# block 1

## src/rtl/cache_dre_ctrl.sv

```systemverilog
// Maintenance controller for the cache byte-readable (dre) RAM.
// Drives the ri-side port and the sel mux input of cache_rw_dre to run
// read-modify-write set/clear of one row/channel entry, or a full
// invalidate sweep of every row and channel.
module cache_dre_ctrl #(
   parameter int ADDR_WIDTH = 9
) (
   input  logic                  clk,
   input  logic                  rst,
   input  logic                  cmd_valid,
   output logic                  cmd_ready,
   input  logic [1:0]            cmd_op,
   input  logic [ADDR_WIDTH-2:0] cmd_row,
   input  logic [1:0]            cmd_channel,
   input  logic [7:0]            cmd_mask,
   output logic                  done,
   output logic                  sel,
   output logic                  busy,
   output logic [ADDR_WIDTH-1:0] ri_readAddress,
   output logic [1:0]            ri_readChannel,
   input  logic [7:0]            ri_readData,
   output logic [ADDR_WIDTH-1:0] ri_writeAddress,
   output logic [1:0]            ri_writeChannel,
   output logic                  ri_writeEnable,
   output logic [7:0]            ri_writeData
);

   localparam logic [1:0] OP_SET    = 2'd0;
   localparam logic [1:0] OP_CLR    = 2'd1;
   localparam logic [1:0] OP_CLRALL = 2'd2;
   localparam logic [1:0] OP_NOP    = 2'd3;

   typedef enum logic [1:0] {
      S_IDLE  = 2'd0,
      S_RD    = 2'd1,
      S_WR    = 2'd2,
      S_SWEEP = 2'd3
   } state_t;

   state_t                state_reg, state_next;
   logic                  done_reg, done_next;
   logic [1:0]            op_reg;
   logic [ADDR_WIDTH-2:0] row_reg;
   logic [1:0]            channel_reg;
   logic [7:0]            mask_reg;
   // Sweep counter: {row, channel}, channel in the low two bits so it steps fastest
   logic [ADDR_WIDTH:0]   cnt_reg;
   logic                  accept;

   assign accept = cmd_valid && (state_reg == S_IDLE);

   // State, command latch, sweep counter and completion pulse registers
   always_ff @(posedge clk) begin
      if (rst) begin
         state_reg   <= S_IDLE;
         done_reg    <= 1'b0;
         op_reg      <= OP_NOP;
         row_reg     <= '0;
         channel_reg <= '0;
         mask_reg    <= '0;
         cnt_reg     <= '0;
      end else begin
         state_reg <= state_next;
         done_reg  <= done_next;
         if (accept) begin
            op_reg      <= cmd_op;
            row_reg     <= cmd_row;
            channel_reg <= cmd_channel;
            mask_reg    <= cmd_mask;
            cnt_reg     <= '0;
         end else if (state_reg == S_SWEEP) begin
            cnt_reg <= cnt_reg + {{ADDR_WIDTH{1'b0}}, 1'b1};
         end
      end
   end

   // Next-state decode; done is raised for the cycle after the final action
   always_comb begin
      state_next = state_reg;
      done_next  = 1'b0;
      case (state_reg)
         S_IDLE: begin
            if (cmd_valid) begin
               case (cmd_op)
                  OP_SET, OP_CLR: state_next = S_RD;
                  OP_CLRALL:      state_next = S_SWEEP;
                  default:        done_next  = 1'b1;
               endcase
            end
         end
         S_RD: state_next = S_WR;
         S_WR: begin
            state_next = S_IDLE;
            done_next  = 1'b1;
         end
         S_SWEEP: begin
            if (&cnt_reg) begin
               state_next = S_IDLE;
               done_next  = 1'b1;
            end
         end
         default: state_next = S_IDLE;
      endcase
   end

   // ri-side port drive; everything is zero while idle so the RAM sees no traffic
   always_comb begin
      ri_readAddress  = '0;
      ri_readChannel  = '0;
      ri_writeAddress = '0;
      ri_writeChannel = '0;
      ri_writeEnable  = 1'b0;
      ri_writeData    = '0;
      case (state_reg)
         S_RD: begin
            ri_readAddress = {row_reg, 1'b0};
            ri_readChannel = channel_reg;
         end
         S_WR: begin
            // Read data is muxed on the current channel, so keep driving it
            ri_readChannel  = channel_reg;
            ri_writeAddress = {row_reg, 1'b0};
            ri_writeChannel = channel_reg;
            ri_writeEnable  = 1'b1;
            ri_writeData    = (op_reg == OP_CLR) ? (ri_readData & ~mask_reg)
                                                 : (ri_readData | mask_reg);
         end
         S_SWEEP: begin
            ri_writeAddress = {cnt_reg[ADDR_WIDTH:2], 1'b0};
            ri_writeChannel = cnt_reg[1:0];
            ri_writeEnable  = 1'b1;
            ri_writeData    = 8'h00;
         end
         default: ;
      endcase
   end

   assign cmd_ready = (state_reg == S_IDLE);
   assign sel       = (state_reg != S_IDLE);
   assign busy      = sel;
   assign done      = done_reg;

endmodule

```

## config.mk

```make
export PLATFORM = sky130hd
export DESIGN_NAME = cache_dre_ctrl
export DESIGN_NICKNAME = d
export VERILOG_FILES = /design/src/rtl/cache_dre_ctrl.sv
export SDC_FILE = /design/constraint.sdc
export NUM_CORES = 1
export LEC_CHECK = 0
export CAP_MARGIN = 30
export CORE_AREA = 4 4 68 70
export DETAILED_ROUTE_END_ITERATION = 6
export DIE_AREA = 0 0 72 74
export PLACE_DENSITY = 0.78
export SETUP_SLACK_MARGIN = 0.15
export SKIP_LAST_GASP = 1
export SLEW_MARGIN = 10
export SYNTH_ARGS = -nofsm -noshare
export SYNTH_HDL_FRONTEND = slang
export SYNTH_SLANG_ARGS = --single-unit
export TNS_END_PERCENT = 1
```

## constraint.sdc

```tcl
create_clock -name clk -period 2.13 [get_ports clk]
set_clock_uncertainty 0.2 [all_clocks]
set_input_delay 0.639 -clock clk [delete_from_list [all_inputs] [get_ports clk]]
set_output_delay 0.639 -clock clk [all_outputs]
set_load 0.01 [all_outputs]
```

# block 2

$ cat config.mk
export PLATFORM = sky130hd
export DESIGN_NAME = stopwatch_ctrl
export DESIGN_NICKNAME = d
export VERILOG_FILES = /design/src/rtl/stopwatch_ctrl.sv
export SDC_FILE = /design/constraint.sdc
export NUM_CORES = 1
export LEC_CHECK = 0
export CORE_MARGIN = 2
export CORE_UTILIZATION = 65
export DETAILED_ROUTE_END_ITERATION = 6
export PLACE_DENSITY = 0.86
export SETUP_SLACK_MARGIN = 0.05
export SLEW_MARGIN = 10
export SYNTH_ARGS = -nofsm -noshare
export SYNTH_HDL_FRONTEND = slang
export SYNTH_SLANG_ARGS = --single-unit
$ cat constraint.sdc
create_clock -name clk -period 3.1 [get_ports clk]
set_clock_uncertainty 0.05 [all_clocks]
set_input_delay 0.31 -clock clk [delete_from_list [all_inputs] [get_ports clk]]
set_output_delay 0.31 -clock clk [all_outputs]
set_load 0.005 [all_outputs]
$ cat src/rtl/stopwatch_ctrl.sv
// Stopwatch sequencing controller: debounces start/lap/clear keys, runs the
// run/stop/lap FSM and keeps a registered M:SS.t BCD count for the digit decoders.
`timescale 1ns/1ps

// state | meaning
// IDLE  | cleared, count and prescaler at zero, waiting for start
// RUN   | counting, display shows the live count
// STOP  | paused, count and partial tenth held, clear allowed
// LAP   | counting underneath, display frozen at the lap value
module stopwatch_ctrl #(
  parameter int TICK_DIV = 5000000,
  parameter int DEBOUNCE = 500000
) (
  input  logic       clk,
  input  logic       rst_n,
  input  logic       start_n,
  input  logic       lap_n,
  input  logic       clear_n,
  output logic [3:0] digit0,
  output logic [3:0] digit1,
  output logic [3:0] digit2,
  output logic [3:0] digit3,
  output logic       running,
  output logic       held,
  output logic       overflow
);

  localparam int DBW = (DEBOUNCE > 1) ? $clog2(DEBOUNCE) : 1;
  localparam int PW  = $clog2(TICK_DIV);
  localparam logic [DBW-1:0] DB_LOAD = DBW'(DEBOUNCE - 1);
  localparam logic [PW-1:0]  PRE_TC  = PW'(TICK_DIV - 1);

  typedef enum logic [1:0] {S_IDLE, S_RUN, S_STOP, S_LAP} state_e;

  logic [2:0]     key_raw, sync1_q, sync2_q, level_q, press_q;
  logic [DBW-1:0] db_cnt_q [3];

  assign key_raw = {clear_n, lap_n, start_n};

  // Down-counter per key: reloads while the synced level agrees with the
  // accepted level, accepts the new level when it reaches terminal count.
  always_ff @(posedge clk or negedge rst_n) begin
    if (!rst_n) begin
      sync1_q <= '1;
      sync2_q <= '1;
      level_q <= '1;
      press_q <= '0;
      for (int k = 0; k < 3; k++) db_cnt_q[k] <= DB_LOAD;
    end else begin
      sync1_q <= key_raw;
      sync2_q <= sync1_q;
      for (int k = 0; k < 3; k++) begin
        press_q[k] <= 1'b0;
        if (sync2_q[k] == level_q[k]) begin
          db_cnt_q[k] <= DB_LOAD;
        end else if (db_cnt_q[k] == '0) begin
          level_q[k]  <= sync2_q[k];
          db_cnt_q[k] <= DB_LOAD;
          press_q[k]  <= level_q[k];
        end else begin
          db_cnt_q[k] <= db_cnt_q[k] - DBW'(1);
        end
      end
    end
  end

  logic ev_start, ev_lap, ev_clear;
  assign ev_start = press_q[0];
  assign ev_lap   = press_q[1];
  assign ev_clear = press_q[2];

  state_e        state_q, state_d;
  logic [PW-1:0] pre_q, pre_d;
  logic [15:0]   cnt_q, cnt_d, disp_q, disp_d;
  logic          ovf_q, ovf_d, running_q, running_d, held_q, held_d;
  logic          clr, counting, tick;

  always_comb begin
    state_d = state_q;
    clr     = 1'b0;
    case (state_q)
      S_IDLE: if (ev_start) state_d = S_RUN;
      S_RUN: begin
        if (ev_start)    state_d = S_STOP;
        else if (ev_lap) state_d = S_LAP;
      end
      S_LAP: begin
        if (ev_start)    state_d = S_STOP;
        else if (ev_lap) state_d = S_RUN;
      end
      S_STOP: begin
        if (ev_clear) begin
          state_d = S_IDLE;
          clr     = 1'b1;
        end else if (ev_start) begin
          state_d = S_RUN;
        end
      end
      default: state_d = S_IDLE;
    endcase
  end

  assign counting = (state_q == S_RUN) || (state_q == S_LAP);
  assign tick     = counting && (pre_q == PRE_TC);

  always_comb begin
    pre_d = pre_q;
    cnt_d = cnt_q;
    ovf_d = ovf_q;
    if (clr) begin
      pre_d = '0;
      cnt_d = '0;
      ovf_d = 1'b0;
    end else begin
      if (counting) pre_d = tick ? '0 : pre_q + PW'(1);
      if (tick) begin
        if (cnt_q[3:0] < 4'd9) cnt_d[3:0] = cnt_q[3:0] + 4'd1;
        else begin
          cnt_d[3:0] = 4'd0;
          if (cnt_q[7:4] < 4'd9) cnt_d[7:4] = cnt_q[7:4] + 4'd1;
          else begin
            cnt_d[7:4] = 4'd0;
            if (cnt_q[11:8] < 4'd5) cnt_d[11:8] = cnt_q[11:8] + 4'd1;
            else begin
              cnt_d[11:8] = 4'd0;
              if (cnt_q[15:12] < 4'd9) cnt_d[15:12] = cnt_q[15:12] + 4'd1;
              else begin
                cnt_d[15:12] = 4'd0;
                ovf_d        = 1'b1;
              end
            end
          end
        end
      end
    end
  end

  // Outside LAP the display register tracks the live count, so on entry to
  // LAP it already holds the value present in the lap-press cycle.
  assign disp_d    = (state_d == S_LAP) ? disp_q : cnt_d;
  assign running_d = (state_d == S_RUN) || (state_d == S_LAP);
  assign held_d    = (state_d == S_LAP);

  always_ff @(posedge clk or negedge rst_n) begin
    if (!rst_n) begin
      state_q   <= S_IDLE;
      pre_q     <= '0;
      cnt_q     <= '0;
      disp_q    <= '0;
      ovf_q     <= 1'b0;
      running_q <= 1'b0;
      held_q    <= 1'b0;
    end else begin
      state_q   <= state_d;
      pre_q     <= pre_d;
      cnt_q     <= cnt_d;
      disp_q    <= disp_d;
      ovf_q     <= ovf_d;
      running_q <= running_d;
      held_q    <= held_d;
    end
  end

  assign digit0   = disp_q[3:0];
  assign digit1   = disp_q[7:4];
  assign digit2   = disp_q[11:8];
  assign digit3   = disp_q[15:12];
  assign running  = running_q;
  assign held     = held_q;
  assign overflow = ovf_q;

endmodule

==> gallery <==
Placement view.
panel A
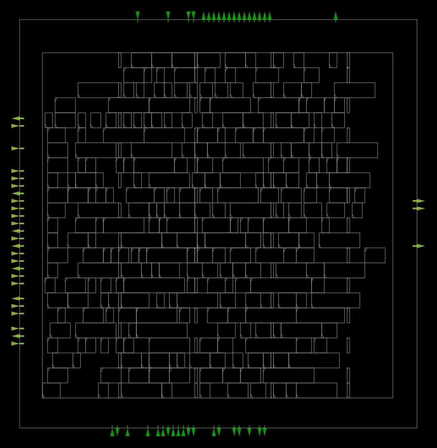
panel B
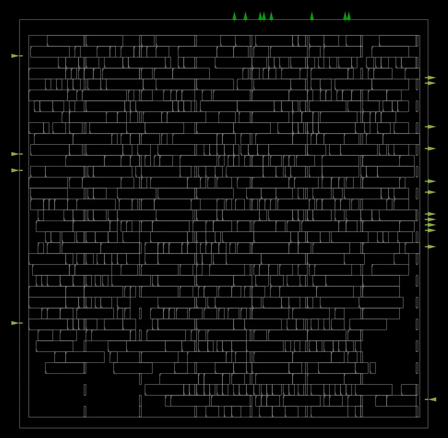
- block 2 = panel B
- block 1 = panel A

Figure 1. Metal 2 (block 1).
Drawn at 6 px/µm.
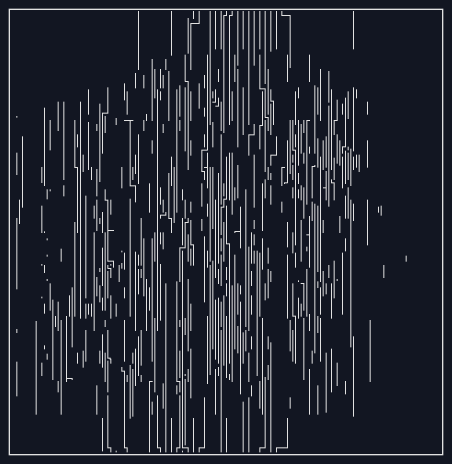
nets with wire on the layer: 277
longest straight run: 40.1 µm
wire length on this layer: 2630 µm
final WL: 4980 µm
vias after detailed routing: 1801
M2 GR Usage: 0.347

==> flow.log, block 1 <==
[flow] final metrics
[metrics] initial antenna violation count: 0
[metrics] cell count after synthesis: between 200 and 250
[metrics] vertical extent of the die: between 70 and 80 µm
[metrics] cell with the largest stage delay on the worst path: sky130_fd_sc_hd__clkdlybuf4s50_1
[metrics] number of well taps: approximately 50
[metrics] setup-violating endpoint count in the final report: 28
[metrics] register area: approximately 670 µm²
[metrics] Comb area: 0.00101 mm²
[metrics] arrival time worst endpoint: 1370 ps
[metrics] simple-gate share of the synthesized area: 0.256
[metrics] outcome: finished with violations
[metrics] part of the cycle the worst path needs: 1.04
[metrics] Critical Path RT: between 1000 and 1500 ps
[metrics] utilization after layout: 0.666
[metrics] XOR Share, Synth: 0.0206
[metrics] distinct cell type count after synthesis: about 43
[metrics] clock tree root driver cell: sky130_fd_sc_hd__clkbuf_8
[metrics] PnR worst setup slack: -75.7 ps
[metrics] share of cell area taken by flip-flops and latches: 0.252
[metrics] DR WL met2: about 2600 µm
[metrics] clock network power: 0.694 mW
[metrics] post-detailed-placement half-perimeter wirelength: about 3600 µm
[metrics] leading cell types in the layout, fill and taps excluded: sky130_fd_sc_hd__nand2_1, sky130_fd_sc_hd__dfxtp_1, sky130_fd_sc_hd__clkdlybuf4s50_1, sky130_fd_sc_hd__a21oi_1, sky130_fd_sc_hd__buf_4
[metrics] clock slew seen by the registers of the worst setup and hold paths: around 70 ps
[metrics] total negative slack for setup checks: -1430 ps
[metrics] start-to-end type of the worst setup path: in -> out
[metrics] failing checks: negative setup slack
[metrics] cell class ranked first by area: multi-input combinational cells
[metrics] area leader, netlist: sky130_fd_sc_hd__dfxtp_1
[metrics] number of inverters outside the clock class in the layout: 4
[metrics] number of iterations in the first detailed-routing pass: 4
[metrics] unrepaired setup endpoints after global routing: true
[metrics] design internal power: about 1.5 mW
[metrics] peak-usage layer in the global routing report: met2
[metrics] input/output buffers: ~63
[metrics] fraction of registers with async set or reset after synthesis: 0
-- block 1: final timing paths --
| kind | endpoint | cells past startpoint | slack [ps] | start |
|---|---|---|---|---|
| max reg2reg | cnt_reg[7] | 6 | 290 | state_reg[0] |
| min | mask_reg[1] | 2 | 270 | mask_reg[1] |
| min reg2reg | mask_reg[1] | 2 | 270 | mask_reg[1] |
| max | ri_writeData[5] | 3 | -80 | ri_readData[5] |
-- block 1: worst max-delay path: cells and delay by family --
kind / cells / cell delay, ps
AND-OR/OR-AND: 1 / 200
buffers and inverters: 2 / 530
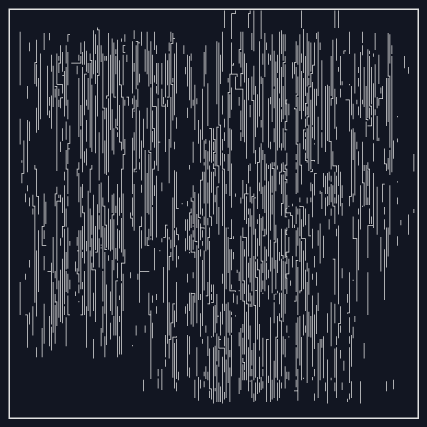
Figure 2: block 2, metal 2.
Drawn at 4 px/µm.
longest straight run: 35.4 µm
main direction: vertical
nets with wire on the layer: 577
wire length on this layer: 6550 µm
final WL: 12600 µm
M2 GR Usage: 0.466
vias after detailed routing: 4478

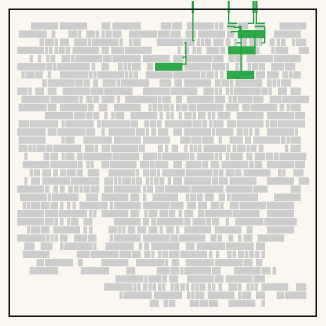
Figure 3: block 2, I/O nets highlighted.
Drawn at 3 px/µm.
[green] `digit3` | bits: 4 | direction: output | end cells: 4 | buffers: 4 | wire: 93.0 µm

==> flow.log, block 2 <==
[flow] final metrics
[metrics] Least-Margin Pin Slew: roughly 890 ps
[metrics] register area: about 0.0033 mm²
[metrics] number of buffers inserted to repair setup after CTS: 0
[metrics] switching power share of the total: 0.207
[metrics] combined buffer and inverter count along the critical path: 0
[metrics] chip area in the Yosys report: ~0.0062 mm²
[metrics] level count of the clock H-tree: 4
[metrics] die outline width: around 100 µm
[metrics] Synth flops: between 100 and 150
[metrics] top routing layer in use: met4
[metrics] Synth top cell by count: sky130_fd_sc_hd__dfrtp_1
[metrics] total I/O pin count: 24
[metrics] Crit path depth: 5
[metrics] number of max-cap violations: 0
[metrics] arrival time worst endpoint: between 2000 and 3000 ps
[metrics] peak-usage layer in the global routing report: met2
[metrics] Psw: just over 0.8 mW
[metrics] sequential power share: 0.443
[metrics] cell class ranked first by area: registers
[metrics] net count after synthesis: between 600 and 700
[metrics] total negative slack for setup checks: 0 ps
[metrics] beginning of the critical path: pre_q[15]
[metrics] clock network power: approximately 2.1 mW
[metrics] Comb area: approximately 0.0028 mm²
[metrics] remaining antenna violation count after routing: 0
[metrics] PD cells: 538 mW/mm²
[metrics] class of the tightest hold or removal check: in -> reg
[metrics] outcome: finished clean
[metrics] worst hold path startpoint: clear_n
[metrics] endpoint of the worst-slack reg-to-reg timing path: pre_q[2]
## block 2: metrics by stage
step / cell area, µm² / utilization / hold slack [ps]
floorplan: 6230 / - / -35.6
global placement: 6590 / 0.710 / 295
detailed placement: 6590 / 0.710 / 298
CTS: 7230 / 0.779 / 127
global route: 7230 / 0.779 / 127
finish: 7230 / 0.779 / 144
## block 2: kinds of logic after synthesis
logic type	share of synthesized area
simple gates	0.252
flops	0.527
xor+xnor	0.0971
buf+inv	0.0213
fa+ha+maj	0.0301
compound gates	0.0472
mux	0.0255

# block 3

Figure 4. Routed metal, one colour a layer (block 3).
Drawn at 4 px/µm. Only two layers are drawn.
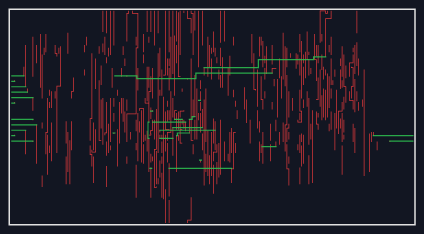

## src/rtl/oled_spi_arbiter.sv

```systemverilog
// Two-requester arbiter (C = command sequencer, P = pixel streamer) feeding one
// SPI byte transmitter. Whole bursts are granted round-robin, with a DC-safe gap after every byte.
module oled_spi_arbiter #(
  parameter int DATA_W     = 8,
  parameter int GAP_CYCLES = 4,
  parameter int TIMEOUT    = 4095
) (
  input  logic              clk_50M,
  input  logic              rst_n,
  input  logic              c_valid,
  input  logic [DATA_W-1:0] c_data,
  input  logic              c_dc,
  input  logic              c_last,
  output logic              c_ready,
  input  logic              p_valid,
  input  logic [DATA_W-1:0] p_data,
  input  logic              p_dc,
  input  logic              p_last,
  output logic              p_ready,
  output logic              spi_wr,
  output logic [DATA_W-1:0] spi_data,
  output logic              spi_dc,
  input  logic              spi_done,
  output logic [1:0]        grant,
  output logic              busy,
  output logic              timeout_err,
  input  logic              clr_err
);
  localparam int TW = $clog2(TIMEOUT + 1);
  localparam int GW = $clog2(GAP_CYCLES + 1);

  typedef enum logic [2:0] {S_IDLE, S_LOAD, S_WR, S_WAIT, S_GAP} state_t;

  typedef struct packed {
    logic              valid;
    logic [DATA_W-1:0] data;
    logic              dc;
    logic              last;
  } req_t;

  state_t            state, state_nx;
  logic [1:0]        grant_nx;
  logic              last_served, last_served_nx;  // 0 = C, 1 = P
  logic [TW-1:0]     timer, timer_nx;
  logic [GW-1:0]     gap_cnt, gap_nx;
  logic [DATA_W-1:0] data_nx;
  logic              dc_nx, last_r, last_nx, err_nx;
  req_t              c_req, p_req, own;

  assign c_req = '{valid: c_valid, data: c_data, dc: c_dc, last: c_last};
  assign p_req = '{valid: p_valid, data: p_data, dc: p_dc, last: p_last};
  assign own   = grant[1] ? p_req : c_req;

  // Ready is decoded from the registered grant, so only the owner can ever see it.
  assign c_ready = (state == S_LOAD) && grant[0];
  assign p_ready = (state == S_LOAD) && grant[1];
  assign spi_wr  = (state == S_WR);
  assign busy    = (state != S_IDLE);

  always_ff @(posedge clk_50M or negedge rst_n) begin
    if (!rst_n) begin
      state       <= S_IDLE;
      grant       <= 2'b00;
      last_served <= 1'b1;
      timer       <= '0;
      gap_cnt     <= '0;
      spi_data    <= '0;
      spi_dc      <= 1'b0;
      last_r      <= 1'b0;
      timeout_err <= 1'b0;
    end else begin
      state       <= state_nx;
      grant       <= grant_nx;
      last_served <= last_served_nx;
      timer       <= timer_nx;
      gap_cnt     <= gap_nx;
      spi_data    <= data_nx;
      spi_dc      <= dc_nx;
      last_r      <= last_nx;
      timeout_err <= err_nx;
    end
  end

  always_comb begin
    state_nx       = state;
    grant_nx       = grant;
    last_served_nx = last_served;
    timer_nx       = timer;
    gap_nx         = gap_cnt;
    data_nx        = spi_data;
    dc_nx          = spi_dc;
    last_nx        = last_r;
    err_nx         = timeout_err & ~clr_err;  // a timeout below overrides the clear
    case (state)
      S_IDLE: begin
        if (c_valid && (!p_valid || last_served)) begin
          grant_nx = 2'b01;
          state_nx = S_LOAD;
        end else if (p_valid) begin
          grant_nx = 2'b10;
          state_nx = S_LOAD;
        end
      end
      S_LOAD: begin
        if (own.valid) begin
          data_nx  = own.data;
          dc_nx    = own.dc;
          last_nx  = own.last;
          state_nx = S_WR;
        end
      end
      S_WR: begin
        timer_nx = '0;
        state_nx = S_WAIT;
      end
      S_WAIT: begin
        if (spi_done) begin
          gap_nx   = '0;
          state_nx = S_GAP;
        end else if (timer == TW'(TIMEOUT - 1)) begin
          err_nx         = 1'b1;
          grant_nx       = 2'b00;
          last_served_nx = grant[1];
          state_nx       = S_IDLE;
        end else begin
          timer_nx = timer + TW'(1);
        end
      end
      S_GAP: begin
        if (gap_cnt == GW'(GAP_CYCLES - 1)) begin
          if (last_r) begin
            grant_nx       = 2'b00;
            last_served_nx = grant[1];
            state_nx       = S_IDLE;
          end else begin
            state_nx = S_LOAD;
          end
        end else begin
          gap_nx = gap_cnt + GW'(1);
        end
      end
      default: begin
        grant_nx = 2'b00;
        state_nx = S_IDLE;
      end
    endcase
  end
endmodule

```

## config.mk

```make
export PLATFORM = sky130hd
export DESIGN_NAME = oled_spi_arbiter
export DESIGN_NICKNAME = d
export VERILOG_FILES = /design/src/rtl/oled_spi_arbiter.sv
export SDC_FILE = /design/constraint.sdc
export NUM_CORES = 1
export LEC_CHECK = 0
export CAP_MARGIN = 20
export CORE_ASPECT_RATIO = 0.5
export CORE_MARGIN = 3
export CORE_UTILIZATION = 40
export CTS_BUF_LIST = sky130_fd_sc_hd__clkbuf_2
export DETAILED_ROUTE_END_ITERATION = 6
export PLACE_DENSITY = 0.77
export SLEW_MARGIN = 5
export SYNTH_ARGS = -nofsm -noshare
export SYNTH_HDL_FRONTEND = slang
export SYNTH_SLANG_ARGS = --single-unit
```

## constraint.sdc

```tcl
create_clock -name clk_50M -period 2 [get_ports clk_50M]
set_input_delay 0.2 -clock clk_50M [delete_from_list [all_inputs] [get_ports clk_50M]]
set_output_delay 0.2 -clock clk_50M [all_outputs]
set_load 0.01 [all_outputs]
```

# block 4

File: src/rtl/position_update_tracker_pkg.sv
// position_pkg: shared state encoding, target record and clamp helper for the position tracker.
`ifndef POS_X_BITS
`define POS_X_BITS 12
`endif
`ifndef POS_Y_BITS
`define POS_Y_BITS 12
`endif
package position_pkg;
  localparam int PX = `POS_X_BITS;
  localparam int PY = `POS_Y_BITS;
  typedef enum logic {IDLE, EMIT} state_t;
  typedef struct packed {
    logic [PX-1:0] x;
    logic [PY-1:0] y;
  } target_t;
  function automatic logic [31:0] clamp(input logic [31:0] v, input logic [31:0] m);
    return (v > m) ? m : v;
  endfunction
endpackage

File: src/rtl/position_update_tracker_if.sv
// PositionUpdate_IF: absolute position command from the command processor.
interface PositionUpdate_IF #(parameter int XW = `POS_X_BITS, parameter int YW = `POS_Y_BITS);
  logic [XW-1:0] new_x;
  logic [YW-1:0] new_y;
  logic          update;
  modport master (output new_x, new_y, update);
  modport slave  (input new_x, new_y, update);
endinterface

File: src/rtl/position_update_tracker_pending.sv
// pos_pending_buf: one-entry overwrite buffer holding the newest update that arrived during a move.
module pos_pending_buf import position_pkg::*; (
  input  logic    clk,
  input  logic    reset,
  input  logic    i_load,
  input  logic    i_take,
  input  target_t i_data,
  output logic    o_valid,
  output target_t o_data,
  output logic    o_ovw
);
  logic    r_valid;
  target_t r_data;
  assign o_valid = r_valid;
  assign o_data  = r_data;
  assign o_ovw   = i_load & r_valid & ~i_take;
  always_ff @(posedge clk or negedge reset) begin
    if (!reset) begin
      r_valid <= 1'b0;
      r_data  <= '0;
    end else if (i_load) begin
      r_valid <= 1'b1;
      r_data  <= i_data;
    end else if (i_take) begin
      r_valid <= 1'b0;
    end
  end
endmodule

File: src/rtl/position_update_tracker.sv
// position_update_tracker: clamps absolute targets, emits signed per-axis deltas over valid/ready,
// and commits the position on handshake.
module position_update_tracker import position_pkg::*; #(
  parameter int POS_X_BITS = `POS_X_BITS,
  parameter int POS_Y_BITS = `POS_Y_BITS,
  parameter int X_MAX = 2**POS_X_BITS-1,
  parameter int Y_MAX = 2**POS_Y_BITS-1
) (
  input  logic                  clk,
  input  logic                  reset,
  PositionUpdate_IF.slave       pos_upd,
  output logic [POS_X_BITS-1:0] o_cur_x,
  output logic [POS_Y_BITS-1:0] o_cur_y,
  output logic [POS_X_BITS:0]   o_delta_x,
  output logic [POS_Y_BITS:0]   o_delta_y,
  output logic                  o_delta_valid,
  input  logic                  i_delta_ready,
  output logic                  o_busy,
  output logic                  o_clamped,
  output logic                  o_overflow,
  input  logic                  i_clear_overflow
);
  state_t                r_state, w_next;
  target_t               r_cur, r_tgt, w_live, w_src, w_tc, w_pend;
  logic [POS_X_BITS:0]   r_dx;
  logic [POS_Y_BITS:0]   r_dy;
  logic                  r_clamped, r_ovf;
  logic                  w_pend_valid, w_pend_ovw, w_pend_load, w_pend_take;
  logic                  w_load, w_commit, w_drop, w_cx, w_cy;
  logic [31:0]           w_clx, w_cly;
  assign w_live = target_t'({pos_upd.new_x, pos_upd.new_y});
  assign w_src  = pos_upd.update ? w_live : w_pend;
  assign w_clx  = clamp(32'(w_src.x), 32'(X_MAX));
  assign w_cly  = clamp(32'(w_src.y), 32'(Y_MAX));
  assign w_cx   = w_clx != 32'(w_src.x);
  assign w_cy   = w_cly != 32'(w_src.y);
  assign w_tc   = target_t'({w_clx[POS_X_BITS-1:0], w_cly[POS_Y_BITS-1:0]});
  pos_pending_buf u_pend (
    .clk     (clk),
    .reset   (reset),
    .i_load  (w_pend_load),
    .i_take  (w_pend_take),
    .i_data  (w_live),
    .o_valid (w_pend_valid),
    .o_data  (w_pend),
    .o_ovw   (w_pend_ovw)
  );
  always_ff @(posedge clk or negedge reset) begin
    if (!reset) r_state <= IDLE;
    else        r_state <= w_next;
  end
  // In IDLE the pending entry is always consumed: either used as the source or dropped by a live update.
  always_comb begin
    w_next      = r_state;
    w_load      = 1'b0;
    w_commit    = 1'b0;
    w_pend_load = 1'b0;
    w_pend_take = 1'b0;
    w_drop      = 1'b0;
    if (r_state == IDLE) begin
      w_pend_take = w_pend_valid;
      w_drop      = pos_upd.update & w_pend_valid;
      w_load      = (pos_upd.update | w_pend_valid) & (w_tc != r_cur);
      w_next      = w_load ? EMIT : IDLE;
    end else begin
      w_pend_load = pos_upd.update;
      w_commit    = i_delta_ready;
      w_next      = i_delta_ready ? IDLE : EMIT;
    end
  end
  always_ff @(posedge clk or negedge reset) begin
    if (!reset) begin
      r_cur     <= '0;
      r_tgt     <= '0;
      r_dx      <= '0;
      r_dy      <= '0;
      r_clamped <= 1'b0;
      r_ovf     <= 1'b0;
    end else begin
      r_clamped <= w_load & (w_cx | w_cy);
      r_ovf     <= w_pend_ovw | w_drop | (r_ovf & ~i_clear_overflow);
      if (w_load) begin
        r_tgt <= w_tc;
        r_dx  <= {1'b0, w_tc.x} - {1'b0, r_cur.x};
        r_dy  <= {1'b0, w_tc.y} - {1'b0, r_cur.y};
      end
      if (w_commit) r_cur <= r_tgt;
    end
  end
  assign o_cur_x       = r_cur.x;
  assign o_cur_y       = r_cur.y;
  assign o_delta_x     = r_dx;
  assign o_delta_y     = r_dy;
  assign o_delta_valid = r_state == EMIT;
  assign o_busy        = (r_state == EMIT) | w_pend_valid;
  assign o_clamped     = r_clamped;
  assign o_overflow    = r_ovf;
endmodule

File: src/flat_wrapper.sv
// flat-port wrapper written by rule: the top's interface ports become plain ports
module position_update_tracker_flat import position_pkg::*;
#(
  parameter int POS_X_BITS = `POS_X_BITS,
  parameter int POS_Y_BITS = `POS_Y_BITS,
  parameter int X_MAX = 2**POS_X_BITS-1,
  parameter int Y_MAX = 2**POS_Y_BITS-1
)
  (clk, reset, o_cur_x, o_cur_y, o_delta_x, o_delta_y, o_delta_valid, i_delta_ready, o_busy, o_clamped, o_overflow, i_clear_overflow, pos_upd_new_x, pos_upd_new_y, pos_upd_update);
  PositionUpdate_IF #(.XW(12), .YW(12)) pos_upd_i ();
  input  logic clk;
  input  logic reset;
  output logic [POS_X_BITS-1:0] o_cur_x;
  output logic [POS_Y_BITS-1:0] o_cur_y;
  output logic [POS_X_BITS:0] o_delta_x;
  output logic [POS_Y_BITS:0] o_delta_y;
  output logic o_delta_valid;
  input  logic i_delta_ready;
  output logic o_busy;
  output logic o_clamped;
  output logic o_overflow;
  input  logic i_clear_overflow;
  input wire logic [$bits(pos_upd_i.new_x)-1:0] pos_upd_new_x;
  input wire logic [$bits(pos_upd_i.new_y)-1:0] pos_upd_new_y;
  input wire logic [$bits(pos_upd_i.update)-1:0] pos_upd_update;
  assign pos_upd_i.new_x = pos_upd_new_x;
  assign pos_upd_i.new_y = pos_upd_new_y;
  assign pos_upd_i.update = pos_upd_update;
  position_update_tracker #(.POS_X_BITS(POS_X_BITS), .POS_Y_BITS(POS_Y_BITS), .X_MAX(X_MAX), .Y_MAX(Y_MAX)) u_core (.clk(clk), .reset(reset), .pos_upd(pos_upd_i), .o_cur_x(o_cur_x), .o_cur_y(o_cur_y), .o_delta_x(o_delta_x), .o_delta_y(o_delta_y), .o_delta_valid(o_delta_valid), .i_delta_ready(i_delta_ready), .o_busy(o_busy), .o_clamped(o_clamped), .o_overflow(o_overflow), .i_clear_overflow(i_clear_overflow));
endmodule
File: config.mk
export PLATFORM = sky130hd
export DESIGN_NAME = position_update_tracker_flat
export DESIGN_NICKNAME = d
export VERILOG_FILES = /design/src/rtl/position_update_tracker_pkg.sv /design/src/rtl/position_update_tracker_if.sv /design/src/rtl/position_update_tracker_pending.sv /design/src/rtl/position_update_tracker.sv /design/src/flat_wrapper.sv
export SDC_FILE = /design/constraint.sdc
export NUM_CORES = 1
export LEC_CHECK = 0
export CELL_PAD_IN_SITES_DETAIL_PLACEMENT = 0
export CELL_PAD_IN_SITES_GLOBAL_PLACEMENT = 1
export CORE_MARGIN = 2
export CORE_UTILIZATION = 42
export CTS_CLUSTER_DIAMETER = 30
export DETAILED_ROUTE_END_ITERATION = 8
export PLACE_DENSITY = 0.85
export SYNTH_ARGS = -nofsm -noshare
export SYNTH_HDL_FRONTEND = slang
export SYNTH_SLANG_ARGS = --single-unit
File: constraint.sdc
create_clock -name clk -period 2.89 [get_ports clk]
set_clock_uncertainty 0.1 [all_clocks]
set_input_delay 0.578 -clock clk [delete_from_list [all_inputs] [get_ports clk]]
set_output_delay 0.578 -clock clk [all_outputs]
set_load 0.005 [all_outputs]
Figure 5. Metal 2 (block 3).
Drawn at 6 px/µm.
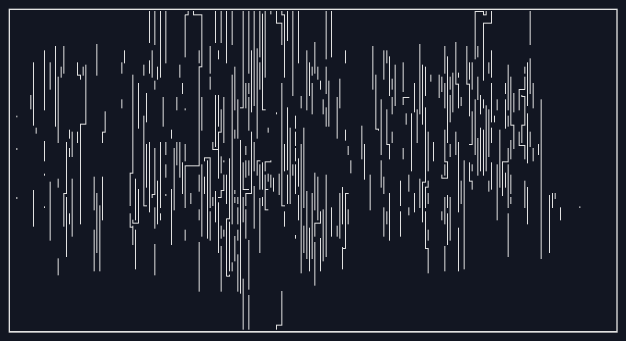
nets with wire on the layer: 235
longest straight run: 26.5 µm

About Figure 4:
[red] met2 | wire length: 2060 µm
[green] met3 | wire length: 193 µm
global router's overall resource usage: 0.160
post-DR wirelength/cell: 14.2 µm
final WL: 4190 µm
vias after detailed routing: 1635

==> flow.log, block 3 <==
[flow] final metrics
[metrics] number of flip-flops under the largest register name: 12
[metrics] start-to-end type of the worst setup path: reg -> out
[metrics] post-detailed-placement half-perimeter wirelength: roughly 3000 µm
[metrics] number of buffers inserted to repair setup after CTS: 2
[metrics] critical path fanouts, max: 5
[metrics] hold violation total from the final report: 0
[metrics] number of iterations in the first detailed-routing pass: 4
[metrics] startpoint type of the worst setup path: flop
[metrics] maximum buffer depth of the clock tree: 2
[metrics] total combinational power: roughly 1.4 mW
[metrics] vias per inst: approximately 5.6
[metrics] clk ins delay skew pair: around 380 ps
[metrics] number of synthesis warnings: 0
[metrics] area of all placed cells without fillers: 0.00245 mm²
[metrics] chip area in the Yosys report: 0.00181 mm²
[metrics] netlist area before placement: 0.00181 mm²
[metrics] clock-cell share of area: 0.0266
[metrics] cells on worst reg2reg path: 6
[metrics] distinct cell type count after synthesis: approximately 50
[metrics] non-clock buffer contribution to total cell area: 0.227
[metrics] register area: between 800 and 900 µm²
[metrics] area grow syn2layout: 35.4%
[metrics] antenna cell count: 0
[metrics] class of the tightest hold or removal check: in -> async
[metrics] Sequential Power: between 1 and 1.5 mW
[metrics] unrepaired setup endpoints after global routing: false
[metrics] Synth flops: 32
[metrics] peak-usage layer in the global routing report: met2
[metrics] DR WL met2: 2060 µm
[metrics] area inside the core boundary: 0.00412 mm²
[metrics] XOR Share, Synth: 0.00485
[metrics] destination of the critical timing path: c_ready
[metrics] outcome: finished clean
[metrics] setup-violating endpoint count in the final report: 0
[metrics] switching power share of the total: 0.374
[metrics] M2 GR Usage: 0.293
[metrics] number of enable flip-flop cells: 0
[metrics] clk_skew: 21.7 ps
[metrics] cell with the largest stage delay on the worst path: sky130_fd_sc_hd__clkdlybuf4s50_1
[metrics] adder and majority cell fraction of the synthesized area: 0.0277
[metrics] number of well taps: around 54
[metrics] count of clock tree sinks: 32
[metrics] PD cells: about 1200 mW/mm²
[metrics] part of the cycle the worst path needs: 0.949
-- block 3: worst max-delay path, delay by kind of cell, from the launching register on --
kind | cells | cell delay [ps]
flops | 1 | 500
simple gates | 2 | 280
buf+inv | 1 | 530
-- block 3: logic make-up after synthesis --
| group | count (synthesis) |
|---|---|
| multiplexers | 15 |
| flip-flops | 32 |
| buffers and inverters | 21 |
| adder cells (fa/ha/maj) | 4 |
| AND-OR/OR-AND | 49 |
| AND/OR/NAND/NOR | 62 |
| XOR/XNOR | 1 |
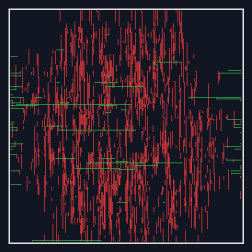
Figure 6: block 4, routed metal, one colour a layer.
Drawn at 2 px/µm. Only two layers are drawn.
[green] met3 | wire length: 503 µm
[red] met2 | wire length: 5840 µm

==> flow.log, block 4 <==
[flow] final metrics
[metrics] area leader, netlist: sky130_fd_sc_hd__dfrtp_1
[metrics] startpoint of the worst register-to-register path: u_core.u_pend.o_data[0]
[metrics] endpoint of the worst-slack reg-to-reg timing path: u_core.o_delta_y[10]
[metrics] cell class ranked first by area: multi-input combinational cells
[metrics] top cells by area, synth: sky130_fd_sc_hd__dfrtp_1, sky130_fd_sc_hd__mux2_2, sky130_fd_sc_hd__ha_1, sky130_fd_sc_hd__nand2_1, sky130_fd_sc_hd__o21ai_0
[metrics] DR WL met2: between 5000 and 6000 µm
[metrics] distinct cell type count after synthesis: 44
[metrics] Comb area: 0.00254 mm²
[metrics] multiplexer share of the synthesized area: 0.152
[metrics] most used flip-flop cell after synthesis: sky130_fd_sc_hd__dfrtp_1
[metrics] number of inverters outside the clock class in the layout: 28
[metrics] CTS Buf Count: 9
[metrics] non-clock buffer contribution to total cell area: 0.195
[metrics] critical path's largest stage delay: slightly below 400 ps
[metrics] arrival time worst endpoint: approximately 2900 ps
[metrics] tool warnings: 34
[metrics] net count after synthesis: ~560
[metrics] part of the cycle the worst path needs: 0.957
[metrics] vias after detailed routing: approximately 4000
[metrics] outcome: finished clean
[metrics] proportion of synthesized chip area in sequential cells: 0.478
[metrics] setup-violating endpoint count in the final report: 0
[metrics] leading cell types in the layout, fill and taps excluded: sky130_fd_sc_hd__nand2_1, sky130_fd_sc_hd__dfrtp_1, sky130_fd_sc_hd__clkdlybuf4s50_1, sky130_fd_sc_hd__mux2_2, sky130_fd_sc_hd__buf_4
[metrics] critical path cell sequence: dlygate4sd2_1 -> buf_12 -> mux2i_1 -> ha_1 -> fa_1 -> nor2b_1 -> o31ai_1 -> buf_4 -> a21oi_1 -> a21oi_1 -> xor2_1 -> o21ai_0
[metrics] simple-gate share of the synthesized area: 0.122
[metrics] initial standard-cell utilization of the core: 0.435
[metrics] number of placement rows: roughly 40
[metrics] TritonCTS clock tree: yes
[metrics] maximum buffer depth of the clock tree: 2
[metrics] fraction of registers with async set or reset after synthesis: 1.00
[block 4: report_power, final]
group	total, mW	leakage [nW]	internal, mW	switching, mW
registers	2.59	1.23	2.13	0.455
logic	4.98	1.91	2.66	2.32
clock network	1.14	0.134	0.632	0.509
[block 4: metrics by stage]
step                      setup slack, ps  setup TNS, ps  instance area [µm²]  std cells  utilization
final                                 123              0                 7020        809        0.578
after floorplan                     0.628              0                 5290        498            -
after global placement               -462         -18130                 6730        791        0.553
after detailed placement             -601         -20950                 6730        791        0.553
after global routing                 17.3              0                 7020        809        0.578
after CTS                             149              0                 7020        809        0.577

==> layout pictures side by side <==
I/O nets highlighted.
shot_01.png
Drawn at 4 px/µm.
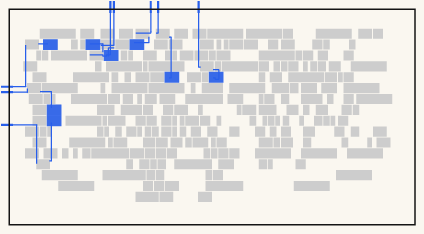
shot_02.png
Drawn at 2 px/µm.
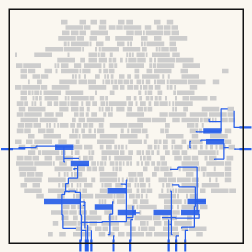
- block 4 = shot_02.png
- block 3 = shot_01.png

Key to shot_01.png:
[blue] `p_data` | bits: 8 | direction: input | end cells: 8 | buffers: 8 | wire: 142 µm


# block 5

Figure 7. Placement view (block 5).
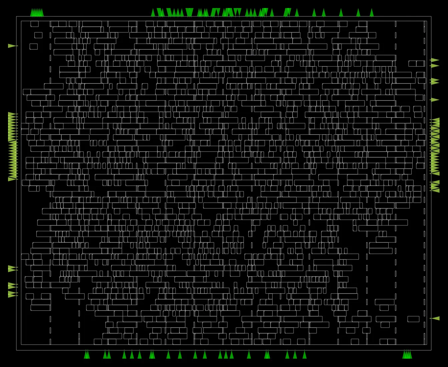

### src/rtl/div_sequencer.sv
// Multi-cycle restoring divider with signed/unsigned support.
// One quotient bit per cycle; flush-aware for pipeline exceptions.
module div_sequencer #(
   parameter int WIDTH = 32
) (
   input  logic             clk,
   input  logic             resetn,
   input  logic             i_start,
   input  logic             i_signed,
   input  logic [WIDTH-1:0] i_dividend,
   input  logic [WIDTH-1:0] i_divisor,
   input  logic             i_cancel,
   output logic             o_busy,
   output logic             o_done,
   output logic [WIDTH-1:0] o_quotient,
   output logic [WIDTH-1:0] o_remainder,
   output logic             o_div_by_zero
);

   localparam int CW = $clog2(WIDTH + 1);

   typedef enum logic [2:0] {
      IDLE,
      PREP,
      CALC,
      FIX,
      DONE
   } state_t;

   state_t state, state_nx;

   logic             accept;
   logic             neg_dvd;
   logic             neg_dvs;
   logic [WIDTH-1:0] dvd_raw;
   logic [WIDTH-1:0] dvs_raw;
   logic [WIDTH-1:0] acc_q;
   logic [WIDTH-1:0] dvs_mag;
   logic [WIDTH-1:0] rem;
   logic [CW-1:0]    cnt;
   logic [WIDTH:0]   rem_sh;
   logic             ge;
   logic [WIDTH-1:0] rem_nx;
   logic [WIDTH-1:0] q_fix;
   logic [WIDTH-1:0] r_fix;

   assign accept = (state == IDLE) && i_start && !i_cancel;
   assign rem_sh = {rem, acc_q[WIDTH-1]};
   assign ge     = rem_sh >= {1'b0, dvs_mag};
   assign rem_nx = ge ? WIDTH'(rem_sh - {1'b0, dvs_mag})
                      : rem_sh[WIDTH-1:0];
   // Sign flags are only set in signed mode, so unsigned passes through.
   assign q_fix  = (neg_dvd ^ neg_dvs) ? -acc_q : acc_q;
   assign r_fix  = neg_dvd ? -rem : rem;

   assign o_busy = (state != IDLE) || accept;
   assign o_done = (state == DONE);

   // Next-state selection; a flush overrides every busy state.
   always_comb begin
      state_nx = state;
      unique case (state)
         IDLE: if (accept) state_nx = PREP;
         PREP: state_nx = (dvs_raw == '0) ? DONE : CALC;
         CALC: if (cnt == CW'(1)) state_nx = FIX;
         FIX:  state_nx = DONE;
         DONE: state_nx = IDLE;
         default: state_nx = IDLE;
      endcase
      if (state != IDLE && i_cancel) state_nx = IDLE;
   end

   // State register.
   always_ff @(posedge clk or negedge resetn) begin
      if (!resetn) state <= IDLE;
      else         state <= state_nx;
   end

   // Operand capture and the shift/subtract datapath.
   always_ff @(posedge clk or negedge resetn) begin
      if (!resetn) begin
         neg_dvd <= 1'b0;
         neg_dvs <= 1'b0;
         dvd_raw <= '0;
         dvs_raw <= '0;
         acc_q   <= '0;
         dvs_mag <= '0;
         rem     <= '0;
         cnt     <= '0;
      end else begin
         unique case (state)
            IDLE: if (accept) begin
               dvd_raw <= i_dividend;
               dvs_raw <= i_divisor;
               neg_dvd <= i_signed & i_dividend[WIDTH-1];
               neg_dvs <= i_signed & i_divisor[WIDTH-1];
            end
            PREP: begin
               acc_q   <= neg_dvd ? -dvd_raw : dvd_raw;
               dvs_mag <= neg_dvs ? -dvs_raw : dvs_raw;
               rem     <= '0;
               cnt     <= CW'(WIDTH);
            end
            CALC: begin
               rem   <= rem_nx;
               acc_q <= {acc_q[WIDTH-2:0], ge};
               cnt   <= cnt - CW'(1);
            end
            default: ;
         endcase
      end
   end

   // Result registers load only on the way into DONE.
   always_ff @(posedge clk or negedge resetn) begin
      if (!resetn) begin
         o_quotient    <= '0;
         o_remainder   <= '0;
         o_div_by_zero <= 1'b0;
      end else if (state_nx == DONE) begin
         if (state == PREP) begin
            o_quotient    <= '1;
            o_remainder   <= dvd_raw;
            o_div_by_zero <= 1'b1;
         end else begin
            o_quotient    <= q_fix;
            o_remainder   <= r_fix;
            o_div_by_zero <= 1'b0;
         end
      end
   end

endmodule

### config.mk
export PLATFORM = sky130hd
export DESIGN_NAME = div_sequencer
export DESIGN_NICKNAME = d
export VERILOG_FILES = /design/src/rtl/div_sequencer.sv
export SDC_FILE = /design/constraint.sdc
export NUM_CORES = 1
export LEC_CHECK = 0
export CORE_ASPECT_RATIO = 0.8
export CORE_MARGIN = 2
export CORE_UTILIZATION = 45
export DETAILED_ROUTE_END_ITERATION = 10
export PLACE_DENSITY = 0.65
export SYNTH_ARGS = -nofsm -noshare
export SYNTH_HDL_FRONTEND = slang
export SYNTH_SLANG_ARGS = --single-unit
### constraint.sdc
create_clock -name clk -period 4.1 [get_ports clk]
set_input_delay 0.82 -clock clk [delete_from_list [all_inputs] [get_ports clk]]
set_output_delay 0.82 -clock clk [all_outputs]
set_load 0.005 [all_outputs]
# block 6

File: src/rtl/pe_addr_gen.sv
// -----------------------------------------------------------------------------
// pe_addr_gen -- per-PE local address generator.
//
// NCH independent row/column address channels. A command is taken over a
// valid/ready handshake. The channel counters update on the accept edge. On the
// next edge a single multiply stage produces the store address of the addressed
// channel, or of every channel for INIT_ALL. This gives a throughput of one
// command every two cycles.
//
// Optional build macro: AUTO_WRAP_EN
//   When it is defined, INCR/INCR1 wrap the column to 0 and advance the row
//   once the column reaches cfg_cols[ch]. A cfg_cols value of 0 disables the
//   wrap. When it is undefined, cfg_cols is ignored and wrapped stays 0.
//
// Ports:
//   CLK, RSTn          clock (rising edge), async active-low reset
//   cmd_valid/ready    command handshake; ready is low during the CALC cycle
//   cmd_op[2:0]        INIT, HOLD, INCR, JUMP, INCR1, SET_ROW_OFST,
//                      SET_COL_OFST, INIT_ALL
//   cmd_ch[CW-1:0]     target channel; values >= NCH are consumed with no effect
//   pe_sel, set_data   offset write enable and value for the SET ops
//   cfg_step           per-channel row pitch            (ch i at [i*A +: A])
//   cfg_col_stride     per-channel column stride        (ch i at [i*SW +: SW])
//   cfg_row_stride     per-channel row stride           (ch i at [i*SW +: SW])
//   cfg_cols           per-channel columns per row      (ch i at [i*A +: A])
//   addr               registered address per channel   (ch i at [i*A +: A])
//   addr_valid         one-cycle pulse per updated channel
//   wrapped            one-cycle pulse when an automatic row wrap occurred
// -----------------------------------------------------------------------------
module pe_addr_gen #(
    parameter int NCH = 2,
    parameter int A   = 7,
    parameter int OW  = 2,
    parameter int SW  = 4,
    localparam int CW = (NCH > 1) ? $clog2(NCH) : 1
) (
    input  logic              CLK,
    input  logic              RSTn,
    input  logic              cmd_valid,
    output logic              cmd_ready,
    input  logic [2:0]        cmd_op,
    input  logic [CW-1:0]     cmd_ch,
    input  logic              pe_sel,
    input  logic [OW-1:0]     set_data,
    input  logic [NCH*A-1:0]  cfg_step,
    input  logic [NCH*SW-1:0] cfg_col_stride,
    input  logic [NCH*SW-1:0] cfg_row_stride,
    input  logic [NCH*A-1:0]  cfg_cols,
    output logic [NCH*A-1:0]  addr,
    output logic [NCH-1:0]    addr_valid,
    output logic [NCH-1:0]    wrapped
);

    localparam logic [2:0] OP_INIT     = 3'b000;
    localparam logic [2:0] OP_HOLD     = 3'b001;
    localparam logic [2:0] OP_INCR     = 3'b010;
    localparam logic [2:0] OP_JUMP     = 3'b011;
    localparam logic [2:0] OP_INCR1    = 3'b100;
    localparam logic [2:0] OP_SET_ROW  = 3'b101;
    localparam logic [2:0] OP_SET_COL  = 3'b110;
    localparam logic [2:0] OP_INIT_ALL = 3'b111;

    typedef enum logic {
        ST_IDLE = 1'b0,
        ST_CALC = 1'b1
    } state_t;

    state_t          r_state;
    state_t          w_state_nx;
    logic            r_cmd_ready;
    logic [2:0]      r_op;
    logic [CW-1:0]   r_ch;
    logic            r_ch_ok;
    logic            w_accept;
    logic            w_ch_ok;

    assign w_accept  = cmd_valid && r_cmd_ready;
    assign w_ch_ok   = (32'(cmd_ch) < 32'(NCH));
    assign cmd_ready = r_cmd_ready;

`ifndef AUTO_WRAP_EN
    // Column limits only matter for the auto-wrap build.
    logic w_unused_cols;
    assign w_unused_cols = ^cfg_cols;
`endif

    // Next-state logic: IDLE accepts a command, CALC always lasts one cycle.
    always_comb begin
        w_state_nx = r_state;
        case (r_state)
            ST_IDLE: begin
                if (w_accept) begin
                    w_state_nx = ST_CALC;
                end else begin
                    w_state_nx = ST_IDLE;
                end
            end
            ST_CALC: w_state_nx = ST_IDLE;
            default: w_state_nx = ST_IDLE;
        endcase
    end

    // State register, registered ready, and the command latched for CALC.
    always_ff @(posedge CLK or negedge RSTn) begin
        if (!RSTn) begin
            r_state     <= ST_IDLE;
            r_cmd_ready <= 1'b1;
            r_op        <= 3'b000;
            r_ch        <= {CW{1'b0}};
            r_ch_ok     <= 1'b0;
        end else begin
            r_state     <= w_state_nx;
            r_cmd_ready <= (w_state_nx == ST_IDLE);
            if (w_accept) begin
                r_op    <= cmd_op;
                r_ch    <= cmd_ch;
                r_ch_ok <= w_ch_ok;
            end
        end
    end

    for (genvar i = 0; i < NCH; i++) begin : g_ch
        logic [A-1:0]  w_step;
        logic [SW-1:0] w_cstride;
        logic [SW-1:0] w_rstride;
        logic [A-1:0]  w_inc;
        logic [A-1:0]  w_row_nx;
        logic [A-1:0]  w_col_nx;
        logic [OW-1:0] w_rofs_nx;
        logic [OW-1:0] w_cofs_nx;
        logic          w_wrap_nx;
        logic          w_hit;
        logic          w_all;
        logic          w_upd;
        logic [A-1:0]  w_rsum;
        logic [A-1:0]  w_addr_calc;
        logic [A-1:0]  r_row;
        logic [A-1:0]  r_col;
        logic [A-1:0]  r_addr;
        logic [OW-1:0] r_rofs;
        logic [OW-1:0] r_cofs;
        logic          r_wrap_pend;
        logic          r_valid;
        logic          r_wrapped;

        assign w_step    = cfg_step[i*A +: A];
        assign w_cstride = cfg_col_stride[i*SW +: SW];
        assign w_rstride = cfg_row_stride[i*SW +: SW];
        assign w_inc     = (cmd_op == OP_INCR1) ? A'(1'b1) : A'(w_cstride);
        assign w_hit     = w_accept && w_ch_ok && (cmd_ch == CW'(i));
        assign w_all     = w_accept && w_ch_ok && (cmd_op == OP_INIT_ALL);
        assign w_upd     = (r_state == ST_CALC) && r_ch_ok &&
                           ((r_op == OP_INIT_ALL) || (r_ch == CW'(i)));

`ifdef AUTO_WRAP_EN
        logic [A-1:0] w_cols;
        logic [A:0]   w_nc;
        assign w_cols = cfg_cols[i*A +: A];
        // The extra bit keeps the wrap compare exact when col+inc overflows A bits.
        assign w_nc   = {1'b0, r_col} + {1'b0, w_inc};
`endif

        // Counter/offset update for this channel on an accepted command.
        always_comb begin
            w_row_nx  = r_row;
            w_col_nx  = r_col;
            w_rofs_nx = r_rofs;
            w_cofs_nx = r_cofs;
            w_wrap_nx = 1'b0;
            if (w_all) begin
                w_row_nx = {A{1'b0}};
                w_col_nx = {A{1'b0}};
            end else if (w_hit) begin
                case (cmd_op)
                    OP_INIT: begin
                        w_row_nx = {A{1'b0}};
                        w_col_nx = {A{1'b0}};
                    end
                    OP_INCR, OP_INCR1: begin
`ifdef AUTO_WRAP_EN
                        if ((w_cols != {A{1'b0}}) && (w_nc >= {1'b0, w_cols})) begin
                            w_col_nx  = {A{1'b0}};
                            w_row_nx  = r_row + A'(w_rstride);
                            w_wrap_nx = 1'b1;
                        end else begin
                            w_col_nx  = w_nc[A-1:0];
                        end
`else
                        w_col_nx = r_col + w_inc;
`endif
                    end
                    OP_JUMP: begin
                        w_row_nx = r_row + A'(w_rstride);
                        w_col_nx = {A{1'b0}};
                    end
                    OP_SET_ROW: begin
                        if (pe_sel) begin
                            w_rofs_nx = set_data;
                        end else begin
                            w_rofs_nx = r_rofs;
                        end
                    end
                    OP_SET_COL: begin
                        if (pe_sel) begin
                            w_cofs_nx = set_data;
                        end else begin
                            w_cofs_nx = r_cofs;
                        end
                    end
                    OP_HOLD:  w_wrap_nx = 1'b0;
                    default:  w_wrap_nx = 1'b0;
                endcase
            end else begin
                w_wrap_nx = 1'b0;
            end
        end

        // Only the low A bits of the product are kept. An A-bit multiply gives
        // exactly the same bits as the full 2A-bit product truncated.
        assign w_rsum      = r_row + A'(r_rofs);
        assign w_addr_calc = (w_rsum * w_step) + r_col + A'(r_cofs);

        // Channel state, CALC-stage address register and output pulses.
        always_ff @(posedge CLK or negedge RSTn) begin
            if (!RSTn) begin
                r_row       <= {A{1'b0}};
                r_col       <= {A{1'b0}};
                r_rofs      <= {OW{1'b0}};
                r_cofs      <= {OW{1'b0}};
                r_addr      <= {A{1'b0}};
                r_wrap_pend <= 1'b0;
                r_valid     <= 1'b0;
                r_wrapped   <= 1'b0;
            end else begin
                r_row     <= w_row_nx;
                r_col     <= w_col_nx;
                r_rofs    <= w_rofs_nx;
                r_cofs    <= w_cofs_nx;
                r_valid   <= w_upd;
                r_wrapped <= w_upd && r_wrap_pend;
                if (w_accept) begin
                    r_wrap_pend <= w_wrap_nx;
                end
                if (w_upd) begin
                    r_addr <= w_addr_calc;
                end
            end
        end

        assign addr[i*A +: A] = r_addr;
        assign addr_valid[i]  = r_valid;
        assign wrapped[i]     = r_wrapped;
    end

endmodule

File: config.mk
export PLATFORM = sky130hd
export DESIGN_NAME = pe_addr_gen
export DESIGN_NICKNAME = d
export VERILOG_FILES = /design/src/rtl/pe_addr_gen.sv
export SDC_FILE = /design/constraint.sdc
export NUM_CORES = 1
export LEC_CHECK = 0
export CORE_MARGIN = 2
export CORE_UTILIZATION = 40
export CTS_CLUSTER_SIZE = 12
export DETAILED_ROUTE_END_ITERATION = 10
export GPL_TIMING_DRIVEN = 0
export HOLD_SLACK_MARGIN = 0.06
export SLEW_MARGIN = 20
export SYNTH_ARGS = -nofsm -noshare
export SYNTH_HDL_FRONTEND = slang
export SYNTH_SLANG_ARGS = --single-unit
File: constraint.sdc
create_clock -name CLK -period 7.29 [get_ports CLK]
set_input_delay 0.729 -clock CLK [delete_from_list [all_inputs] [get_ports CLK]]
set_output_delay 0.729 -clock CLK [all_outputs]
set_load 0.02 [all_outputs]
# block 7

===== src/rtl/truth_table_sweeper_pkg.sv =====
// Shared constants and state encoding for the truth-table sweeper.
package truth_table_sweeper_pkg;

  localparam int NUM_CODES = 16;
  localparam int CODE_W    = 4;
  localparam int ERR_W     = 5;
  localparam int CNT_W     = 8;

  typedef enum logic [1:0] {
    ST_IDLE   = 2'd0,
    ST_SETTLE = 2'd1,
    ST_DONE   = 2'd2
  } state_e;

endpackage


===== src/rtl/truth_table_sweeper_settle_timer.sv =====
// Per-code settle counter: counts up while enabled, flags the sample cycle.
module settle_timer
  import truth_table_sweeper_pkg::*;
#(
  parameter int SETTLE = 2
) (
  input  logic             clk,
  input  logic             rst,
  input  logic             clr_i,
  input  logic             en_i,
  output logic [CNT_W-1:0] cnt_o,
  output logic             tc_o
);

  logic [CNT_W-1:0] cnt_q, cnt_d;

  always_comb begin
    cnt_d = cnt_q;
    if (clr_i)     cnt_d = '0;
    else if (en_i) cnt_d = cnt_q + CNT_W'(1);
  end

  always_ff @(posedge clk) begin
    if (rst) cnt_q <= '0;
    else     cnt_q <= cnt_d;
  end

  assign cnt_o = cnt_q;
  assign tc_o  = (cnt_q == CNT_W'(SETTLE - 1));

endmodule


===== src/rtl/truth_table_sweeper.sv =====
// Walks all 16 input codes of a 4-in/2-out block, checks outputs against
// EXP_X/EXP_Y and reports error count, first failing code and pass.
module truth_table_sweeper
  import truth_table_sweeper_pkg::*;
#(
  parameter int                     SETTLE = 2,
  parameter logic [NUM_CODES-1:0]   EXP_X  = 16'h0000,
  parameter logic [NUM_CODES-1:0]   EXP_Y  = 16'h0000
) (
  input  logic              clk,
  input  logic              rst,
  input  logic              start,
  input  logic              dut_x,
  input  logic              dut_y,
  output logic              a,
  output logic              b,
  output logic              c,
  output logic              d,
  output logic              busy,
  output logic              done,
  output logic              pass,
  output logic [ERR_W-1:0]  err_count,
  output logic              fail_valid,
  output logic [CODE_W-1:0] first_fail
);

  state_e              state_q, state_d;
  logic [CODE_W-1:0]   idx_q, idx_d;
  logic [ERR_W-1:0]    err_q, err_d;
  logic [CODE_W-1:0]   ff_q, ff_d;
  logic                fv_q, fv_d;
  logic                pass_q, pass_d;

  logic                tc, accept, sample, mism, last;
  logic [CNT_W-1:0]    cnt_unused;

  assign accept = (state_q == ST_IDLE) && start;
  assign sample = (state_q == ST_SETTLE) && tc;
  assign last   = (idx_q == CODE_W'(NUM_CODES - 1));
  assign mism   = (dut_x != EXP_X[idx_q]) || (dut_y != EXP_Y[idx_q]);

  settle_timer #(.SETTLE(SETTLE)) u_timer (
    .clk   (clk),
    .rst   (rst),
    .clr_i (accept || sample),
    .en_i  (state_q == ST_SETTLE),
    .cnt_o (cnt_unused),
    .tc_o  (tc)
  );

  always_ff @(posedge clk) begin
    if (rst) begin
      state_q <= ST_IDLE;
      idx_q   <= '0;
      err_q   <= '0;
      ff_q    <= '0;
      fv_q    <= 1'b0;
      pass_q  <= 1'b0;
    end else begin
      state_q <= state_d;
      idx_q   <= idx_d;
      err_q   <= err_d;
      ff_q    <= ff_d;
      fv_q    <= fv_d;
      pass_q  <= pass_d;
    end
  end

  always_comb begin
    state_d = state_q;
    unique case (state_q)
      ST_IDLE:   if (start) state_d = ST_SETTLE;
      ST_SETTLE: if (sample && last) state_d = ST_DONE;
      ST_DONE:   state_d = ST_IDLE;
      default:   state_d = ST_IDLE;
    endcase
  end

  // Result registers; pass is resolved on the final sample so it is valid with done.
  always_comb begin
    idx_d  = idx_q;
    err_d  = err_q;
    ff_d   = ff_q;
    fv_d   = fv_q;
    pass_d = pass_q;
    if (accept) begin
      idx_d  = '0;
      err_d  = '0;
      ff_d   = '0;
      fv_d   = 1'b0;
      pass_d = 1'b0;
    end else if (sample) begin
      if (mism) begin
        err_d = err_q + ERR_W'(1);
        if (!fv_q) begin
          ff_d = idx_q;
          fv_d = 1'b1;
        end
      end
      if (last) pass_d = (err_d == '0);
      else      idx_d  = idx_q + CODE_W'(1);
    end
  end

  always_comb begin
    busy         = (state_q == ST_SETTLE);
    done         = (state_q == ST_DONE);
    {a, b, c, d} = busy ? idx_q : '0;
    pass         = pass_q;
    err_count    = err_q;
    fail_valid   = fv_q;
    first_fail   = ff_q;
  end

endmodule


===== config.mk =====
export PLATFORM = sky130hd
export DESIGN_NAME = truth_table_sweeper
export DESIGN_NICKNAME = d
export VERILOG_FILES = /design/src/rtl/truth_table_sweeper_pkg.sv /design/src/rtl/truth_table_sweeper_settle_timer.sv /design/src/rtl/truth_table_sweeper.sv
export SDC_FILE = /design/constraint.sdc
export NUM_CORES = 1
export LEC_CHECK = 0
export CORE_ASPECT_RATIO = 1.75
export CORE_MARGIN = 3
export CORE_UTILIZATION = 51
export DETAILED_ROUTE_END_ITERATION = 7
export PLACE_DENSITY = 0.78
export REMOVE_ABC_BUFFERS = 1
export SLEW_MARGIN = 30
export SYNTH_ARGS = -nofsm -noshare
export SYNTH_HDL_FRONTEND = slang
export SYNTH_SLANG_ARGS = --single-unit

===== constraint.sdc =====
create_clock -name clk -period 2.6 [get_ports clk]
set_clock_uncertainty 0.1 [all_clocks]
set_input_delay 0.65 -clock clk [delete_from_list [all_inputs] [get_ports clk]]
set_output_delay 0.65 -clock clk [all_outputs]
set_load 0.05 [all_outputs]

# block 8

File: config.mk
export PLATFORM = sky130hd
export DESIGN_NAME = mem_access_unit
export DESIGN_NICKNAME = d
export VERILOG_FILES = /design/src/rtl/mips_mem_pkg.sv /design/src/rtl/mem_lane_align.sv /design/src/rtl/mem_access_unit.sv
export SDC_FILE = /design/constraint.sdc
export NUM_CORES = 1
export LEC_CHECK = 0
export ABC_AREA = 1
export CORE_UTILIZATION = 28
export DETAILED_ROUTE_END_ITERATION = 8
export GPL_ROUTABILITY_DRIVEN = 1
export GPL_TIMING_DRIVEN = 0
export MAX_ROUTING_LAYER = met4
export PLACE_DENSITY_LB_ADDON = 0.05
export SYNTH_ARGS = -nofsm -noshare
export SYNTH_HDL_FRONTEND = slang
export SYNTH_SLANG_ARGS = --single-unit
File: constraint.sdc
create_clock -name clk -period 2 [get_ports clk]
set_input_delay 0.2 -clock clk [delete_from_list [all_inputs] [get_ports clk]]
set_output_delay 0.2 -clock clk [all_outputs]
set_load 0.005 [all_outputs]
File: src/rtl/mips_mem_pkg.sv
// Shared definitions for the MEM-stage load/store unit: opcodes, FSM states
// and small decode helpers.
package mips_mem_pkg;

  localparam logic [3:0] OP_LB  = 4'b0000;
  localparam logic [3:0] OP_LH  = 4'b0001;
  localparam logic [3:0] OP_LW  = 4'b0011;
  localparam logic [3:0] OP_LBU = 4'b0100;
  localparam logic [3:0] OP_LHU = 4'b0101;
  localparam logic [3:0] OP_SB  = 4'b1000;
  localparam logic [3:0] OP_SH  = 4'b1001;
  localparam logic [3:0] OP_SW  = 4'b1011;

  typedef enum logic [2:0] {
    S_IDLE,
    S_RD,
    S_RD_CAP,
    S_WR,
    S_RESP
  } mau_state_e;

  function automatic logic is_legal(input logic [3:0] op);
    case (op)
      OP_LB, OP_LH, OP_LW, OP_LBU, OP_LHU, OP_SB, OP_SH, OP_SW: return 1'b1;
      default: return 1'b0;
    endcase
  endfunction

  function automatic logic is_store(input logic [3:0] op);
    return op[3];
  endfunction

  function automatic logic is_aligned(input logic [3:0] op, input logic [1:0] off);
    case (op)
      OP_LW, OP_SW:         return (off == 2'b00);
      OP_LH, OP_LHU, OP_SH: return (off[0] == 1'b0);
      default:              return 1'b1;
    endcase
  endfunction

endpackage

File: src/rtl/mem_lane_align.sv
// Big-endian lane handling: extracts/extends load data and merges sub-word
// store data into the word read from memory. Purely combinational.
module mem_lane_align
  import mips_mem_pkg::*;
(
  input  logic [31:0] i_word,
  input  logic [1:0]  i_off,
  input  logic [3:0]  i_op,
  input  logic [31:0] i_wdata,
  output logic [31:0] o_load,
  output logic [31:0] o_merged
);

  logic [7:0]  w_byte;
  logic [15:0] w_half;

  // Lane select, extension and store merge
  always_comb begin
    w_byte   = 8'h00;
    w_half   = i_off[1] ? i_word[15:0] : i_word[31:16];
    o_load   = i_word;
    o_merged = i_wdata;
    case (i_off)
      2'd0:    w_byte = i_word[31:24];
      2'd1:    w_byte = i_word[23:16];
      2'd2:    w_byte = i_word[15:8];
      default: w_byte = i_word[7:0];
    endcase
    case (i_op)
      OP_LB:  o_load = {{24{w_byte[7]}}, w_byte};
      OP_LBU: o_load = {24'h000000, w_byte};
      OP_LH:  o_load = {{16{w_half[15]}}, w_half};
      OP_LHU: o_load = {16'h0000, w_half};
      OP_SB: begin
        o_merged = i_word;
        case (i_off)
          2'd0:    o_merged[31:24] = i_wdata[7:0];
          2'd1:    o_merged[23:16] = i_wdata[7:0];
          2'd2:    o_merged[15:8]  = i_wdata[7:0];
          default: o_merged[7:0]   = i_wdata[7:0];
        endcase
      end
      OP_SH: o_merged = i_off[1] ? {i_word[31:16], i_wdata[15:0]}
                                 : {i_wdata[15:0], i_word[15:0]};
      default: ;
    endcase
  end

endmodule

File: src/rtl/mem_access_unit.sv
// MEM-stage load/store initiator: one transaction at a time against a
// word-only data memory, with read-modify-write for byte/half stores.
module mem_access_unit
  import mips_mem_pkg::*;
#(
  parameter int unsigned WORD_ADDR = 1
) (
  input  logic        clk,
  input  logic        rst_n,
  input  logic        req_valid,
  output logic        req_ready,
  input  logic [3:0]  req_op,
  input  logic [31:0] req_addr,
  input  logic [31:0] req_wdata,
  output logic        resp_valid,
  output logic [31:0] resp_rdata,
  output logic        resp_err,
  output logic        MemRead,
  output logic        MemWrite,
  output logic [31:0] Addr,
  output logic [31:0] Wdata,
  input  logic [31:0] Rdata
);

  mau_state_e  r_state, w_nxt_state;
  logic [3:0]  r_op;
  logic [1:0]  r_off;
  logic [31:0] r_wdata;

  logic        w_accept;
  logic [31:0] w_req_maddr;
  logic [31:0] w_nxt_rdata, w_nxt_addr, w_nxt_wdata;
  logic        w_nxt_err;
  logic [31:0] w_load, w_merged;

  assign w_req_maddr = (WORD_ADDR != 0) ? {2'b00, req_addr[31:2]} : req_addr;

  mem_lane_align u_align (
    .i_word   (Rdata),
    .i_off    (r_off),
    .i_op     (r_op),
    .i_wdata  (r_wdata),
    .o_load   (w_load),
    .o_merged (w_merged)
  );

  // Next-state and next-output decode; strobes/valid/ready follow the next state
  always_comb begin
    w_nxt_state = r_state;
    w_nxt_rdata = resp_rdata;
    w_nxt_err   = resp_err;
    w_nxt_addr  = Addr;
    w_nxt_wdata = Wdata;
    w_accept    = 1'b0;
    case (r_state)
      S_IDLE: begin
        if (req_valid && req_ready) begin
          w_accept    = 1'b1;
          w_nxt_rdata = '0;
          w_nxt_err   = 1'b0;
          if (!is_legal(req_op) || !is_aligned(req_op, req_addr[1:0])) begin
            w_nxt_err   = 1'b1;
            w_nxt_state = S_RESP;
          end else if (req_op == OP_SW) begin
            w_nxt_addr  = w_req_maddr;
            w_nxt_wdata = req_wdata;
            w_nxt_state = S_WR;
          end else begin
            w_nxt_addr  = w_req_maddr;
            w_nxt_state = S_RD;
          end
        end
      end
      S_RD:     w_nxt_state = S_RD_CAP;
      S_RD_CAP: begin
        if (is_store(r_op)) begin
          w_nxt_wdata = w_merged;
          w_nxt_state = S_WR;
        end else begin
          w_nxt_rdata = w_load;
          w_nxt_state = S_RESP;
        end
      end
      S_WR:     w_nxt_state = S_RESP;
      S_RESP: begin
        w_nxt_rdata = '0;
        w_nxt_err   = 1'b0;
        w_nxt_state = S_IDLE;
      end
      default:  w_nxt_state = S_IDLE;
    endcase
  end

  // State, latched request fields and registered outputs
  always_ff @(posedge clk) begin
    if (!rst_n) begin
      r_state    <= S_IDLE;
      r_op       <= '0;
      r_off      <= '0;
      r_wdata    <= '0;
      req_ready  <= 1'b1;
      resp_valid <= 1'b0;
      resp_rdata <= '0;
      resp_err   <= 1'b0;
      MemRead    <= 1'b0;
      MemWrite   <= 1'b0;
      Addr       <= '0;
      Wdata      <= '0;
    end else begin
      r_state    <= w_nxt_state;
      if (w_accept) begin
        r_op    <= req_op;
        r_off   <= req_addr[1:0];
        r_wdata <= req_wdata;
      end
      req_ready  <= (w_nxt_state == S_IDLE);
      resp_valid <= (w_nxt_state == S_RESP);
      MemRead    <= (w_nxt_state == S_RD);
      MemWrite   <= (w_nxt_state == S_WR);
      resp_rdata <= w_nxt_rdata;
      resp_err   <= w_nxt_err;
      Addr       <= w_nxt_addr;
      Wdata      <= w_nxt_wdata;
    end
  end

endmodule
Figure 8. Metal 2 (block 5).
Drawn at 2 px/µm.
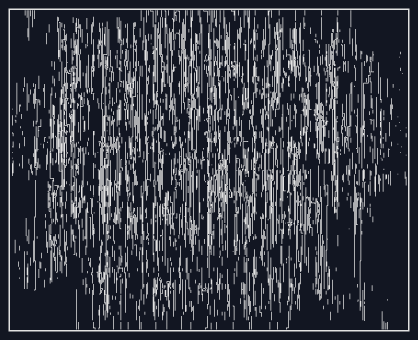
longest straight run: 60.5 µm
nets with wire on the layer: 1393
main direction: vertical
share of all routed wire: 44%
wire length on this layer: 15700 µm

## Picture notes: Figure 7
share of cell area taken by flip-flops and latches: 0.361
final non-filler cell total: 2026
number of well taps: 413
total number of sequential cells: 236
area inside the core boundary: 0.0302 mm²

==> flow.log, block 5 <==
[flow] final metrics
[metrics] pin count of the biggest net entering global routing: around 100
[metrics] area after detailed placement: roughly 0.016 mm²
[metrics] Layout fillers: roughly 2800
[metrics] total placed cells including tap cells: between 1500 and 2000
[metrics] vertical extent of the die: between 150 and 200 µm
[metrics] total power: roughly 13 mW
[metrics] level count of the clock H-tree: 1
[metrics] beginning of the critical path: dvs_raw[6]
[metrics] initial standard-cell utilization of the core: 0.454
[metrics] vias per inst: 5.58
[metrics] main power-consuming group: combinational logic
[metrics] number of standard cells reported by yosys: approximately 1500
[metrics] top cells by area, synth: sky130_fd_sc_hd__dfrtp_1, sky130_fd_sc_hd__o21ai_0, sky130_fd_sc_hd__xor2_1, sky130_fd_sc_hd__mux2_2, sky130_fd_sc_hd__nand2_1
[metrics] critical path fanouts, max: between 60 and 70
[metrics] post-DR wirelength/cell: approximately 18 µm
[metrics] input/output buffers: 135
[metrics] worst setup slack before clock tree synthesis: around 600 ps
[metrics] area of the chip: ~0.032 mm²
[metrics] Critical Path RT: approximately 4500 ps
[metrics] arrival time worst endpoint: between 3000 and 4000 ps
[metrics] die outline width: roughly 200 µm
[metrics] outcome: finished clean
[metrics] PnR worst setup slack: between 600 and 700 ps
[metrics] average cell area after synthesis: between 9 and 10 µm²
[metrics] Crit path depth: 9
[metrics] post-detailed-placement half-perimeter wirelength: 25500 µm
[metrics] Synth top cell by count: sky130_fd_sc_hd__dfrtp_1
[metrics] distinct cell type count after synthesis: slightly above 60
[metrics] sequential power share: 0.325
[metrics] leading cell types in the layout, fill and taps excluded: sky130_fd_sc_hd__dfrtp_1, sky130_fd_sc_hd__o21ai_0, sky130_fd_sc_hd__nand2_1, sky130_fd_sc_hd__clkdlybuf4s50_1, sky130_fd_sc_hd__nor2_1
[metrics] cells resized by post-CTS repair: 0
[metrics] number of placement rows: ~57
[metrics] part of the cycle the worst path needs: 0.852
[metrics] sort of element at the end of the critical path: flop
[metrics] via count of the first global-routing pass: 11000
[metrics] Synth flops: between 200 and 250
[metrics] maximum operating frequency: between 0.2 and 0.3 GHz
[metrics] number of buffers inserted to repair setup after CTS: 0
[metrics] CTS Buf Count: 26
[metrics] count of hold buffers inserted by post-cts repair: 0
[metrics] proportion of synthesized chip area in sequential cells: 0.431
[metrics] global-route wire length before repair: 58200 µm
## block 5: sequential cells by signal, summed over array words and instances, names as in the netlist, 6 cells and up
signal	cells
cnt	6
dvs_mag	32
dvd_raw	32
o_quotient	32
o_remainder	32
rem	32
dvs_raw	32
acc_q	32
## block 5: layer usage
layer,part of all wire,vias up,wire length [µm],GRT usage
met2,0.44,230,15700,0.353
met5,0,-,0,0
met4,0.017,0,600,0.0421
met1,0.50,5499,17700,0.340
li1,-,5533,-,-
met3,0.041,39,1460,0.0266
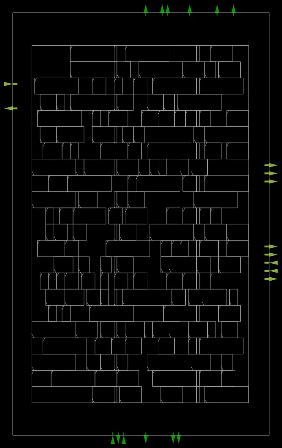
Figure 9: block 7, placement view.
area inside the core boundary: 0.00217 mm²
number of placement rows: 22

==> flow.log, block 7 <==
[flow] final metrics
[metrics] met3 Usage GRT: 0.0204
[metrics] cell with the largest stage delay on the worst path: sky130_fd_sc_hd__clkdlybuf4s50_1
[metrics] critical path fanouts, max: 10
[metrics] ao+oa area frac: 0.131
[metrics] fraction of registers with async set or reset after synthesis: 0
[metrics] post-DR wirelength/cell: approximately 15 µm
[metrics] share of cells above drive strength 1: 0.106
[metrics] adder and majority cell fraction of the synthesized area: 0.0409
[metrics] vias per inst: between 6 and 7
[metrics] XOR Share, Synth: 0.0788
[metrics] Multi-In Gates: around 110
[metrics] number of iterations in the first detailed-routing pass: 4
[metrics] TritonCTS clock tree: yes
[metrics] area of the chip: about 0.0030 mm²
[metrics] start-to-end type of the worst setup path: reg -> out
[metrics] maximum operating frequency: a little over 0.4 GHz
[metrics] distinct cell type count after synthesis: 38
[metrics] post-layout net count: about 170
[metrics] Gate power share: 0.096
[metrics] Crit path depth: 1
[metrics] worst hold path startpoint: first_fail[1]
[metrics] outcome: finished clean
[metrics] final non-filler cell total: 184
## block 7: power groups by stage
stage	clock network (mW)	registers [mW]	logic [mW]
final	0.178	0.393	0.0604
after global routing	0.195	0.395	0.0660
after CTS	0.182	0.393	0.0601
after detailed placement	0	0.402	0.0596
after global placement	0	0.402	0.0583
after floorplan	0	0.402	0.0368
## block 7: flip-flops by register name, summed over array words and instances, names as in the netlist
| name | count |
|---|---|
| pass | 1 |
| idx_q | 4 |
| state_q | 2 |
| fail_valid | 1 |
| first_fail | 4 |
| u_timer.cnt_o | 8 |
| err_count | 5 |
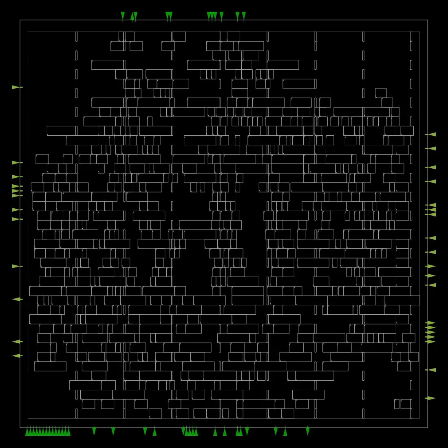
Figure 10: block 6, placement view.
share of cell area taken by flip-flops and latches: 0.237
area inside the core boundary: 0.0126 mm²

==> flow.log, block 6 <==
[flow] final metrics
[metrics] outcome: finished clean
[metrics] number of placement rows: slightly above 40
[metrics] Lkg Pwr: 2.95 nW
[metrics] met1 WL: roughly 4600 µm
[metrics] area after detailed placement: 0.00593 mm²
[metrics] startpoint type of the worst setup path: flop
[metrics] IR Drop Worst-Case VDD: 0.000205 V
[metrics] clk ins delay skew pair: between 300 and 400 ps
[metrics] clock tree root driver cell: sky130_fd_sc_hd__clkbuf_16
[metrics] sequential power share: 0.253
[metrics] clock slew seen by the registers of the worst setup and hold paths: roughly 60 ps
[metrics] count of clock tree sinks: roughly 60
[metrics] maximum operating frequency: roughly 0.2 GHz
[metrics] average cell area after synthesis: a little under 10 µm²
[metrics] cell with the largest stage delay on the worst path: sky130_fd_sc_hd__fa_1
[metrics] Least-Margin Pin Slew: between 700 and 800 ps
[metrics] total I/O pin count: between 70 and 80
[metrics] switching power share of the total: 0.389
[metrics] post-route minimum period: ~5000 ps
[metrics] remaining antenna violation count after routing: 0
[metrics] cell class ranked first by area: multi-input combinational cells
==> block 6: how the worst min path moves through the flow <==
stage                              to  cells past startpoint     from
floorplan           g_ch[0].r_addr[0]                      0     RSTn
detailed placement            r_ch_ok                      1  r_ch_ok
finish                g_ch[1].r_valid                      1     RSTn
global placement              r_ch_ok                      1  r_ch_ok
CTS                   g_ch[1].r_valid                      1     RSTn
global route          g_ch[1].r_valid                      1     RSTn
==> block 6: critical path: cells and delay by family, from the launching register on <==
family          cells  cell delay [ps]
simple gates        2              380
buf+inv             4              200
compound gates      2              360
fa+ha+maj           7             2740
xor+xnor            4             1000
flops               1              390
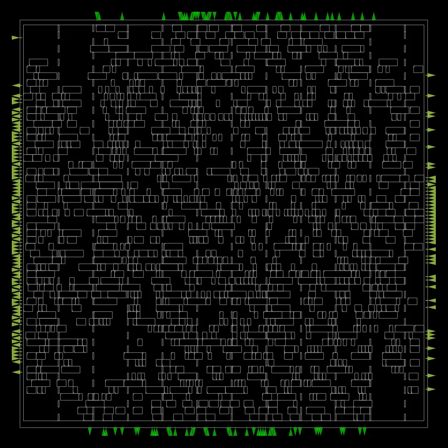
Figure 11: block 8, placement view.
area inside the core boundary: 0.0252 mm²
final non-filler cell total: 1664
total number of sequential cells: 140
utilization after layout: 0.411
share of cell area taken by flip-flops and latches: 0.271

==> flow.log, block 8 <==
[flow] final metrics
[metrics] PD cells: between 800 and 900 mW/mm²
[metrics] Psw: about 2.7 mW
[metrics] design internal power: 5.71 mW
[metrics] Least-Margin Pin Slew: between 600 and 700 ps
[metrics] Gate power share: 0.237
[metrics] worst hold path startpoint: req_addr[0]
[metrics] vias per inst: around 4.7
[metrics] post-detailed-placement half-perimeter wirelength: ~22000 µm
[metrics] Crit path depth: 10
[metrics] clock network power: 3.32 mW
[metrics] number of enable flip-flop cells: 0
[metrics] post-layout net count: 1424
[metrics] outcome: finished clean
[metrics] CTS Buf Count: 17
[metrics] number of stages on the worst hold path: 3
==> block 8: cell type report <==
class	instances	area, µm²
tap	330	413
sequential	140	2800
fill	2714	14800
inverter	123	465
clock buffer	19	453
clock inverter	13	153
timing repair buffer	207	2060
buffer	66	324
multi-input combinational	766	3680
==> block 8: cell families (layout without fill, tap and decap cells) <==
kind of cell / Yosys count / count (layout) / synth area share
compound gates: 316 / 316 / 0.236
other cells: 1 / 2 / 0.000520
flops: 140 / 140 / 0.389
buf+inv: 189 / 428 / 0.107
simple gates: 448 / 448 / 0.267


## Gallery

I/O nets highlighted.
Plate I
Drawn at 1.5 px/µm.
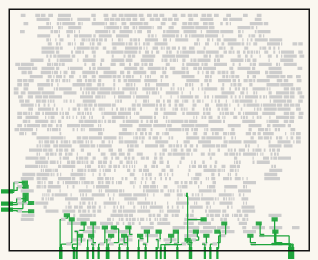
Plate II
Drawn at 1.5 px/µm.
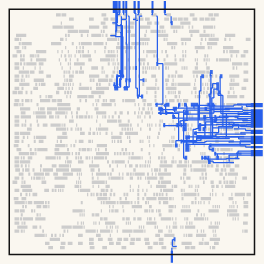
Plate III
Drawn at 2 px/µm.
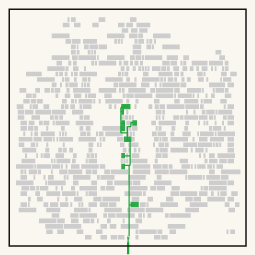
Plate IV
Drawn at 4 px/µm.
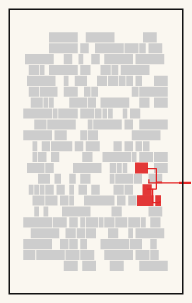
Plate V
Drawn at 4 px/µm.
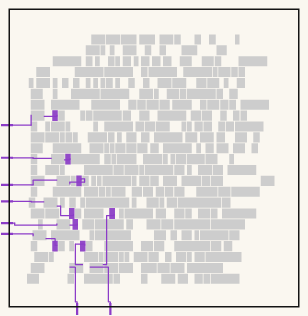
block 1 -> Plate V
block 7 -> Plate IV
block 8 -> Plate II
block 6 -> Plate III
block 5 -> Plate I
- largest die: Plate I
- fewest cells: Plate IV

Key to Plate IV:
[red] `dut_y` | bits: 1 | direction: input | end cells: 4 | buffers: 1 | wire: 25.6 µm


==> notes/layouts.md <==
Pictures saved along the way, in no particular order.

Routed metal, one colour a layer.
image #1
Drawn at 4 px/µm. Only two layers are drawn.
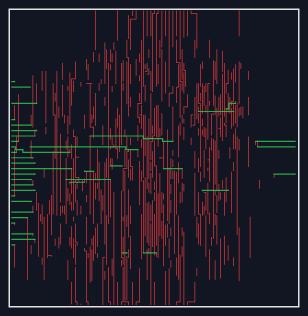
image #2
Drawn at 1.5 px/µm. Only two layers are drawn.
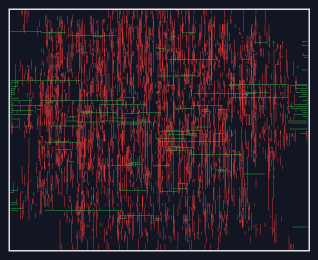
image #3
Drawn at 1.5 px/µm. Only two layers are drawn.
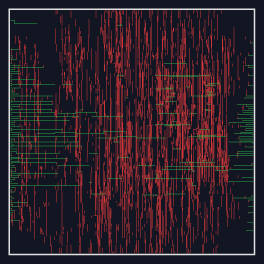
image #4
Drawn at 3 px/µm. Only two layers are drawn.
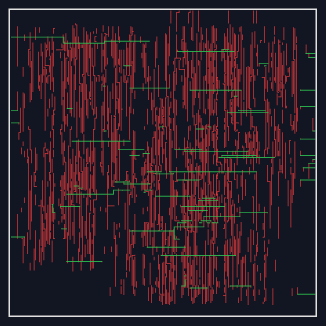
image #5
Drawn at 2 px/µm. Only two layers are drawn.
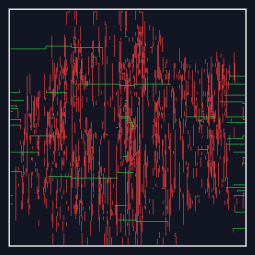
image #6
Drawn at 4 px/µm. Only two layers are drawn.
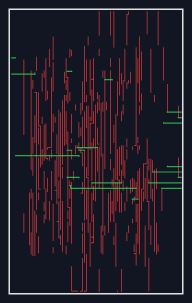
| from | picture |
|---|---|
| block 2 | image #4 |
| block 1 | image #1 |
| block 6 | image #5 |
| block 7 | image #6 |
| block 5 | image #2 |
| block 8 | image #3 |
The one with the most wire is image #2.

Key to image #5:
[green] met3 | wire length: 400 µm
[red] met2 | wire length: 5600 µm

No activity file was given, so power comes from the tool's default toggle rates.
